=== binarize_pack ===
File: src/rtl/binarize_pack.sv
// binarize_pack: thresholds signed sums into bits and packs them LSB-first into PACK_W-bit words.
// Optional BINARIZE_PACK_STAT_EN adds the o_words emitted-word counter.
module binarize_pack #(
  parameter int ACC_W  = 12,
  parameter int PACK_W = 64,
  parameter int CNT_W  = $clog2(PACK_W) + 1
) (
  input  logic              clk,
  input  logic              rst,
  input  logic              i_val,
  input  logic [ACC_W-1:0]  stream_i,
  input  logic [ACC_W-1:0]  thr_i,
  input  logic              i_last,
  output logic              o_val,
  output logic [PACK_W-1:0] stream_o,
  output logic [CNT_W-1:0]  o_cnt
`ifdef BINARIZE_PACK_STAT_EN
  ,
  output logic [15:0]       o_words
`endif
);
  localparam int IDX_W = $clog2(PACK_W);
  logic              s1_val_q, s1_bit_q, s1_last_q, s1_bit_d;
  logic [IDX_W-1:0]  cnt_q, cnt_d;
  logic [PACK_W-1:0] pack_q, pack_d, word, stream_q, stream_d;
  logic [CNT_W-1:0]  o_cnt_q, o_cnt_d;
  logic              o_val_q, emit;
  always_comb begin
    s1_bit_d = $signed(stream_i) >= $signed(thr_i);
    word     = pack_q | (PACK_W'(s1_val_q & s1_bit_q) << cnt_q);
    // A flush with nothing accumulated and no beat this cycle emits nothing
    emit     = (s1_val_q && cnt_q == IDX_W'(PACK_W - 1)) || (s1_last_q && (s1_val_q || cnt_q != '0));
    stream_d = emit ? word : stream_q;
    o_cnt_d  = emit ? CNT_W'(cnt_q) + CNT_W'(s1_val_q) : o_cnt_q;
    pack_d   = emit ? '0 : word;
    cnt_d    = emit ? '0 : cnt_q + IDX_W'(s1_val_q);
  end
  always_ff @(posedge clk or negedge rst) begin
    if (!rst) begin
      s1_val_q  <= 1'b0;
      s1_bit_q  <= 1'b0;
      s1_last_q <= 1'b0;
      cnt_q     <= '0;
      pack_q    <= '0;
      o_val_q   <= 1'b0;
      stream_q  <= '0;
      o_cnt_q   <= '0;
    end else begin
      s1_val_q  <= i_val;
      s1_bit_q  <= s1_bit_d;
      s1_last_q <= i_last;
      cnt_q     <= cnt_d;
      pack_q    <= pack_d;
      o_val_q   <= emit;
      stream_q  <= stream_d;
      o_cnt_q   <= o_cnt_d;
    end
  end
  assign o_val    = o_val_q;
  assign stream_o = stream_q;
  assign o_cnt    = o_cnt_q;
`ifdef BINARIZE_PACK_STAT_EN
  logic [15:0] words_q, words_d;
  always_comb words_d = words_q + 16'(emit);
  always_ff @(posedge clk or negedge rst) begin
    if (!rst) words_q <= '0;
    else      words_q <= words_d;
  end
  assign o_words = words_q;
`endif
endmodule

File: config.mk
export PLATFORM = sky130hd
export DESIGN_NAME = binarize_pack
export DESIGN_NICKNAME = d
export VERILOG_FILES = /design/src/rtl/binarize_pack.sv
export SDC_FILE = /design/constraint.sdc
export NUM_CORES = 1
export LEC_CHECK = 0
export ABC_AREA = 1
export CORE_UTILIZATION = 29
export DETAILED_ROUTE_END_ITERATION = 12
export SLEW_MARGIN = 5
export SYNTH_ARGS = -nofsm -noshare
export SYNTH_HDL_FRONTEND = slang
export SYNTH_SLANG_ARGS = --single-unit
File: constraint.sdc
create_clock -name clk -period 1.6 [get_ports clk]
set_input_delay 0.24 -clock clk [delete_from_list [all_inputs] [get_ports clk]]
set_output_delay 0.24 -clock clk [all_outputs]
set_load 0.01 [all_outputs]
=== fifo_rr_arbiter ===
`src/rtl/fifo_arb_pkg.sv`:
```
// Shared helpers for the fifo round-robin read arbiter: ID width and modulo-N pointer math.
package fifo_arb_pkg;

    function automatic int unsigned idwid(input int unsigned n);
        return (n < 2) ? 1 : $clog2(n);
    endfunction

    // Both operands must already be below n, so a single subtract wraps.
    function automatic int unsigned wrap_add(input int unsigned a, input int unsigned b,
                                             input int unsigned n);
        int unsigned s;
        s = a + b;
        return (s >= n) ? s - n : s;
    endfunction

    function automatic int unsigned wrap_inc(input int unsigned p, input int unsigned n);
        return (p == n - 1) ? 0 : p + 1;
    endfunction

endpackage

```
`src/rtl/fifo_rr_arbiter_rr_pick.sv`:
```
// Combinational round-robin pick: rotate requests to start at ptr, take the lowest, map back.
module rr_pick
    import fifo_arb_pkg::*;
#(
    parameter int unsigned N = 4,
    localparam int unsigned IDW = idwid(N)
) (
    input  logic [N-1:0]   req,
    input  logic [IDW-1:0] ptr,
    output logic [N-1:0]   gnt_onehot,
    output logic [IDW-1:0] gnt_idx,
    output logic           any
);

    logic [N-1:0]   rot;
    logic [IDW-1:0] hit_k;

    always_comb begin
        rot        = '0;
        hit_k      = '0;
        gnt_onehot = '0;
        gnt_idx    = '0;
        any        = |req;
        for (int k = 0; k < int'(N); k++) begin
            rot[k] = req[IDW'(wrap_add(32'(ptr), 32'(k), N))];
        end
        // Descending scan so the lowest rotated position wins.
        for (int k = int'(N) - 1; k >= 0; k--) begin
            if (rot[k]) begin
                hit_k = IDW'(k);
            end
        end
        gnt_idx = IDW'(wrap_add(32'(ptr), 32'(hit_k), N));
        if (any) begin
            gnt_onehot[gnt_idx] = 1'b1;
        end
    end

endmodule

```
`src/rtl/fifo_rr_arbiter.sv`:
```
// Round-robin read arbiter draining NUM_FIFOS fifos into one registered valid/ready stage.
module fifo_rr_arbiter
    import fifo_arb_pkg::*;
#(
    parameter int unsigned NUM_FIFOS = 4,
    parameter int unsigned WIDTH = 8,
    localparam int unsigned IDWID = idwid(NUM_FIFOS)
) (
    input  logic                       clk,
    input  logic                       rst,
    input  logic [NUM_FIFOS-1:0]       fifo_empty,
    input  logic [NUM_FIFOS*WIDTH-1:0] fifo_data,
    input  logic [NUM_FIFOS-1:0]       en_mask,
    output logic [NUM_FIFOS-1:0]       fifo_pop,
    output logic                       out_valid,
    input  logic                       out_ready,
    output logic [WIDTH-1:0]           out_data,
    output logic [IDWID-1:0]           out_id
);

    logic [IDWID-1:0]     rr_ptr;
    logic [NUM_FIFOS-1:0] req;
    logic [NUM_FIFOS-1:0] gnt_onehot;
    logic [IDWID-1:0]     gnt_idx;
    logic                 any_req;
    logic                 load_c;
    logic [WIDTH-1:0]     data_arr [NUM_FIFOS];

    always_comb begin
        for (int i = 0; i < int'(NUM_FIFOS); i++) begin
            data_arr[i] = fifo_data[i*WIDTH +: WIDTH];
        end
    end

    assign req = ~fifo_empty & en_mask;

    rr_pick #(
        .N(NUM_FIFOS)
    ) u_pick (
        .req        (req),
        .ptr        (rr_ptr),
        .gnt_onehot (gnt_onehot),
        .gnt_idx    (gnt_idx),
        .any        (any_req)
    );

    // A drain and refill in the same cycle counts as a load.
    assign load_c   = !rst && any_req && (!out_valid || out_ready);
    assign fifo_pop = load_c ? gnt_onehot : '0;

    always_ff @(posedge clk) begin
        if (rst) begin
            rr_ptr    <= '0;
            out_valid <= 1'b0;
            out_data  <= '0;
            out_id    <= '0;
        end else if (load_c) begin
            out_data  <= data_arr[gnt_idx];
            out_id    <= gnt_idx;
            out_valid <= 1'b1;
            rr_ptr    <= IDWID'(wrap_inc(32'(gnt_idx), NUM_FIFOS));
        end else if (out_valid && out_ready) begin
            out_valid <= 1'b0;
        end
    end

`ifdef FORMAL
    a_pop_onehot0: assert property (@(posedge clk) $onehot0(fifo_pop));
    a_pop_nonempty: assert property (@(posedge clk) (fifo_pop & fifo_empty) == '0);
    a_hold_stable: assert property (@(posedge clk) disable iff (rst)
        (out_valid && !out_ready) |=> ($stable(out_data) && $stable(out_id)));
`endif

endmodule

```
`config.mk`:
```
export PLATFORM = sky130hd
export DESIGN_NAME = fifo_rr_arbiter
export DESIGN_NICKNAME = d
export VERILOG_FILES = /design/src/rtl/fifo_arb_pkg.sv /design/src/rtl/fifo_rr_arbiter_rr_pick.sv /design/src/rtl/fifo_rr_arbiter.sv
export SDC_FILE = /design/constraint.sdc
export NUM_CORES = 1
export LEC_CHECK = 0
export CORE_MARGIN = 1.5
export CORE_UTILIZATION = 38
export DETAILED_ROUTE_END_ITERATION = 16
export HOLD_SLACK_MARGIN = 0.08
export PLACE_DENSITY_LB_ADDON = 0.05
export REMOVE_ABC_BUFFERS = 1
export SLEW_MARGIN = 15
export SYNTH_ARGS = -nofsm -noshare
export SYNTH_HDL_FRONTEND = slang
export SYNTH_SLANG_ARGS = --single-unit
```
`constraint.sdc`:
```
create_clock -name clk -period 3.6 [get_ports clk]
set_clock_uncertainty 0.2 [all_clocks]
set_input_delay 0.72 -clock clk [delete_from_list [all_inputs] [get_ports clk]]
set_output_delay 0.72 -clock clk [all_outputs]
set_load 0.02 [all_outputs]
```
=== axis_tx_min_frame_pad_flat ===
**src/rtl/axis_tx_min_frame_pad_pkg.sv**
```systemverilog
// Shared definitions for the TX minimum-frame padder.
//   MIN_FRAME_BYTES        : minimum frame length, FCS excluded
//   AXIS_DATA_W/AXIS_KEEP_W: stream widths the keep helpers are sized for
//   pad_state_t            : padder FSM states
//   axis_keep_popcount     : number of enabled bytes in a tkeep word
//   axis_keep_to_byte_mask : tkeep expanded to a per-bit data mask
package axis_tx_min_frame_pad_pkg;

  localparam int MIN_FRAME_BYTES = 60;
  localparam int AXIS_DATA_W     = 32;
  localparam int AXIS_KEEP_W     = AXIS_DATA_W / 8;
  localparam int POPCNT_W        = $clog2(AXIS_KEEP_W + 1);

  typedef enum logic {
    PASS = 1'b0,
    PAD  = 1'b1
  } pad_state_t;

  function automatic logic [POPCNT_W-1:0] axis_keep_popcount(
    input logic [AXIS_KEEP_W-1:0] keep
  );
    logic [POPCNT_W-1:0] n;
    n = '0;
    for (int i = 0; i < AXIS_KEEP_W; i++) begin
      n = n + POPCNT_W'(keep[i]);
    end
    return n;
  endfunction

  function automatic logic [AXIS_DATA_W-1:0] axis_keep_to_byte_mask(
    input logic [AXIS_KEEP_W-1:0] keep
  );
    logic [AXIS_DATA_W-1:0] m;
    m = '0;
    for (int i = 0; i < AXIS_KEEP_W; i++) begin
      m[i*8 +: 8] = {8{keep[i]}};
    end
    return m;
  endfunction

endpackage

```
**src/rtl/axis_tx_min_frame_pad_if.sv**
```systemverilog
// AXI-Stream bundle used on both sides of the padder.
//   tdata/tkeep/tvalid/tlast : driven by the master
//   trdy                     : driven by the slave
interface axis_tx_min_frame_pad_if
  import axis_tx_min_frame_pad_pkg::*;
#(
  parameter int DATA_WIDTH = AXIS_DATA_W,
  parameter int KEEP_WIDTH = DATA_WIDTH / 8
);

  logic [DATA_WIDTH-1:0] tdata;
  logic [KEEP_WIDTH-1:0] tkeep;
  logic                  tvalid;
  logic                  tlast;
  logic                  trdy;

  modport master (
    output tdata, tkeep, tvalid, tlast,
    input  trdy
  );

  modport slave (
    input  tdata, tkeep, tvalid, tlast,
    output trdy
  );

endinterface

```
**src/rtl/axis_tx_min_frame_pad_out_reg.sv**
```systemverilog
// Registered output stage of the padder.
//   load/load_*  : new beat to capture (only asserted when the stage is free)
//   out_rdy      : downstream ready
//   out_*        : held beat; stable while out_valid && !out_rdy
//   out_pad      : beat belongs to a frame that was padded
module axis_tx_min_frame_pad_out_reg
  import axis_tx_min_frame_pad_pkg::*;
#(
  parameter int DATA_WIDTH = AXIS_DATA_W,
  parameter int KEEP_WIDTH = DATA_WIDTH / 8
) (
  input  logic                  clk,
  input  logic                  reset,
  input  logic                  load,
  input  logic [DATA_WIDTH-1:0] load_data,
  input  logic [KEEP_WIDTH-1:0] load_keep,
  input  logic                  load_last,
  input  logic                  load_pad,
  input  logic                  out_rdy,
  output logic                  out_valid,
  output logic [DATA_WIDTH-1:0] out_data,
  output logic [KEEP_WIDTH-1:0] out_keep,
  output logic                  out_last,
  output logic                  out_pad
);

  logic                  valid_q, valid_d;
  logic [DATA_WIDTH-1:0] data_q, data_d;
  logic [KEEP_WIDTH-1:0] keep_q, keep_d;
  logic                  last_q, last_d;
  logic                  pad_q, pad_d;

  always_comb begin
    valid_d = valid_q;
    data_d  = data_q;
    keep_d  = keep_q;
    last_d  = last_q;
    pad_d   = pad_q;
    if (load) begin
      valid_d = 1'b1;
      data_d  = load_data;
      keep_d  = load_keep;
      last_d  = load_last;
      pad_d   = load_pad;
    end else if (out_rdy) begin
      valid_d = 1'b0;
    end
  end

  always_ff @(posedge clk) begin
    if (reset) begin
      valid_q <= 1'b0;
      data_q  <= '0;
      keep_q  <= '0;
      last_q  <= 1'b0;
      pad_q   <= 1'b0;
    end else begin
      valid_q <= valid_d;
      data_q  <= data_d;
      keep_q  <= keep_d;
      last_q  <= last_d;
      pad_q   <= pad_d;
    end
  end

  assign out_valid = valid_q;
  assign out_data  = data_q;
  assign out_keep  = keep_q;
  assign out_last  = last_q;
  assign out_pad   = pad_q;

endmodule

```
**src/rtl/axis_tx_min_frame_pad.sv**
```systemverilog
// Zero-pads TX frames shorter than MIN_FRAME_BYTES (FCS excluded).
//   clk, reset   : single clock, synchronous active-high reset
//   s_axis       : user frames in (slave modport)
//   m_axis       : frames towards the MAC framer (master modport), registered
//   frame_padded : pulses when the final beat of a padded frame is accepted
//
// state | meaning
// PASS  | forwarding user beats; input ready follows the output stage
// PAD   | emitting all-zero filler beats; input held off
module axis_tx_min_frame_pad
  import axis_tx_min_frame_pad_pkg::*;
#(
  parameter int DATA_WIDTH      = AXIS_DATA_W,
  parameter int KEEP_WIDTH      = DATA_WIDTH / 8,
  parameter int MIN_FRAME_BYTES = axis_tx_min_frame_pad_pkg::MIN_FRAME_BYTES
) (
  input  logic                     clk,
  input  logic                     reset,
  axis_tx_min_frame_pad_if.slave   s_axis,
  axis_tx_min_frame_pad_if.master  m_axis,
  output logic                     frame_padded
);

  localparam int             CNT_W   = $clog2(MIN_FRAME_BYTES + 1);
  localparam logic [CNT_W:0] MIN_EXT = (CNT_W+1)'(MIN_FRAME_BYTES);
  localparam logic [CNT_W:0] KW_EXT  = (CNT_W+1)'(KEEP_WIDTH);
  localparam logic [CNT_W-1:0] MIN_CNT = CNT_W'(MIN_FRAME_BYTES);

  pad_state_t        state_q, state_d;
  logic [CNT_W-1:0]  cnt_q, cnt_d;
  logic              rdy_en_q, rdy_en_d;

  logic [CNT_W-1:0]  cnt_base;
  logic [CNT_W-1:0]  cnt_sat;
  logic [CNT_W:0]    sum_kw;
  logic [CNT_W:0]    total;

  logic                  ld, ld_last, ld_pad;
  logic [DATA_WIDTH-1:0] ld_data;
  logic [KEEP_WIDTH-1:0] ld_keep;

  logic                  m_valid, m_last, m_pad;
  logic [DATA_WIDTH-1:0] m_data;
  logic [KEEP_WIDTH-1:0] m_keep;

  logic out_free, s_rdy, s_fire, m_fire;

  // rdy_en holds input ready low through the reset cycle and releases it
  // on the first cycle after reset deasserts.
  assign out_free = !m_valid || m_axis.trdy;
  assign s_rdy    = rdy_en_q && (state_q == PASS) && out_free;
  assign s_fire   = s_axis.tvalid && s_rdy;
  assign m_fire   = m_valid && m_axis.trdy;

  always_comb begin
    state_d  = state_q;
    rdy_en_d = 1'b1;
    // The count belongs to the frame currently in the output stage; once
    // its tlast leaves, a beat accepted in the same cycle starts from zero.
    cnt_base = (m_fire && m_last) ? '0 : cnt_q;
    sum_kw   = {1'b0, cnt_base} + KW_EXT;
    total    = {1'b0, cnt_base} + (CNT_W+1)'(axis_keep_popcount(s_axis.tkeep));
    cnt_sat  = (sum_kw >= MIN_EXT) ? MIN_CNT : sum_kw[CNT_W-1:0];
    cnt_d    = cnt_base;
    ld       = 1'b0;
    ld_data  = s_axis.tdata;
    ld_keep  = s_axis.tkeep;
    ld_last  = 1'b0;
    ld_pad   = 1'b0;
    case (state_q)
      PASS: begin
        if (s_fire) begin
          ld    = 1'b1;
          cnt_d = cnt_sat;
          if (s_axis.tlast) begin
            if (total >= MIN_EXT) begin
              ld_last = 1'b1;
            end else begin
              // Short frame: widen the last beat to a full word of zeros
              // beyond the user bytes.
              ld_data = s_axis.tdata & axis_keep_to_byte_mask(s_axis.tkeep);
              ld_keep = '1;
              ld_pad  = 1'b1;
              if (sum_kw == MIN_EXT) begin
                ld_last = 1'b1;
              end else begin
                state_d = PAD;
              end
            end
          end
        end
      end
      PAD: begin
        if (out_free) begin
          ld      = 1'b1;
          ld_data = '0;
          ld_keep = '1;
          ld_pad  = 1'b1;
          cnt_d   = cnt_sat;
          // Leave PAD as the final filler beat is loaded so the next frame
          // can be taken in the cycle that beat is accepted downstream.
          if (sum_kw >= MIN_EXT) begin
            ld_last = 1'b1;
            state_d = PASS;
          end
        end
      end
      default: state_d = PASS;
    endcase
  end

  always_ff @(posedge clk) begin
    if (reset) begin
      state_q  <= PASS;
      cnt_q    <= '0;
      rdy_en_q <= 1'b0;
    end else begin
      state_q  <= state_d;
      cnt_q    <= cnt_d;
      rdy_en_q <= rdy_en_d;
    end
  end

  axis_tx_min_frame_pad_out_reg #(
    .DATA_WIDTH (DATA_WIDTH),
    .KEEP_WIDTH (KEEP_WIDTH)
  ) u_out_reg (
    .clk       (clk),
    .reset     (reset),
    .load      (ld),
    .load_data (ld_data),
    .load_keep (ld_keep),
    .load_last (ld_last),
    .load_pad  (ld_pad),
    .out_rdy   (m_axis.trdy),
    .out_valid (m_valid),
    .out_data  (m_data),
    .out_keep  (m_keep),
    .out_last  (m_last),
    .out_pad   (m_pad)
  );

  assign s_axis.trdy   = s_rdy;
  assign m_axis.tvalid = m_valid;
  assign m_axis.tdata  = m_data;
  assign m_axis.tkeep  = m_keep;
  assign m_axis.tlast  = m_last;
  assign frame_padded  = m_fire && m_last && m_pad;

  logic [KEEP_WIDTH-1:0] keep_inc;
  assign keep_inc = s_axis.tkeep + KEEP_WIDTH'(1);

  a_mid_keep_full: assert property (@(posedge clk) disable iff (reset)
    (s_fire && !s_axis.tlast) |-> (&s_axis.tkeep));

  a_last_keep_contig: assert property (@(posedge clk) disable iff (reset)
    (s_fire && s_axis.tlast) |-> ((s_axis.tkeep != '0) && ((s_axis.tkeep & keep_inc) == '0)));

endmodule

```
**src/flat_wrapper.sv**
```systemverilog
// flat-port wrapper written by rule: the top's interface ports become plain ports
module axis_tx_min_frame_pad_flat import axis_tx_min_frame_pad_pkg::*;
#(
  parameter int DATA_WIDTH      = AXIS_DATA_W,
  parameter int KEEP_WIDTH      = DATA_WIDTH / 8,
  parameter int MIN_FRAME_BYTES = axis_tx_min_frame_pad_pkg::MIN_FRAME_BYTES
)
  (clk, reset, frame_padded, s_axis_tdata, s_axis_tkeep, s_axis_tvalid, s_axis_tlast, s_axis_trdy, m_axis_tdata, m_axis_tkeep, m_axis_tvalid, m_axis_tlast, m_axis_trdy);
  axis_tx_min_frame_pad_if #(.DATA_WIDTH(DATA_WIDTH), .KEEP_WIDTH(KEEP_WIDTH)) s_axis_i ();
  axis_tx_min_frame_pad_if #(.DATA_WIDTH(DATA_WIDTH), .KEEP_WIDTH(KEEP_WIDTH)) m_axis_i ();
  input  logic clk;
  input  logic reset;
  output logic frame_padded;
  input wire logic [$bits(s_axis_i.tdata)-1:0] s_axis_tdata;
  input wire logic [$bits(s_axis_i.tkeep)-1:0] s_axis_tkeep;
  input wire logic [$bits(s_axis_i.tvalid)-1:0] s_axis_tvalid;
  input wire logic [$bits(s_axis_i.tlast)-1:0] s_axis_tlast;
  output wire logic [$bits(s_axis_i.trdy)-1:0] s_axis_trdy;
  output wire logic [$bits(m_axis_i.tdata)-1:0] m_axis_tdata;
  output wire logic [$bits(m_axis_i.tkeep)-1:0] m_axis_tkeep;
  output wire logic [$bits(m_axis_i.tvalid)-1:0] m_axis_tvalid;
  output wire logic [$bits(m_axis_i.tlast)-1:0] m_axis_tlast;
  input wire logic [$bits(m_axis_i.trdy)-1:0] m_axis_trdy;
  assign s_axis_i.tdata = s_axis_tdata;
  assign s_axis_i.tkeep = s_axis_tkeep;
  assign s_axis_i.tvalid = s_axis_tvalid;
  assign s_axis_i.tlast = s_axis_tlast;
  assign s_axis_trdy = s_axis_i.trdy;
  assign m_axis_tdata = m_axis_i.tdata;
  assign m_axis_tkeep = m_axis_i.tkeep;
  assign m_axis_tvalid = m_axis_i.tvalid;
  assign m_axis_tlast = m_axis_i.tlast;
  assign m_axis_i.trdy = m_axis_trdy;
  axis_tx_min_frame_pad #(.DATA_WIDTH(DATA_WIDTH), .KEEP_WIDTH(KEEP_WIDTH), .MIN_FRAME_BYTES(MIN_FRAME_BYTES)) u_core (.clk(clk), .reset(reset), .s_axis(s_axis_i), .m_axis(m_axis_i), .frame_padded(frame_padded));
endmodule
```
**config.mk**
```make
export PLATFORM = sky130hd
export DESIGN_NAME = axis_tx_min_frame_pad_flat
export DESIGN_NICKNAME = d
export VERILOG_FILES = /design/src/rtl/axis_tx_min_frame_pad_pkg.sv /design/src/rtl/axis_tx_min_frame_pad_if.sv /design/src/rtl/axis_tx_min_frame_pad_out_reg.sv /design/src/rtl/axis_tx_min_frame_pad.sv /design/src/flat_wrapper.sv
export SDC_FILE = /design/constraint.sdc
export NUM_CORES = 1
export LEC_CHECK = 0
export CORE_AREA = 2 2 69 71
export DETAILED_ROUTE_END_ITERATION = 6
export DIE_AREA = 0 0 71 73
export GPL_ROUTABILITY_DRIVEN = 0
export GPL_TIMING_DRIVEN = 0
export HOLD_SLACK_MARGIN = 0.05
export PLACE_DENSITY = 0.83
export SLEW_MARGIN = 20
export SYNTH_ARGS = -nofsm -noshare
export SYNTH_HDL_FRONTEND = slang
export SYNTH_SLANG_ARGS = --single-unit
```
**constraint.sdc**
```tcl
create_clock -name clk -period 9.9 [get_ports clk]
set_input_delay 2.97 -clock clk [delete_from_list [all_inputs] [get_ports clk]]
set_output_delay 2.97 -clock clk [all_outputs]
set_load 0.005 [all_outputs]
```
=== bopit_tempo_ctrl_flat ===
**src/rtl/bopit_tempo_ctrl_if.sv**
```systemverilog
// Handshake bundle between the Bop-it round sequencer and its neighbours:
// the input/debounce side drives start and actions; the sequencer reports
// prompts, slow ticks, tempo and score back.
interface bopit_tempo_ctrl_if #(
    parameter int DIV_W   = 32,
    parameter int SCORE_W = 8
);
    logic               start;
    logic               action_valid;
    logic               action_match;
    logic               cmd_req;
    logic               tick;
    logic [3:0]         ticks_left;
    logic [DIV_W-1:0]   cur_period;
    logic [SCORE_W-1:0] score;
    logic               busy;
    logic               game_over;

    modport master (
        output start, action_valid, action_match,
        input  cmd_req, tick, ticks_left, cur_period, score, busy, game_over
    );

    modport slave (
        input  start, action_valid, action_match,
        output cmd_req, tick, ticks_left, cur_period, score, busy, game_over
    );
endinterface

```
**src/rtl/bopit_tempo_ctrl.sv**
```systemverilog
// Bop-it round sequencer: requests a prompt, times the response window with a
// programmable slow-tick divider, scores hits and speeds the tempo up each
// round until the player misses or runs out of time.
module bopit_tempo_ctrl #(
    parameter int DIV_W        = 32,
    parameter int START_DIV    = 25000000,
    parameter int MIN_DIV      = 6250000,
    parameter int STEP_DIV     = 1250000,
    parameter int WINDOW_TICKS = 4,
    parameter int SCORE_W      = 8
) (
    input  logic                clk,
    input  logic                rst,
    bopit_tempo_ctrl_if.slave   ctrl_io
);

    localparam logic [2:0] S_IDLE   = 3'd0;
    localparam logic [2:0] S_PROMPT = 3'd1;
    localparam logic [2:0] S_WAIT   = 3'd2;
    localparam logic [2:0] S_HIT    = 3'd3;
    localparam logic [2:0] S_OVER   = 3'd4;

    localparam logic [DIV_W-1:0] START_P = DIV_W'(START_DIV);
    localparam logic [DIV_W-1:0] MIN_P   = DIV_W'(MIN_DIV);
    localparam logic [DIV_W-1:0] STEP_P  = DIV_W'(STEP_DIV);
    localparam logic [3:0]       WIN_T   = 4'(WINDOW_TICKS);

    logic [2:0]         state_q, state_d;
    logic [DIV_W-1:0]   cnt_q, cnt_d;
    logic [DIV_W-1:0]   period_q, period_d;
    logic [SCORE_W-1:0] score_q, score_d;
    logic [3:0]         ticks_q, ticks_d;
    logic               tick_q, tick_d;
    logic               cmd_req_q, busy_q, game_over_q;
    logic [DIV_W:0]     diff;

    // Round sequencing: start/restart, window accounting, scoring and tempo step.
    always_comb begin
        state_d  = state_q;
        period_d = period_q;
        score_d  = score_q;
        ticks_d  = ticks_q;
        diff     = {1'b0, period_q} - {1'b0, STEP_P};
        case (state_q)
            S_IDLE, S_OVER: begin
                if (ctrl_io.start) begin
                    state_d  = S_PROMPT;
                    score_d  = '0;
                    period_d = START_P;
                end
            end
            S_PROMPT: begin
                ticks_d = WIN_T;
                state_d = S_WAIT;
            end
            S_WAIT: begin
                if (ctrl_io.action_valid && ctrl_io.action_match) begin
                    state_d = S_HIT;
                end else if (ctrl_io.action_valid) begin
                    state_d = S_OVER;
                end else if (tick_q) begin
                    if (ticks_q == 4'd1) begin
                        ticks_d = 4'd0;
                        state_d = S_OVER;
                    end else begin
                        ticks_d = ticks_q - 4'd1;
                    end
                end
            end
            S_HIT: begin
                score_d  = (score_q == '1) ? score_q : score_q + SCORE_W'(1);
                period_d = (diff[DIV_W] || (diff[DIV_W-1:0] < MIN_P)) ? MIN_P : diff[DIV_W-1:0];
                state_d  = S_PROMPT;
            end
            default: state_d = S_IDLE;
        endcase
    end

    // Slow-tick divider, only counting while the window stays open.
    always_comb begin
        cnt_d  = '0;
        tick_d = 1'b0;
        if (state_q == S_WAIT && state_d == S_WAIT) begin
            if (cnt_q == period_q - DIV_W'(1)) begin
                tick_d = 1'b1;
            end else begin
                cnt_d = cnt_q + DIV_W'(1);
            end
        end
    end

    // State and registered outputs; flags follow the state being entered.
    always_ff @(posedge clk) begin
        if (rst) begin
            state_q     <= S_IDLE;
            cnt_q       <= '0;
            period_q    <= START_P;
            score_q     <= '0;
            ticks_q     <= 4'd0;
            tick_q      <= 1'b0;
            cmd_req_q   <= 1'b0;
            busy_q      <= 1'b0;
            game_over_q <= 1'b0;
        end else begin
            state_q     <= state_d;
            cnt_q       <= cnt_d;
            period_q    <= period_d;
            score_q     <= score_d;
            ticks_q     <= ticks_d;
            tick_q      <= tick_d;
            cmd_req_q   <= (state_d == S_PROMPT);
            busy_q      <= (state_d == S_PROMPT) || (state_d == S_WAIT) || (state_d == S_HIT);
            game_over_q <= (state_d == S_OVER);
        end
    end

    assign ctrl_io.cmd_req    = cmd_req_q;
    assign ctrl_io.tick       = tick_q;
    assign ctrl_io.ticks_left = ticks_q;
    assign ctrl_io.cur_period = period_q;
    assign ctrl_io.score      = score_q;
    assign ctrl_io.busy       = busy_q;
    assign ctrl_io.game_over  = game_over_q;

endmodule

```
**src/flat_wrapper.sv**
```systemverilog
// flat-port wrapper written by rule: the top's interface ports become plain ports
module bopit_tempo_ctrl_flat 
#(
    parameter int DIV_W        = 32,
    parameter int START_DIV    = 25000000,
    parameter int MIN_DIV      = 6250000,
    parameter int STEP_DIV     = 1250000,
    parameter int WINDOW_TICKS = 4,
    parameter int SCORE_W      = 8
)
  (clk, rst, ctrl_io_start, ctrl_io_action_valid, ctrl_io_action_match, ctrl_io_cmd_req, ctrl_io_tick, ctrl_io_ticks_left, ctrl_io_cur_period, ctrl_io_score, ctrl_io_busy, ctrl_io_game_over);
  bopit_tempo_ctrl_if #(.DIV_W(DIV_W), .SCORE_W(SCORE_W)) ctrl_io_i ();
  input  logic clk;
  input  logic rst;
  input wire logic [$bits(ctrl_io_i.start)-1:0] ctrl_io_start;
  input wire logic [$bits(ctrl_io_i.action_valid)-1:0] ctrl_io_action_valid;
  input wire logic [$bits(ctrl_io_i.action_match)-1:0] ctrl_io_action_match;
  output wire logic [$bits(ctrl_io_i.cmd_req)-1:0] ctrl_io_cmd_req;
  output wire logic [$bits(ctrl_io_i.tick)-1:0] ctrl_io_tick;
  output wire logic [$bits(ctrl_io_i.ticks_left)-1:0] ctrl_io_ticks_left;
  output wire logic [$bits(ctrl_io_i.cur_period)-1:0] ctrl_io_cur_period;
  output wire logic [$bits(ctrl_io_i.score)-1:0] ctrl_io_score;
  output wire logic [$bits(ctrl_io_i.busy)-1:0] ctrl_io_busy;
  output wire logic [$bits(ctrl_io_i.game_over)-1:0] ctrl_io_game_over;
  assign ctrl_io_i.start = ctrl_io_start;
  assign ctrl_io_i.action_valid = ctrl_io_action_valid;
  assign ctrl_io_i.action_match = ctrl_io_action_match;
  assign ctrl_io_cmd_req = ctrl_io_i.cmd_req;
  assign ctrl_io_tick = ctrl_io_i.tick;
  assign ctrl_io_ticks_left = ctrl_io_i.ticks_left;
  assign ctrl_io_cur_period = ctrl_io_i.cur_period;
  assign ctrl_io_score = ctrl_io_i.score;
  assign ctrl_io_busy = ctrl_io_i.busy;
  assign ctrl_io_game_over = ctrl_io_i.game_over;
  bopit_tempo_ctrl #(.DIV_W(DIV_W), .START_DIV(START_DIV), .MIN_DIV(MIN_DIV), .STEP_DIV(STEP_DIV), .WINDOW_TICKS(WINDOW_TICKS), .SCORE_W(SCORE_W)) u_core (.clk(clk), .rst(rst), .ctrl_io(ctrl_io_i));
endmodule
```
**config.mk**
```make
export PLATFORM = sky130hd
export DESIGN_NAME = bopit_tempo_ctrl_flat
export DESIGN_NICKNAME = d
export VERILOG_FILES = /design/src/rtl/bopit_tempo_ctrl_if.sv /design/src/rtl/bopit_tempo_ctrl.sv /design/src/flat_wrapper.sv
export SDC_FILE = /design/constraint.sdc
export NUM_CORES = 1
export LEC_CHECK = 0
export CAP_MARGIN = 20
export CORE_MARGIN = 2
export CORE_UTILIZATION = 30
export DETAILED_ROUTE_END_ITERATION = 6
export HOLD_SLACK_MARGIN = 0.08
export PLACE_DENSITY = 0.49
export SKIP_CTS_REPAIR_TIMING = 1
export SYNTH_ARGS = -nofsm -noshare
export SYNTH_HDL_FRONTEND = slang
export SYNTH_SLANG_ARGS = --single-unit
```
**constraint.sdc**
```tcl
create_clock -name clk -period 3.11 [get_ports clk]
set_input_delay 0.4665 -clock clk [delete_from_list [all_inputs] [get_ports clk]]
set_output_delay 0.4665 -clock clk [all_outputs]
set_load 0.01 [all_outputs]
```
**binarize_pack: the metal 4 layer**

Drawn at 3 px/um. Supply wires on this layer in grey.
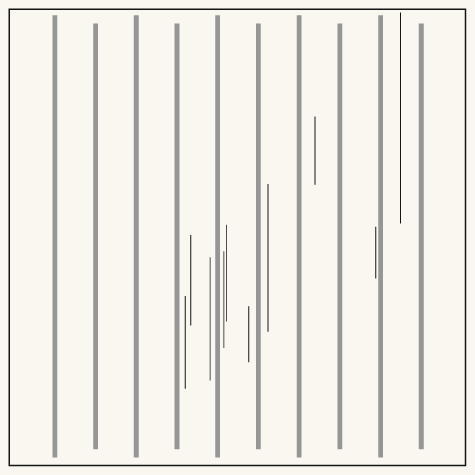
wire length on this layer: 342 um
longest straight run: 70.0 um
vias: 5673
final wirelength: 18400 um

==> reports/metrics.yaml, binarize_pack <==
timing:
  setup_viol: 89
  tightest_slew_ns: 0.407
  fin_crit_sh: 1.06
  maxSlewViolCount: 0
  worst_slack_ns: -0.102
  whs_ns: 0.257
logic_synthesis:
  syn_inst: 791
  synth_cell_type_count: 24
  area_leaders: "dfrtp_1 (56%), nand2_1 (15%), inv_1 (6.6%), nand3_1 (6.0%), a21oi_1 (3.5%)"
  logic_family: "simple AND/OR/NAND/NOR gates"
  xor_area_frac: 0.00540
job:
  max_cap_violations: 0
worst_setup_path:
  critical-path-top-delay-family: "buffers and inverters"
  critPathKind: "flip-flop to flip-flop"
  setup.worst_path.end_class: "flip-flop"
die:
  dieArea_um2: 23000
  rows: 54
  dieWidth_um: 152
  ioPinCount: 100
outcome:
  outcome: "complete, but fails checks"
  violations: "setup timing"
layout:
  fin_area_um2: 9820
drt:
  drt-initial-drc-count: 382
  drt_first_pass_iters: 5
  viasPerCell: 4.59
power:
  switchingPower_uw: 2810
  powerSeq_uw: 3910
  seq_power_share: 0.385
placed_design:
  dpl.hpwl_um: 11800
  dp_slack_ns: -0.117
## binarize_pack: layout make-up
type	instances	area [um2]
Clock buffer	19	443
Timing Repair Buffer	169	2020
Inverter	117	444
Tap cell	280	350
Fill cell	2102	12100
Sequential cell	145	3630
Clock inverter	12	159
Multi-Input combinational cell	493	2780
## binarize_pack: cells by family after synthesis
group	after synthesis
xor gates and xnor gates	4
adders and majority gates	14
DFF	145
and+or+nand+nor	405
AOI/OAI and AO/OA	69
buffers and inverters	154
## binarize_pack: state kept, by name, summed over array words and instances, names as in the netlist
name	cells
cnt_q	6
o_cnt	7
o_val	1
pack_q	64
s1_bit_q	1
s1_last_q	1
s1_val_q	1
stream_o	64
## binarize_pack: routing by layer
metal / vias up / share of wire / global-route usage
met5: - / 0 / 0
met4: 0 / 0.019 / 0.0530
met3: 28 / 0.061 / 0.0464
met2: 166 / 0.48 / 0.244
met1: 2725 / 0.44 / 0.198
li1: 2754 / - / -
## binarize_pack: timing repair
action                                 in CTS  in global routing
endpoints found under the hold margin      33                  0
setup endpoints to repair                  32                160
hold buffers                                1                  0
setup buffers                               0                 11
gates cloned                                0                 15
gates resized                              13                214
pin swaps                                   0                 35
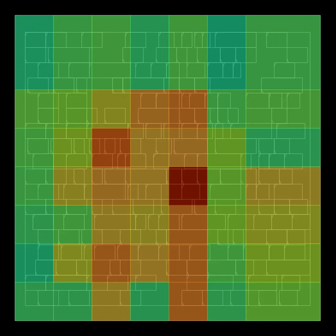
**Above:** fifo_rr_arbiter (routing congestion map).
Routed WL per cell: 14.5 um
GR Layer Usage met1: 0.253
GRT busiest layer: met2
met2 usage: 0.423

==> reports/metrics.yaml, fifo_rr_arbiter <==
worst_setup_path:
  r2r_start: "rr_ptr[0]$_SDFFE_PP0P_"
  required_ns: 2.68
  crit_buf_inv: 3
  cpMostUsedCell: "ha_2"
  worstSetupEndpoint: "fifo_pop[3]"
  critPathKind: "primary input to output pin"
  slowest_delay_ns: 0.26
  r2r_slack_ns: 0.91
clock_network:
  cts_tree: "done"
  clk_path_buf_depth: 2
  cts_inserted_buffers: 3
timing:
  rsz0062_at_grt: "no"
  fmax_mhz: 285
logic_synthesis:
  ys_ff: 13
  most_common_cell: "mux2i_1"
  syn_inst: 112
  edf_count: 0
  synth_cell_type_count: 36
  synth_simple_gate_area_share: 0.293
  yosys.area_share.aoi: 0.237
  synth.yosys.warnings: 0
  netlist_area_um2: 1020
die:
  dieWidth_um: 54.7
  dieArea_um2: 3000
  die-height_um: 54.7
worst_hold_path:
  min_to: "out_id[0]$_SDFFE_PP0P_"
layout:
  drive_gt1_frac: 0.298
  antenna_cells: 0
  final_util: 0.746
  fin_cells: 221
  nets: 237
  fin_area_um2: 1870
  final_cell_mix: "clkdlybuf4s50_1 (45), buf_4 (24), mux2i_1 (16)"
  fillers: 205
power:
  power_frac_comb: 0.687
  cellPowerDensity_nw_per_um2: 545
  swShare: 0.419
  p_clk_frac: 0.093
outcome:
  outcome: "finished, final reports clean"
job:
  max_cap_violations: 0
global_route:
  grt_pass1_vias: 1126
  grt.overflow.total: 0
drt:
  postRouteAntennaNets: 0
  drcViolationCount: 0
==> fifo_rr_arbiter: what timing repair did <==
| action | in CTS | in global routing |
|---|---|---|
| cloned | 0 | 0 |
| buffers inserted | 1 | 3 |
| resized | 45 | 2 |
| setup endpoints to repair | 4 | 4 |
| pin swaps | 8 | 2 |
==> fifo_rr_arbiter: cell type report <==
cell class / count / area share
multi-input combinational: 93 / 0.431
timing repair buffer: 81 / 0.395
sequential: 13 / 0.140
tap: 30 / 0.0201
clock buffer: 4 / 0.0141
==> fifo_rr_arbiter: metrics by stage <==
| step | total power [uW] | TNS, ns |
|---|---|---|
| finish | 1020 | 0 |
| floorplan | 598 | -0.137 |
| global placement | 858 | -2.34 |
| CTS | 1010 | 0 |
| global route | 1090 | 0 |
| detailed placement | 874 | -2.55 |
==> fifo_rr_arbiter: registers in the layout, summed over array words and instances, names as in the netlist <==
register	flops
out_data	8
out_id	2
out_valid	1
rr_ptr	2
==> fifo_rr_arbiter: layer usage <==
| metal | wire [um] | track usage |
|---|---|---|
| met1 | 1320 | 0.253 |
| met2 | 1660 | 0.423 |
| met3 | 187 | 0.0355 |
| met4 | 34 | 0.0792 |
| met5 | 0 | 0 |
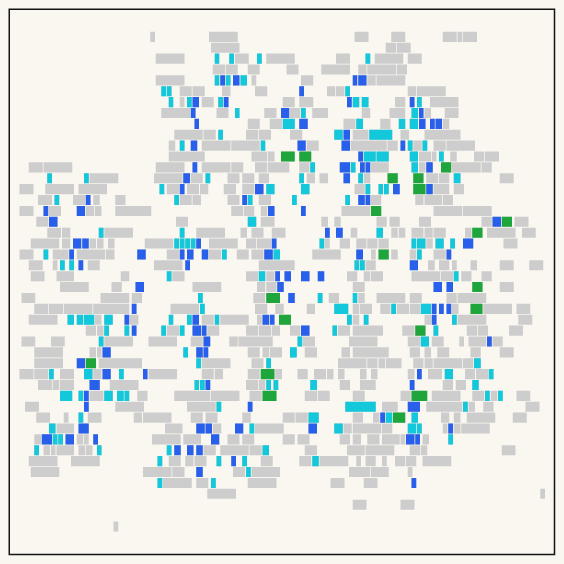
**Above:** bopit_tempo_ctrl_flat (selected gate families).
Drawn at 4 px/um.
[green] AND-OR and OR-AND gates | cells: 20
[blue] NAND gates | cells: 119
[cyan] NOR gates | cells: 153

==> reports/metrics.yaml, bopit_tempo_ctrl_flat <==
job:
  max_cap_violations: 0
worst_setup_path:
  slowest_delay_ns: 0.41
  slowest_stage: "dfxtp_1"
worst_hold_path:
  hold_class: "flip-flop to flip-flop"
  min_to: "u_core.cnt_q[0]$_SDFF_PP0_"
layout:
  layout_top_cell: "nor2_1"
  antenna_cells: 0
power:
  swShare: 0.264
  p_clk_frac: 0.468
  powerSeq_uw: 1040
drt:
  viasPerCell: 5.23
  drt_wl_total_um: 15600
  postRouteAntennaNets: 0
placed_design:
  place_congestion: 0.876
  dp_slack_ns: 0.000168
  dpl.cell_count: 955
clock_network:
  clk_path_buf_depth: 2
  h-tree-depth: 3
  insertion_delay_ns: 0.36
  cts_root_buf: "clkbuf_16"
  clk_pin_slew_worst_paths_ns: 0.07
logic_synthesis:
  netlist.area_leader.share: 0.303
  edf_count: 0
  ys_cells: 680
  synth_simple_gate_area_share: 0.290
  ys_sh_mux: 0.0221
  yosysChipArea_um2: 5220
  ys_ff: 79
  xor_area_frac: 0.154
  synth_seq_share: 0.303
timing:
  rsz0062_at_grt: "no"
die:
  dieArea_um2: 18500
global_route:
  antenna_found_initial: 0
  grt_max_degree: 32
outcome:
  outcome: "finished, final reports clean"
==> bopit_tempo_ctrl_flat: area by class of cell <==
cell class / instances / area, um2
clock buffer: 9 / 225
clock inverter: 7 / 80.1
fill: 1767 / 10700
inverter: 18 / 67.6
multi-input combinational: 541 / 3390
sequential: 79 / 1580
tap: 225 / 282
timing repair buffer: 92 / 836
==> bopit_tempo_ctrl_flat: sequential cells by signal (all words and copies together) (netlist names) <==
name and flops:
u_core.cnt_q 32, u_core.ctrl_io.cur_period 28, u_core.ctrl_io.score 8, u_core.ctrl_io.ticks_left 4
u_core.state_q 3, u_core.ctrl_io.busy 1, u_core.ctrl_io.cmd_req 1, u_core.ctrl_io.game_over 1
u_core.ctrl_io.tick 1
==> bopit_tempo_ctrl_flat: routing by layer <==
layer,wire length [um],track usage,share of wire
met1,7390,0.236,0.47
met2,6990,0.277,0.45
met3,847,0.0380,0.054
met4,333,0.0671,0.021
met5,0,0,0
**axis_tx_min_frame_pad_flat: selected gate families**

Drawn at 8 px/um.
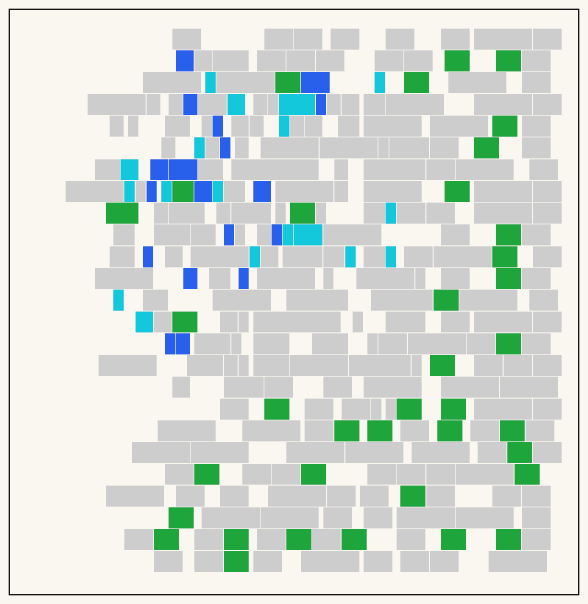
[blue] NAND gates | cells: 18
[cyan] NOR gates | cells: 18
[green] AND-OR and OR-AND gates | cells: 37

==> reports/metrics.yaml, axis_tx_min_frame_pad_flat <==
logic_synthesis:
  syn-mean-instance-area_um2: 10.5
  yosysTopAreaCell: "dfxtp_1"
  synth_cell_type_count: 37
  area_leaders: "dfxtp_1 (47%), a22o_1 (14%), ha_1 (4.4%), a31oi_4 (4.3%), a211oi_1 (2.6%)"
  most_common_cell: "dfxtp_1"
  synth.yosys.warnings: 0
worst_hold_path:
  hold_depth: 1
die:
  rows: 25
  initial_core_util: 0.438
  die-height_um: 73
layout:
  fillers: 338
  area_delta_synth_final_pct: 50.3
  buffers_excl_clock: 88
  nNonClkInverters: 11
  antenna_cells: 0
outcome:
  outcome: "finished, final reports clean"
timing:
  period_needed_ns: 7.36
  fin_skew_ns: 0.00541
  setup_viol: 0
power:
  power_leader: "sequential cells"
  p_leak_uw: 0.00116
  swShare: 0.225
clock_network:
  cts_inserted_buffers: 5
  insertion_delay_ns: 0.29
  clock-sinks: 47
  cts_tree: "done"
drt:
  postRouteAntennaNets: 0
  num_vias: 1817
  drt-initial-drc-count: 67
worst_setup_path:
  critical-path-top-delay-family: "buffers and inverters"
  slowest_stage: "clkdlybuf4s50_1"
  crit_arrival_ns: 4.39
  worstSetupEndpoint: "frame_padded"
global_route:
  grt_pass1_wl_um: 8380
[axis_tx_min_frame_pad_flat: registers in the layout, summed over array words and instances, names as in the netlist]
| register | flops |
|---|---|
| u_core.cnt_q | 6 |
| u_core.u_out_reg.out_keep | 4 |
| u_core.u_out_reg.out_pad | 1 |
| u_core.state_q | 1 |
| u_core.rdy_en_q | 1 |
| u_core.u_out_reg.out_valid | 1 |
| u_core.u_out_reg.out_data | 32 |
| u_core.u_out_reg.out_last | 1 |
[axis_tx_min_frame_pad_flat: worst reg2reg max path: stages (launching register included)]
cell and delay (ns):
dfxtp_1 0.34, nand3_1 0.11, buf_2 0.20, and2_1 0.17
ha_1 0.17, inv_1 0.05, fa_1 0.42, xnor2_1 0.18
o22ai_1 0.09, a31o_2 0.36, a21oi_1 0.39, a211oi_1 0.13
[axis_tx_min_frame_pad_flat: per-stage QoR]
stage	area [um2]	hold WS, ns	std cells	power, uW	setup WS (ns)
after floorplan	1990	0.475	190	238	3.61
after global placement	2860	0.460	324	278	2.56
after detailed placement	2860	0.463	324	279	2.55
after CTS	2990	0.487	332	442	2.54
after global routing	2990	0.504	332	458	2.47
final	2990	0.483	332	439	2.54

=== ifu_fetch_q ===
**ifu_fetch_q: wiring heat map**

Drawn at 1.5 px/um. The die is cut into 22 by 19 equal tiles; white is low, dark blue is high, scaled to the fullest tile. Values are wire area over tile area, all layers added.
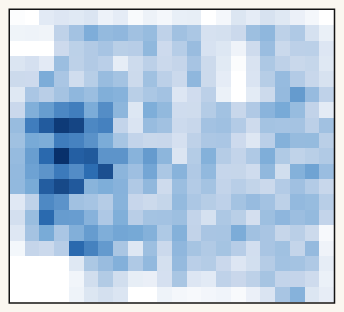

<file path="config.mk">
export PLATFORM = sky130hd
export DESIGN_NAME = ifu_fetch_q
export DESIGN_NICKNAME = d
export VERILOG_FILES = /design/src/rtl/ifu_fetch_q.sv
export SDC_FILE = /design/constraint.sdc
export NUM_CORES = 1
export LEC_CHECK = 0
export CAP_MARGIN = 15
export CORE_ASPECT_RATIO = 0.9
export CORE_MARGIN = 3
export CORE_UTILIZATION = 42
export CTS_CLUSTER_DIAMETER = 120
export DETAILED_ROUTE_END_ITERATION = 7
export PLACE_DENSITY_LB_ADDON = 0.1
export SLEW_MARGIN = 20
export SYNTH_ARGS = -nofsm -noshare
export SYNTH_HDL_FRONTEND = slang
export SYNTH_SLANG_ARGS = --single-unit
</file>
<file path="constraint.sdc">
create_clock -name clk -period 2.95 [get_ports clk]
set_input_delay 0.4425 -clock clk [delete_from_list [all_inputs] [get_ports clk]]
set_output_delay 0.4425 -clock clk [all_outputs]
set_load 0.02 [all_outputs]
</file>
<file path="src/rtl/ifu_fetch_q.sv">
// rtl/ifu_fetch_q.sv - instruction fetch front end: sequential PC generation, imem fetch, in-order queue to exu
// Optional zero-latency response bypass is enabled by defining IFU_BYPASS_EN.
module ifu_fetch_q #(
    parameter int unsigned DEPTH    = 4,
    parameter logic [31:0] RESET_PC = 32'h0
) (
    input  logic        clk,
    input  logic        rst_n,
    output logic        imem_req_vld,
    input  logic        imem_req_rdy,
    output logic [31:0] imem_req_addr,
    input  logic        imem_rsp_vld,
    input  logic [31:0] imem_rsp_data,
    output logic        iexec_req_vld,
    input  logic        iexec_req_rdy,
    output logic [31:0] iexec_req_ir,
    output logic [31:0] iexec_req_pc,
    input  logic        redir_vld,
    input  logic [31:0] redir_pc
);
    localparam int unsigned PW = (DEPTH > 1) ? $clog2(DEPTH) : 1;
    localparam int unsigned CW = PW + 1;

    logic [31:0]   pc;
    logic          run;
    logic [CW-1:0] outstanding;
    logic [CW-1:0] drop;
    logic [CW-1:0] count;
    logic [CW:0]   credit_sum;

    logic [31:0]   q_ir [DEPTH];
    logic [31:0]   q_pc [DEPTH];
    logic [PW-1:0] q_wr;
    logic [PW-1:0] q_rd;

    // pc of every accepted request, popped one per response (stale or not)
    logic [31:0]   f_pc [DEPTH];
    logic [PW-1:0] f_wr;
    logic [PW-1:0] f_rd;

    logic req_hsk;
    logic exec_hsk;
    logic rsp_keep;
    logic push;
    logic pop;
    logic bypass;

    assign credit_sum    = {1'b0, count} + {1'b0, outstanding};
    assign imem_req_vld  = run && !redir_vld && (credit_sum < (CW+1)'(DEPTH));
    assign imem_req_addr = pc;
    assign req_hsk       = imem_req_vld && imem_req_rdy;
    assign rsp_keep      = imem_rsp_vld && (drop == '0) && !redir_vld;

`ifdef IFU_BYPASS_EN
    assign bypass = imem_rsp_vld && (count == '0) && (drop == '0) && !redir_vld;
`else
    assign bypass = 1'b0;
`endif

    always_comb begin
        iexec_req_vld = 1'b0;
        iexec_req_ir  = 32'h0;
        iexec_req_pc  = 32'h0;
        if (count != '0) begin
            iexec_req_vld = 1'b1;
            iexec_req_ir  = q_ir[q_rd];
            iexec_req_pc  = q_pc[q_rd];
        end else if (bypass) begin
            iexec_req_vld = 1'b1;
            iexec_req_ir  = imem_rsp_data;
            iexec_req_pc  = f_pc[f_rd];
        end
    end

    assign exec_hsk = iexec_req_vld && iexec_req_rdy;
    assign pop      = exec_hsk && (count != '0);
    // a bypassed word consumed this cycle never occupies a slot
    assign push     = rsp_keep && !(bypass && iexec_req_rdy);

    always_ff @(posedge clk) begin
        if (!rst_n) begin
            pc          <= RESET_PC;
            run         <= 1'b0;
            outstanding <= '0;
            drop        <= '0;
            count       <= '0;
            q_wr        <= '0;
            q_rd        <= '0;
            f_wr        <= '0;
            f_rd        <= '0;
        end else begin
            run         <= 1'b1;
            outstanding <= outstanding + CW'(req_hsk) - CW'(imem_rsp_vld);
            if (req_hsk) begin
                f_wr <= f_wr + 1'b1;
            end
            if (imem_rsp_vld) begin
                f_rd <= f_rd + 1'b1;
            end

            if (redir_vld) begin
                pc    <= redir_pc & ~32'd3;
                drop  <= outstanding - CW'(imem_rsp_vld);
                count <= '0;
                q_wr  <= '0;
                q_rd  <= '0;
            end else begin
                if (req_hsk) begin
                    pc <= pc + 32'd4;
                end
                if (imem_rsp_vld && (drop != '0)) begin
                    drop <= drop - 1'b1;
                end
                if (push) begin
                    q_wr <= q_wr + 1'b1;
                end
                if (pop) begin
                    q_rd <= q_rd + 1'b1;
                end
                count <= count + CW'(push) - CW'(pop);
            end
        end
    end

    always_ff @(posedge clk) begin
        if (req_hsk) begin
            f_pc[f_wr] <= pc;
        end
        if (push && !redir_vld) begin
            q_ir[q_wr] <= imem_rsp_data;
            q_pc[q_wr] <= f_pc[f_rd];
        end
    end

    a_rsp_has_request: assert property (@(posedge clk) disable iff (!rst_n)
        imem_rsp_vld |-> (outstanding != '0));
    a_credit_bound: assert property (@(posedge clk) disable iff (!rst_n)
        credit_sum <= (CW+1)'(DEPTH));

endmodule
</file>
=== miinst_queue_flat ===
### config.mk
export PLATFORM = sky130hd
export DESIGN_NAME = miinst_queue_flat
export DESIGN_NICKNAME = d
export VERILOG_FILES = /design/src/rtl/miinst_queue_pkg.sv /design/src/rtl/miinst_queue_if.sv /design/src/rtl/miinst_queue_mem.sv /design/src/rtl/miinst_queue.sv /design/src/flat_wrapper.sv
export SDC_FILE = /design/constraint.sdc
export NUM_CORES = 1
export LEC_CHECK = 0
export ABC_AREA = 1
export CAP_MARGIN = 20
export CORE_AREA = 3 3 192 194
export CTS_CLUSTER_DIAMETER = 100
export DETAILED_ROUTE_END_ITERATION = 10
export DIE_AREA = 0 0 195 197
export PLACE_DENSITY_LB_ADDON = 0.3
export REMOVE_ABC_BUFFERS = 1
export SLEW_MARGIN = 20
export SYNTH_ARGS = -nofsm -noshare
export SYNTH_HDL_FRONTEND = slang
export SYNTH_SLANG_ARGS = --single-unit
### constraint.sdc
create_clock -name clk -period 6 [get_ports clk]
set_clock_uncertainty 0.1 [all_clocks]
set_input_delay 0.9 -clock clk [delete_from_list [all_inputs] [get_ports clk]]
set_output_delay 0.9 -clock clk [all_outputs]
set_load 0.02 [all_outputs]
### src/rtl/miinst_queue_pkg.sv
// Shared micro-instruction types for the decode-side instruction queue.
// Holds the payload layout, the NOP encoding and the default queue depth.
package miinst_queue_pkg;

   localparam int MIQ_DEPTH = 8;

   typedef enum logic [3:0] {
      MIOP_NOP    = 4'd0,
      MIOP_ALU    = 4'd1,
      MIOP_LOAD   = 4'd2,
      MIOP_STORE  = 4'd3,
      MIOP_BRANCH = 4'd4
   } miop_e;

   typedef struct packed {
      miop_e       opcode;
      logic [4:0]  rd;
      logic [4:0]  rs1;
      logic [4:0]  rs2;
      logic [15:0] tag;
   } miinst_t;

   localparam miinst_t MIINST_NOP = '{
      opcode: MIOP_NOP,
      rd:     5'd0,
      rs1:    5'd0,
      rs2:    5'd0,
      tag:    16'd0
   };

endpackage

### src/rtl/miinst_queue_if.sv
// Enqueue/dequeue bundle between the fetch side, the queue and decode.
// The master drives enqueue, stall and flush; the slave is the queue itself.
interface miinst_queue_if
   import miinst_queue_pkg::*;
#(
   parameter int DEPTH = MIQ_DEPTH,
   parameter int ENQ_W = 2
);

   logic [$clog2(ENQ_W+1)-1:0] enq_num;
   miinst_t                    enq_miinst [ENQ_W];
   logic                       enq_ready;
   miinst_t                    deq_miinst_head;
   logic                       deq_valid;
   logic                       stall;
   logic                       flush;
   logic [$clog2(DEPTH):0]     count;

   modport master (
      output enq_num,
      output enq_miinst,
      output stall,
      output flush,
      input  enq_ready,
      input  deq_miinst_head,
      input  deq_valid,
      input  count
   );

   modport slave (
      input  enq_num,
      input  enq_miinst,
      input  stall,
      input  flush,
      output enq_ready,
      output deq_miinst_head,
      output deq_valid,
      output count
   );

endinterface

### src/rtl/miinst_queue_mem.sv
// Storage for the instruction queue: DEPTH registers, ENQ_W write ports,
// one asynchronous read port. Contents are intentionally not reset.
module miinst_queue_mem
   import miinst_queue_pkg::*;
#(
   parameter  int DEPTH = MIQ_DEPTH,
   parameter  int ENQ_W = 2,
   localparam int AW    = $clog2(DEPTH)
) (
   input  logic             clk,
   input  logic [ENQ_W-1:0] we,
   input  logic [AW-1:0]    waddr [ENQ_W],
   input  miinst_t          wdata [ENQ_W],
   input  logic [AW-1:0]    raddr,
   output miinst_t          rdata
);

   miinst_t mem [DEPTH];

   // Write addresses of active ports are always distinct, so port order is irrelevant.
   always_ff @(posedge clk) begin
      for (int i = 0; i < ENQ_W; i++) begin
         if (we[i]) begin
            mem[waddr[i]] <= wdata[i];
         end
      end
   end

   assign rdata = mem[raddr];

endmodule

### src/rtl/miinst_queue.sv
// Circular micro-instruction queue between fetch and decode.
// Accepts up to ENQ_W entries per cycle all-or-nothing; dequeues one per cycle.
module miinst_queue
   import miinst_queue_pkg::*;
#(
   parameter int DEPTH = MIQ_DEPTH,
   parameter int ENQ_W = 2
) (
   input  logic          clk,
   input  logic          rst,
   miinst_queue_if.slave q
);

   localparam int AW = $clog2(DEPTH);
   localparam int PW = AW + 1;
   localparam int EW = $clog2(ENQ_W + 1);

   logic [PW-1:0]    rptr;
   logic [PW-1:0]    wptr;
   logic [PW-1:0]    count_r;
   logic [31:0]      free_slots;
   logic             enq_ready;
   logic             deq_valid;
   logic             do_enq;
   logic             do_deq;
   logic [PW-1:0]    acc_num;
   logic [ENQ_W-1:0] we;
   logic [AW-1:0]    waddr [ENQ_W];
   miinst_t          rdata;

   // Readiness uses only the registered count, so a same-cycle dequeue never
   // grants extra room; this keeps enq_ready off the stall path.
   always_comb begin
      free_slots = 32'(DEPTH) - 32'(count_r);
      enq_ready  = free_slots >= 32'(ENQ_W);
      deq_valid  = count_r != '0;
      do_enq     = enq_ready && !q.flush && !rst && (q.enq_num != '0);
      do_deq     = deq_valid && !q.stall && !q.flush;
      acc_num    = do_enq ? PW'(q.enq_num) : '0;
   end

   for (genvar i = 0; i < ENQ_W; i++) begin : g_wr
      assign we[i]    = do_enq && (EW'(i) < q.enq_num);
      assign waddr[i] = wptr[AW-1:0] + AW'(i);
   end

   miinst_queue_mem #(
      .DEPTH (DEPTH),
      .ENQ_W (ENQ_W)
   ) u_mem (
      .clk   (clk),
      .we    (we),
      .waddr (waddr),
      .wdata (q.enq_miinst),
      .raddr (rptr[AW-1:0]),
      .rdata (rdata)
   );

   // Reset beats flush, and flush discards any enqueue or dequeue in the same cycle.
   always_ff @(posedge clk) begin
      if (rst) begin
         rptr    <= '0;
         wptr    <= '0;
         count_r <= '0;
      end else if (q.flush) begin
         rptr    <= wptr;
         count_r <= '0;
      end else begin
         wptr    <= wptr + acc_num;
         rptr    <= rptr + PW'(do_deq);
         count_r <= count_r + acc_num - PW'(do_deq);
      end
   end

   always_comb begin
      q.deq_miinst_head = rdata;
      if (!deq_valid) begin
         q.deq_miinst_head = MIINST_NOP;
      end
   end

   assign q.enq_ready = enq_ready;
   assign q.deq_valid = deq_valid;
   assign q.count     = count_r;

endmodule

### src/flat_wrapper.sv
// flat-port wrapper written by rule: the top's interface ports become plain ports
module miinst_queue_flat import miinst_queue_pkg::*;
#(
   parameter int DEPTH = MIQ_DEPTH,
   parameter int ENQ_W = 2
)
  (clk, rst, q_enq_num, q_enq_miinst, q_stall, q_flush, q_enq_ready, q_deq_miinst_head, q_deq_valid, q_count);
  miinst_queue_if #(.DEPTH(DEPTH), .ENQ_W(ENQ_W)) q_i ();
  input  logic clk;
  input  logic rst;
  input wire logic [$bits(q_i.enq_num)-1:0] q_enq_num;
  input wire logic [$bits(q_i.enq_miinst)-1:0] q_enq_miinst;
  input wire logic [$bits(q_i.stall)-1:0] q_stall;
  input wire logic [$bits(q_i.flush)-1:0] q_flush;
  output wire logic [$bits(q_i.enq_ready)-1:0] q_enq_ready;
  output wire logic [$bits(q_i.deq_miinst_head)-1:0] q_deq_miinst_head;
  output wire logic [$bits(q_i.deq_valid)-1:0] q_deq_valid;
  output wire logic [$bits(q_i.count)-1:0] q_count;
  assign q_i.enq_num = q_enq_num;
  assign q_i.enq_miinst = {>>{q_enq_miinst}};
  assign q_i.stall = q_stall;
  assign q_i.flush = q_flush;
  assign q_enq_ready = q_i.enq_ready;
  assign q_deq_miinst_head = q_i.deq_miinst_head;
  assign q_deq_valid = q_i.deq_valid;
  assign q_count = q_i.count;
  miinst_queue #(.DEPTH(DEPTH), .ENQ_W(ENQ_W)) u_core (.clk(clk), .rst(rst), .q(q_i));
endmodule
=== pe_acc ===
[src/rtl/pe_pkg.sv]
// Shared constants and FSM state encoding for the pe_acc accumulator slice.
package pe_pkg;

    localparam int LANES  = 32;             // int32 product lanes per beat
    localparam int LANE_W = 32;             // width of one lane
    localparam int TREE_N = 8;              // adjacent lanes summed by one tree
    localparam int TREES  = LANES / TREE_N; // number of stage-1 partials
    localparam int PART_W = 35;             // 8 x int32 cannot overflow 35 bits
    localparam int SUM_W  = 37;             // 4 x 35-bit partials cannot overflow 37 bits

    // Final drain-counter value. It spans the two pipeline flush cycles plus
    // the edge that loads the result register.
    localparam logic [1:0] DRAIN_LAST = 2'd2;

    typedef enum logic [1:0] {
        ST_IDLE  = 2'd0,
        ST_ACC   = 2'd1,
        ST_DRAIN = 2'd2,
        ST_OUT   = 2'd3
    } state_t;

endpackage

[src/rtl/pe_acc_tree8.sv]
// Combinational adder tree: sums 8 adjacent signed int32 lanes into one
// sign-extended 35-bit partial.
module pe_acc_tree8
    import pe_pkg::*;
(
    input  logic [TREE_N*LANE_W-1:0] lanes_i,
    output logic signed [PART_W-1:0] sum_o
);

    logic signed [PART_W-1:0] acc;

    // Sign-extend each lane to the partial width and add it to the running sum.
    always_comb begin
        // NOTE: blocking '=' because each add must see the running sum from the previous iteration.
        acc = '0;
        for (int i = 0; i < TREE_N; i++) begin
            acc = acc + PART_W'($signed(lanes_i[i*LANE_W +: LANE_W]));
        end
    end

    assign sum_o = acc;

endmodule

[src/rtl/pe_acc.sv]
// pe_acc: job-based accumulator for beats of 32 signed int32 products.
// A job of inst_len beats is reduced through a 2-stage pipeline (lane-group
// partials, then accumulate). The sum is presented on result until it is
// consumed.
// Build option: define PE_ACC_SAT_EN to clamp the presented result to the
// int32 range. The internal accumulator always wraps.
module pe_acc
    import pe_pkg::*;
#(
    parameter int ACC_W = 48,
    parameter int LEN_W = 8
) (
    input  logic                    clk,
    input  logic                    rst,
    input  logic                    inst_vld,
    input  logic [LEN_W-1:0]        inst_len,
    output logic                    inst_rdy,
    input  logic                    mult_vld,
    input  logic [LANES*LANE_W-1:0] mult_result,
    output logic                    mult_rdy,
    output logic signed [ACC_W-1:0] result,
    output logic                    result_vld,
    input  logic                    result_rdy
);

    state_t                   state_q;
    logic [LEN_W-1:0]         len_q;
    logic [LEN_W-1:0]         cnt_q;
    logic [1:0]               drain_q;
    logic                     inst_rdy_q;
    logic                     mult_rdy_q;
    logic                     result_vld_q;
    logic signed [ACC_W-1:0]  result_q;
    logic signed [ACC_W-1:0]  result_d;

    logic signed [PART_W-1:0] part_d [TREES];
    logic signed [PART_W-1:0] part_q [TREES];
    logic                     s1_vld_q;
    logic signed [SUM_W-1:0]  sum_d;
    logic signed [ACC_W-1:0]  acc_q;

    logic job_fire;
    logic beat_fire;
    logic last_beat;

    // The ready and valid flags are registered and only ever set in their own
    // state, so they stay mutually exclusive.
    assign job_fire  = inst_vld && inst_rdy_q;
    assign beat_fire = mult_vld && mult_rdy_q;
    assign last_beat = beat_fire && (cnt_q == len_q - LEN_W'(1));

    for (genvar g = 0; g < TREES; g++) begin : g_tree
        pe_acc_tree8 u_tree (
            .lanes_i (mult_result[g*TREE_N*LANE_W +: TREE_N*LANE_W]),
            .sum_o   (part_d[g])
        );
    end

    // Fold the four registered partials into one 37-bit beat sum.
    always_comb begin
        // NOTE: default assignment first, so no path leaves sum_d unassigned (no latch).
        sum_d = '0;
        for (int g = 0; g < TREES; g++) begin
            sum_d = sum_d + SUM_W'(part_q[g]);
        end
    end

`ifdef PE_ACC_SAT_EN
    localparam logic signed [ACC_W-1:0] SAT_MAX = ACC_W'(32'sh7FFF_FFFF);
    localparam logic signed [ACC_W-1:0] SAT_MIN = ACC_W'(32'sh8000_0000);

    // Clamp the presented value to the int32 range. The accumulator itself is not clamped.
    always_comb begin
        if (acc_q > SAT_MAX) begin
            result_d = SAT_MAX;
        end else if (acc_q < SAT_MIN) begin
            result_d = SAT_MIN;
        end else begin
            result_d = acc_q;
        end
    end
`else
    assign result_d = acc_q;
`endif

    // Pipeline: stage 1 captures lane-group partials, stage 2 accumulates them.
    always_ff @(posedge clk) begin
        if (rst) begin
            // NOTE: the partial array is reset too, so nothing from an aborted job survives a reset.
            for (int g = 0; g < TREES; g++) begin
                part_q[g] <= '0;
            end
            s1_vld_q <= 1'b0;
            acc_q    <= '0;
        end else begin
            s1_vld_q <= beat_fire;
            if (beat_fire) begin
                for (int g = 0; g < TREES; g++) begin
                    part_q[g] <= part_d[g];
                end
            end
            if (job_fire) begin
                acc_q <= '0;
            end else if (s1_vld_q) begin
                acc_q <= acc_q + ACC_W'(sum_d);
            end
        end
    end

    // Job-control FSM with registered handshake outputs and result register.
    always_ff @(posedge clk) begin
        if (rst) begin
            // NOTE: non-blocking '<=' so every register samples pre-edge values.
            state_q      <= ST_IDLE;
            len_q        <= '0;
            cnt_q        <= '0;
            drain_q      <= '0;
            inst_rdy_q   <= 1'b1;
            mult_rdy_q   <= 1'b0;
            result_vld_q <= 1'b0;
            result_q     <= '0;
        end else begin
            case (state_q)
                ST_IDLE: begin
                    if (job_fire) begin
                        len_q      <= inst_len;
                        cnt_q      <= '0;
                        drain_q    <= '0;
                        inst_rdy_q <= 1'b0;
                        if (inst_len == '0) begin
                            state_q <= ST_DRAIN;
                        end else begin
                            state_q    <= ST_ACC;
                            mult_rdy_q <= 1'b1;
                        end
                    end
                end
                ST_ACC: begin
                    if (beat_fire) begin
                        cnt_q <= cnt_q + LEN_W'(1);
                        if (last_beat) begin
                            state_q    <= ST_DRAIN;
                            mult_rdy_q <= 1'b0;
                        end
                    end
                end
                ST_DRAIN: begin
                    if (drain_q == DRAIN_LAST) begin
                        state_q      <= ST_OUT;
                        result_vld_q <= 1'b1;
                        result_q     <= result_d;
                    end else begin
                        drain_q <= drain_q + 2'd1;
                    end
                end
                ST_OUT: begin
                    if (result_rdy) begin
                        state_q      <= ST_IDLE;
                        result_vld_q <= 1'b0;
                        inst_rdy_q   <= 1'b1;
                    end
                end
                default: state_q <= ST_IDLE;
            endcase
        end
    end

    assign inst_rdy   = inst_rdy_q;
    assign mult_rdy   = mult_rdy_q;
    assign result_vld = result_vld_q;
    assign result     = result_q;

endmodule

[config.mk]
export PLATFORM = sky130hd
export DESIGN_NAME = pe_acc
export DESIGN_NICKNAME = d
export VERILOG_FILES = /design/src/rtl/pe_pkg.sv /design/src/rtl/pe_acc_tree8.sv /design/src/rtl/pe_acc.sv
export SDC_FILE = /design/constraint.sdc
export NUM_CORES = 2
export LEC_CHECK = 0
export ABC_AREA = 1
export CELL_PAD_IN_SITES_DETAIL_PLACEMENT = 1
export CELL_PAD_IN_SITES_GLOBAL_PLACEMENT = 1
export CORE_AREA = 2 2 424 426
export CTS_BUF_LIST = sky130_fd_sc_hd__clkbuf_4
export CTS_CLUSTER_DIAMETER = 30
export CTS_CLUSTER_SIZE = 10
export DETAILED_ROUTE_END_ITERATION = 10
export DIE_AREA = 0 0 426 428
export GPL_TIMING_DRIVEN = 0
export PLACE_DENSITY = 0.65
export SLEW_MARGIN = 20
export SYNTH_ARGS = -nofsm -noshare
export SYNTH_HDL_FRONTEND = slang
export SYNTH_SLANG_ARGS = --single-unit
[constraint.sdc]
create_clock -name clk -period 5.2 [get_ports clk]
set_clock_uncertainty 0.05 [all_clocks]
set_input_delay 0.52 -clock clk [delete_from_list [all_inputs] [get_ports clk]]
set_output_delay 0.52 -clock clk [all_outputs]
set_load 0.02 [all_outputs]
=== press_classifier ===
File: config.mk
export PLATFORM = sky130hd
export DESIGN_NAME = press_classifier
export DESIGN_NICKNAME = d
export VERILOG_FILES = /design/src/rtl/press_pkg.sv /design/src/rtl/edge_detect.sv /design/src/rtl/press_classifier.sv
export SDC_FILE = /design/constraint.sdc
export NUM_CORES = 1
export LEC_CHECK = 0
export ABC_AREA = 1
export CORE_ASPECT_RATIO = 0.9
export CORE_MARGIN = 2
export CORE_UTILIZATION = 25
export CTS_CLUSTER_DIAMETER = 150
export DETAILED_ROUTE_END_ITERATION = 12
export GPL_TIMING_DRIVEN = 0
export PLACE_DENSITY = 0.46
export SLEW_MARGIN = 20
export SYNTH_ARGS = -nofsm -noshare
export SYNTH_HDL_FRONTEND = slang
export SYNTH_SLANG_ARGS = --single-unit
File: constraint.sdc
create_clock -name clk -period 1.6 [get_ports clk]
set_input_delay 0.16 -clock clk [delete_from_list [all_inputs] [get_ports clk]]
set_output_delay 0.16 -clock clk [all_outputs]
set_load 0.02 [all_outputs]
File: src/rtl/press_pkg.sv
// Shared FSM state encoding, default timing constants and a small helper
// used to size the press/double-click counter.
package press_pkg;

  typedef logic [2:0] state_t;

  localparam state_t S_IDLE   = 3'd0;
  localparam state_t S_PRESS1 = 3'd1;
  localparam state_t S_LONG   = 3'd2;
  localparam state_t S_WAIT2  = 3'd3;
  localparam state_t S_PRESS2 = 3'd4;

  localparam int DEF_LONG_CYCLES   = 200;
  localparam int DEF_DCLICK_CYCLES = 50;

  function automatic int max_int(input int a, input int b);
    return (a > b) ? a : b;
  endfunction

endpackage

File: src/rtl/edge_detect.sv
// Delays the button level by one cycle and flags rising/falling edges.
// The delay register always follows the input, reset included, so a button held through reset shows no edge.
module edge_detect (
  input  logic i_clk,
  input  logic i_din,
  output logic o_rise,
  output logic o_fall
);

  logic r_din_q;

  always_ff @(posedge i_clk) begin
    r_din_q <= i_din;
  end

  assign o_rise = i_din & ~r_din_q;
  assign o_fall = ~i_din & r_din_q;

endmodule

File: src/rtl/press_classifier.sv
// Classifies a debounced button into press/release edges and short, long and double-click events.
// All outputs are registered: each pulse follows the clock edge that first sampled its cause.
module press_classifier
  import press_pkg::*;
#(
  parameter int LONG_CYCLES   = DEF_LONG_CYCLES,
  parameter int DCLICK_CYCLES = DEF_DCLICK_CYCLES
) (
  input  logic clk,
  input  logic rst,
  input  logic db_in,
  input  logic en,
  output logic press_pulse,
  output logic release_pulse,
  output logic short_press,
  output logic long_press,
  output logic double_click,
  output logic held
);

  localparam int CNT_W = $clog2(max_int(LONG_CYCLES, DCLICK_CYCLES)) + 1;
  localparam logic [CNT_W-1:0] LONG_LAST = CNT_W'(LONG_CYCLES - 1);
  localparam logic [CNT_W-1:0] DCLK_LAST = CNT_W'(DCLICK_CYCLES - 1);
  localparam logic [CNT_W-1:0] CNT_SAT   = {CNT_W{1'b1}};

  logic             w_rise;
  logic             w_fall;
  state_t           r_state;
  state_t           w_state_nxt;
  logic [CNT_W-1:0] r_cnt;
  logic [CNT_W-1:0] w_cnt_nxt;
  logic             w_short;
  logic             w_long;
  logic             w_dclick;
  logic             r_press;
  logic             r_release;
  logic             r_short;
  logic             r_long;
  logic             r_dclick;
  logic             r_held;

  edge_detect u_edge_detect (
    .i_clk  (clk),
    .i_din  (db_in),
    .o_rise (w_rise),
    .o_fall (w_fall)
  );

  // A release on the long threshold cycle and a second press on the
  // timeout cycle both take the edge branch, which is checked first.
  always_comb begin
    w_state_nxt = r_state;
    w_short     = 1'b0;
    w_long      = 1'b0;
    w_dclick    = 1'b0;
    case (r_state)
      S_IDLE: begin
        if (w_rise) w_state_nxt = S_PRESS1;
      end
      S_PRESS1: begin
        if (w_fall) begin
          w_state_nxt = S_WAIT2;
        end else if (db_in && (r_cnt >= LONG_LAST)) begin
          w_state_nxt = S_LONG;
          w_long      = 1'b1;
        end
      end
      S_LONG: begin
        if (w_fall) w_state_nxt = S_IDLE;
      end
      S_WAIT2: begin
        if (w_rise) begin
          w_state_nxt = S_PRESS2;
          w_dclick    = 1'b1;
        end else if (r_cnt >= DCLK_LAST) begin
          w_state_nxt = S_IDLE;
          w_short     = 1'b1;
        end
      end
      S_PRESS2: begin
        if (w_fall) w_state_nxt = S_IDLE;
      end
      default: begin
        w_state_nxt = S_IDLE;
      end
    endcase
    if (!en) begin
      w_state_nxt = S_IDLE;
      w_short     = 1'b0;
      w_long      = 1'b0;
      w_dclick    = 1'b0;
    end
  end

  // The counter only runs while staying in a timed state; any transition clears it.
  always_comb begin
    w_cnt_nxt = '0;
    if ((w_state_nxt == r_state) && ((r_state == S_PRESS1) || (r_state == S_WAIT2))) begin
      w_cnt_nxt = (r_cnt == CNT_SAT) ? r_cnt : r_cnt + CNT_W'(1);
    end
  end

  always_ff @(posedge clk) begin
    if (rst) begin
      r_state   <= S_IDLE;
      r_cnt     <= '0;
      r_press   <= 1'b0;
      r_release <= 1'b0;
      r_short   <= 1'b0;
      r_long    <= 1'b0;
      r_dclick  <= 1'b0;
      r_held    <= 1'b0;
    end else begin
      r_state   <= w_state_nxt;
      r_cnt     <= w_cnt_nxt;
      r_press   <= en & w_rise;
      r_release <= en & w_fall;
      r_short   <= w_short;
      r_long    <= w_long;
      r_dclick  <= w_dclick;
      r_held    <= en & (w_state_nxt == S_LONG);
    end
  end

  assign press_pulse   = r_press;
  assign release_pulse = r_release;
  assign short_press   = r_short;
  assign long_press    = r_long;
  assign double_click  = r_dclick;
  assign held          = r_held;

endmodule

**miinst_queue_flat: wiring heat map**

Drawn at 2 px/um. The die is cut into 39 by 39 equal tiles; white is low, dark blue is high, scaled to the fullest tile. Values are wire area over tile area, all layers added.
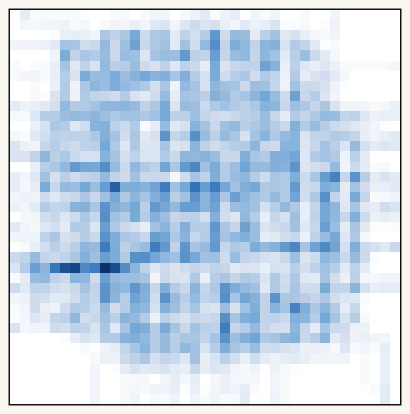
fullest tile: 0.85
nearly empty tiles: 15%
densest ninth of the die: centre
vias: 13200
Routed WL per cell: 19.0 um
GRT Util Overall: 0.235
final wirelength: 45900 um

==> reports/metrics.yaml, miinst_queue_flat <==
logic_synthesis:
  async_flop_share: 0
  netlist.area_leader.share: 0.532
  syn-mean-instance-area_um2: 8.15
  area_leaders: "edfxtp_1 (53%), nand2_1 (21%), nor2_1 (7.0%), o21ai_0 (4.7%), buf_2 (2.6%)"
  synth_cell_type_count: 29
  synth_simple_gate_area_share: 0.295
  ff_type: "edfxtp_1"
  yosysChipArea_um2: 15800
  logic_family: "simple AND/OR/NAND/NOR gates"
  synth_seq_share: 0.545
placed_design:
  placed_cell_area_um2: 17000
  dpl.cell_count: 2364
  dp_slack_ns: 1.56
layout:
  clockBufferCount: 41
  buf_share: 0.0823
  drive_gt1_frac: 0.0530
  logic_gates: 1437
  comb_area_um2: 6240
  flop_area_um2: 8620
  fillers: 3280
  flop-count: 290
  buffers_excl_clock: 146
  final_cell_mix: "nand2_1 (866), nor2_1 (295), edfxtp_1 (280)"
drt:
  drt-initial-drc-count: 1792
  viasPerCell: 5.43
outcome:
  outcome: "finished, final reports clean"
clock_network:
  cts_inserted_buffers: 31
  h-tree-depth: 1
worst_setup_path:
  critPathKind: "flip-flop to output pin"
  crit_arrival_ns: 3.26
  setup.worst_path.end_class: "output pin"
  required_ns: 5.00
  start_kind: "flip-flop"
timing:
  slew_headroom: 0.216
  finalSetupTns_ns: 0
  maxSlewViolCount: 0
  hold_viol_final: 0
  whs_ns: 0.529
global_route:
  grt_pass1_wl_um: 71600
die:
  die-height_um: 197
-- miinst_queue_flat: cell usage after synthesis, types with 13 or more instances --
cell	instances
o32ai_1	35
o21ai_0	149
clkbuf_1	59
nand2_1	867
inv_1	31
buf_4	13
buf_2	81
edfxtp_1	280
ha_1	13
nor2_1	295
buf_6	13
o21ai_1	35
-- miinst_queue_flat: worst paths after layout --
kind              cells after the start                                to                         start  slack, ns
setup / recovery                      6             q_deq_miinst_head[28]     u_core.rptr[1]$_SDFF_PP0_       1.74
hold / removal                        2         u_core.rptr[1]$_SDFF_PP0_   u_core.wptr[1]$_SDFFE_PP0N_       0.53
hold reg to reg                       2         u_core.rptr[1]$_SDFF_PP0_   u_core.wptr[1]$_SDFFE_PP0N_       0.53
setup reg to reg                     11  u_core.u_mem.mem[3][2]$_DFFE_PP_  u_core.q.count[1]$_SDFF_PP0_       2.31
-- miinst_queue_flat: routing by layer --
layer / vias up / wire [um] / part of all wire / track usage
met2: 612 / 21700 / 0.47 / 0.389
met1: 6184 / 19100 / 0.41 / 0.323
met5: - / 27 / 0.00059 / 0
met4: 4 / 1280 / 0.028 / 0.0739
met3: 96 / 3880 / 0.084 / 0.0335
li1: 6273 / - / - / -
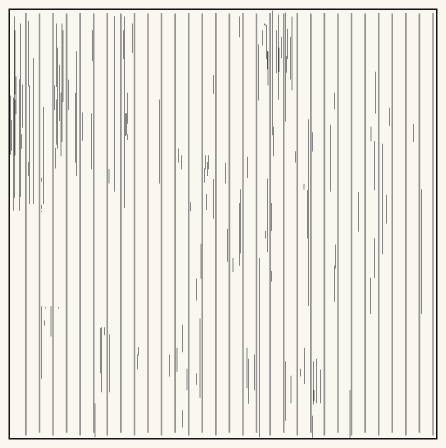
**Above:** pe_acc (the metal 4 layer).
Drawn at 1 px/um. Supply wires on this layer in grey.
main direction: vertical
longest straight run: 191 um
wire length on this layer: 6290 um
share of all routed wire: 2.5%
nets with wire on the layer: 115

==> reports/metrics.yaml, pe_acc <==
layout:
  drive_gt1_frac: 0.280
global_route:
  gr-usage-met2: 0.482
  grt_usage: 0.263
  grt_pass1_wl_um: 351000
  grt_use_met1: 0.334
drt:
  route.met3.wl_um: 7200
  met1_length_um: 106000
  drt-initial-drc-count: 2187
clock_network:
  cts_tree: "done"
logic_synthesis:
  syn_inst: 6376
  yosysChipArea_um2: 48900
  async_flop_share: 0
  ys_ff: 260
  area_leaders: "fa_1 (33%), inv_1 (12%), nand2_1 (9.1%), edfxtp_1 (8.6%), ha_1 (8.1%)"
worst_hold_path:
  hold_class: "primary input to flip-flop"
outcome:
  violations: "setup timing"
  outcome: "complete, but fails checks"
timing:
  hold_viol_final: 0
  rsz0062_at_grt: "yes"
  worst_slack_ns: -0.0704
  setup_viol: 4
  maxSlewViolCount: 0
worst_setup_path:
  cpMostUsedCell: "nor2_4"
  crit_arrival_ns: 5.77
  crit_path_start: "mult_result[87]"
  cp_max_fo: 4
pe_acc: timing repair:
item | in CTS | in global routing
hold endpoints to repair | 0 | 0
setup endpoints to repair | 100 | 98
gates resized | 1161 | 1442
setup buffers | 138 | 218
pin swaps | 399 | 779
pe_acc: area by class of cell:
class / count / area [um2] / share of cell area
repair buffers: 1442 / 14100 / 0.183
multi-input cells: 4525 / 45900 / 0.597
diodes: 17 / 42.5 / 0.000553
inverters: 1546 / 5870 / 0.0764
clock buffers: 82 / 616 / 0.00800
clock inverters: 56 / 651 / 0.00846
plain buffers: 45 / 190 / 0.00247
flip-flops and latches: 260 / 6610 / 0.0859
well taps: 2355 / 2950 / 0.0383
pe_acc: through the flow:
stage | setup TNS (ns) | hold WS [ns] | setup WS [ns] | cell area, um2 | instances
3_3_place_gp | -465.07 | 0.407 | -2.21 | 63400 | 9818
2_1_floorplan | -0.340 | 0.399 | -0.0790 | 49500 | 6376
6_report | -0.138 | 0.274 | -0.0704 | 76900 | 10300
3_5_place_dp | -163.64 | 0.424 | -2.08 | 63400 | 9821
4_1_cts | -0.388 | 0.181 | -0.0899 | 70200 | 10100
5_1_grt | -2.32 | 0.231 | -0.158 | 76900 | 10300
**press_classifier: routed clock nets over the placement**

Drawn at 6 px/um.
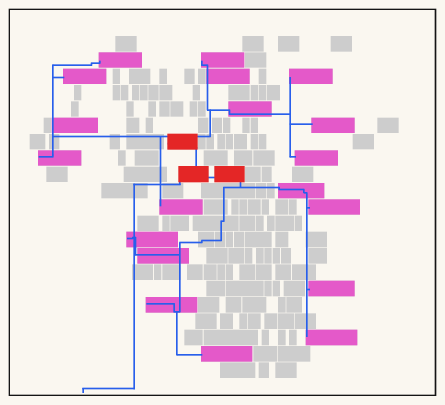
[magenta] flip-flops | count: 19
[red] cells driving clock nets | count: 3
[blue] clock wires | length: 278 um
routed clock nets: 4
Worst-Skew Late Latency: 0.25 ns

**press_classifier: selected gate families**

Drawn at 8 px/um.
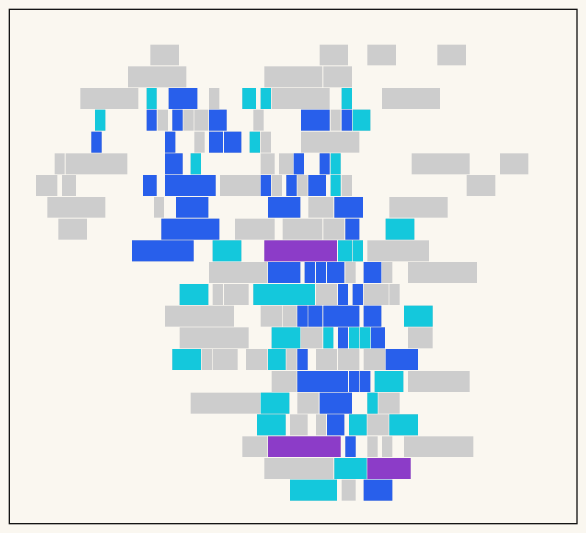
[blue] NAND gates | cells: 46
[purple] adder and majority cells | cells: 3
[cyan] NOR gates | cells: 31

==> reports/metrics.yaml, press_classifier <==
job:
  max_cap_violations: 0
logic_synthesis:
  syn_inst: 132
  ys_ff: 19
  logic_family: "simple AND/OR/NAND/NOR gates"
  ys_cells: 132
  yosysChipArea_um2: 1000
  most_common_cell: "nand2_1"
  ys_sh_adder: 0.0374
  synth.yosys.warnings: 0
  area_leaders: "dfxtp_1 (38%), nand2_1 (10%), nor3_2 (10%), inv_1 (7.1%), nor2_1 (6.4%)"
layout:
  reg_top3: "r_cnt x9, r_state x3"
  nets: 165
worst_setup_path:
  worstSetupEndpoint: "r_cnt[6]$_SDFFE_PP0P_"
  path_cells: "ha_4 > nand2_4 > nor4_4 > ha_4 > inv_4 > nand3_4 > nor3_2 > xor2_1 > inv_1 > nor3_2"
  critical-path-top-delay-family: "simple AND/OR/NAND/NOR gates"
  slowest_stage: "dfxtp_4"
global_route:
  grt_use_met1: 0.139
  grt_max_degree: 12
die:
  rows: 21
  initial_core_util: 0.265
drt:
  viasPerCell: 4.73
  drcViolationCount: 0
clock_network:
  cts_setup_buffers: 7
  cts_root_buf: "clkbuf_8"
  clk_pin_slew_worst_paths_ns: 0.08
  h-tree-depth: 1
placed_design:
  dp_slack_ns: -0.237
outcome:
  outcome: "finished, final reports clean"
worst_hold_path:
  hold_depth: 2
timing:
  tightest_slew_ns: 0.370
## press_classifier: layout make-up
type | instances | area (um2) | share of cell area
buffer | 1 | 7.51 | 0.00509
tap | 46 | 57.6 | 0.0390
clock inverter | 1 | 5.00 | 0.00339
multi-input combinational | 92 | 709 | 0.481
inverter | 22 | 85.1 | 0.0577
sequential | 19 | 407 | 0.276
clock buffer | 3 | 41.3 | 0.0280
timing repair buffer | 19 | 163 | 0.110
## press_classifier: metrics by stage
stage | setup TNS, ns | instances | hold slack [ns] | util
after floorplan | 0 | 132 | 0.188 | -
after global placement | -2.09 | 186 | 0.420 | 0.313
after detailed placement | -2.11 | 186 | 0.425 | 0.313
after CTS | -0.00480 | 198 | 0.153 | 0.363
after global routing | -0.637 | 203 | 0.215 | 0.390
final | 0 | 203 | 0.196 | 0.390
**ifu_fetch_q: the metal 4 layer**

Drawn at 2 px/um. Supply wires on this layer in grey.
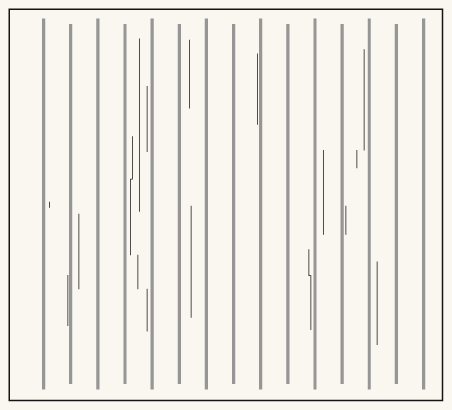
wire length on this layer: 606 um
longest straight run: 86.4 um
vias: 8943
final wirelength: 35800 um

About 'wiring heat map' of ifu_fetch_q:
fullest tile: 0.43
densest ninth of the die: middle left
tiles over half the peak: 11%
nearly empty tiles: 5.7%
Routed WL per cell: 21.2 um
GRT Util Overall: 0.171

==> reports/metrics.yaml, ifu_fetch_q <==
die:
  dieArea_um2: 42100
worst_setup_path:
  slowest_stage: "mux4_2"
  critPathKind: "flip-flop to output pin"
  path_cells: "buf_8 > mux4_2 > and2_1 > clkdlybuf4s50_1"
  r2r_cells: 10
layout:
  largest_class: "flip-flops and latches"
  comb_share: 0.206
  flop-count: 420
  flop_area_um2: 12100
  clockBufferCount: 52
logic_synthesis:
  ys_cells: 918
  ys_sh_mux: 0.125
global_route:
  antenna_found_initial: 0
timing:
  fmax_mhz: 345
placed_design:
  placed_cell_area_um2: 19300
clock_network:
  cts_setup_buffers: 0
outcome:
  outcome: "finished, final reports clean"
==> ifu_fetch_q: routing by layer <==
layer | vias up | track usage | wire, um
li1 | 4080 | - | -
met1 | 4553 | 0.250 | 16800
met2 | 263 | 0.266 | 16500
met3 | 47 | 0.0311 | 1880
met4 | 0 | 0.0440 | 605
met5 | - | 0 | 0
==> ifu_fetch_q: worst min-delay path, stage by stage <==
cell             delay [ns]
clkdlybuf4s50_1        0.39
nand2_1                0.07
a31oi_1                0.07
==> ifu_fetch_q: flip-flops by register name, summed over array words and instances (netlist names), named ones only <==
register	count
f_pc	120
count	3
q_ir	128
imem_req_addr	30
f_rd	2
run	1
q_pc	120
outstanding	3
q_wr	2
drop	3
q_rd	2
f_wr	2


==> notes/layouts.md <==
Pictures saved along the way, in no particular order.

Layout detail.
shot_01.png
Window x 12 to 42, y 1 to 31 um. Cells in grey, sequential cells in the stronger grey; small squares are vias.
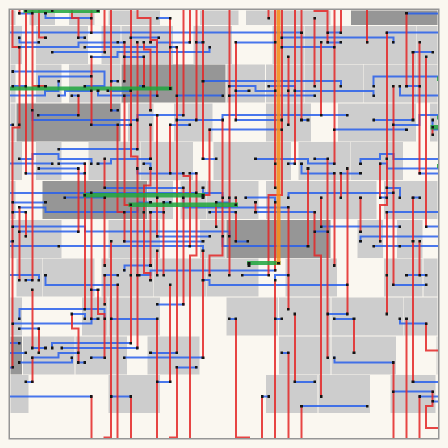
shot_02.png
Window x 61 to 91, y 30 to 60 um. Cells in grey, sequential cells in the stronger grey; small squares are vias.
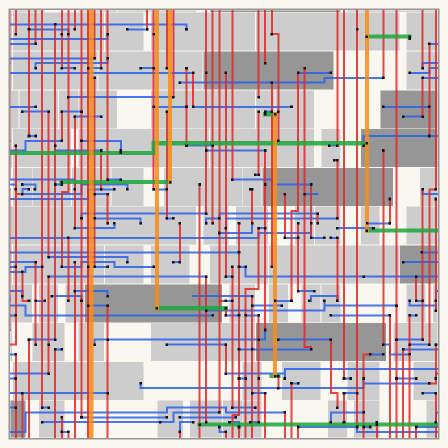
shot_03.png
Window x 20 to 50, y 7 to 37 um. Cells in grey, sequential cells in the stronger grey; small squares are vias.
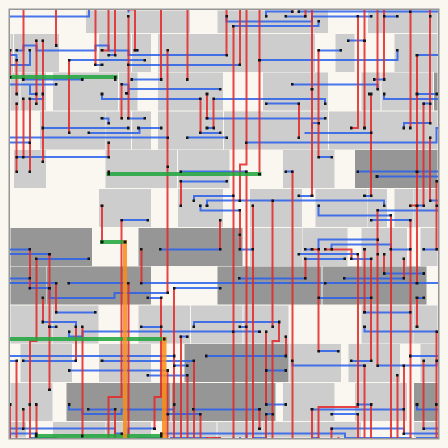
shot_04.png
Window x 53 to 83, y 26 to 56 um. Cells in grey, sequential cells in the stronger grey; small squares are vias.
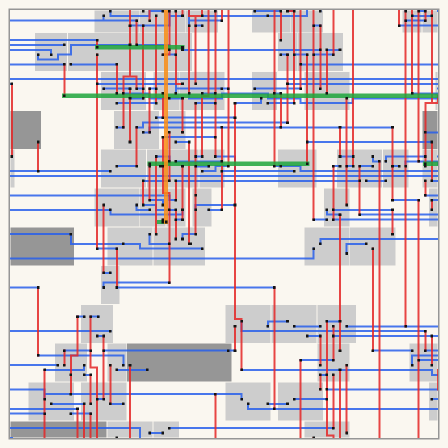
shot_05.png
Window x 82 to 112, y 44 to 74 um. Cells in grey, sequential cells in the stronger grey; small squares are vias.
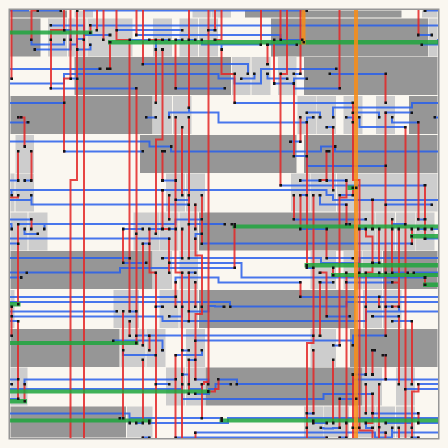
shot_06.png
Window x 20 to 50, y 4 to 34 um. Cells in grey, sequential cells in the stronger grey; small squares are vias.
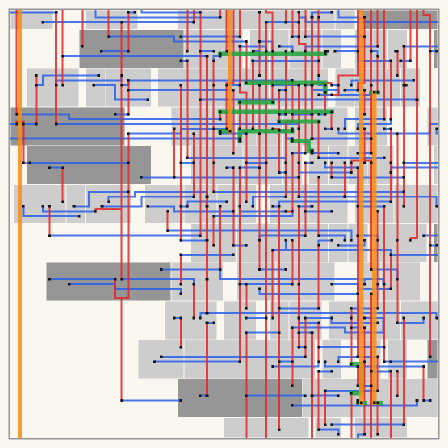
- axis_tx_min_frame_pad_flat = shot_03.png
- press_classifier = shot_06.png
- fifo_rr_arbiter = shot_01.png
- bopit_tempo_ctrl_flat = shot_04.png
- binarize_pack = shot_02.png
- miinst_queue_flat = shot_05.png


==> layout pictures side by side <==
Routing congestion map.
image #1
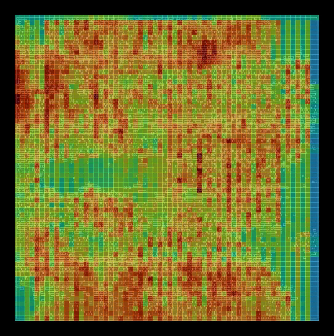
image #2
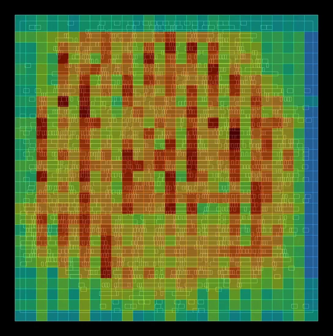
image #3
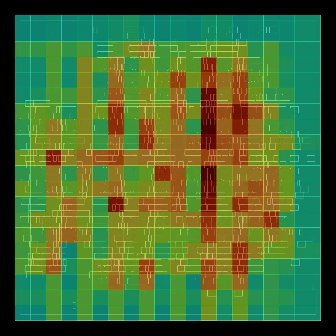
image #4
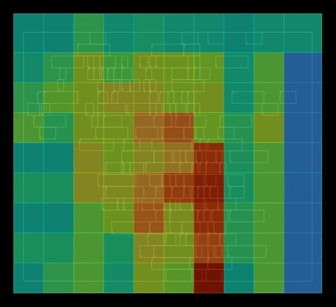
image #5
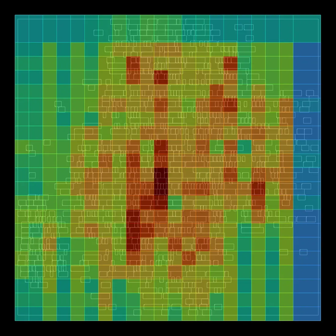
image #6
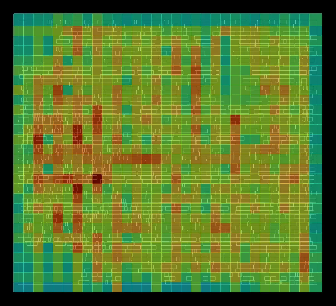
| picture | from |
|---|---|
| image #1 | pe_acc |
| image #3 | bopit_tempo_ctrl_flat |
| image #6 | ifu_fetch_q |
| image #2 | miinst_queue_flat |
| image #5 | binarize_pack |
| image #4 | press_classifier |
- lowest track usage: image #4

Power is estimated from default activity; no workload was simulated.
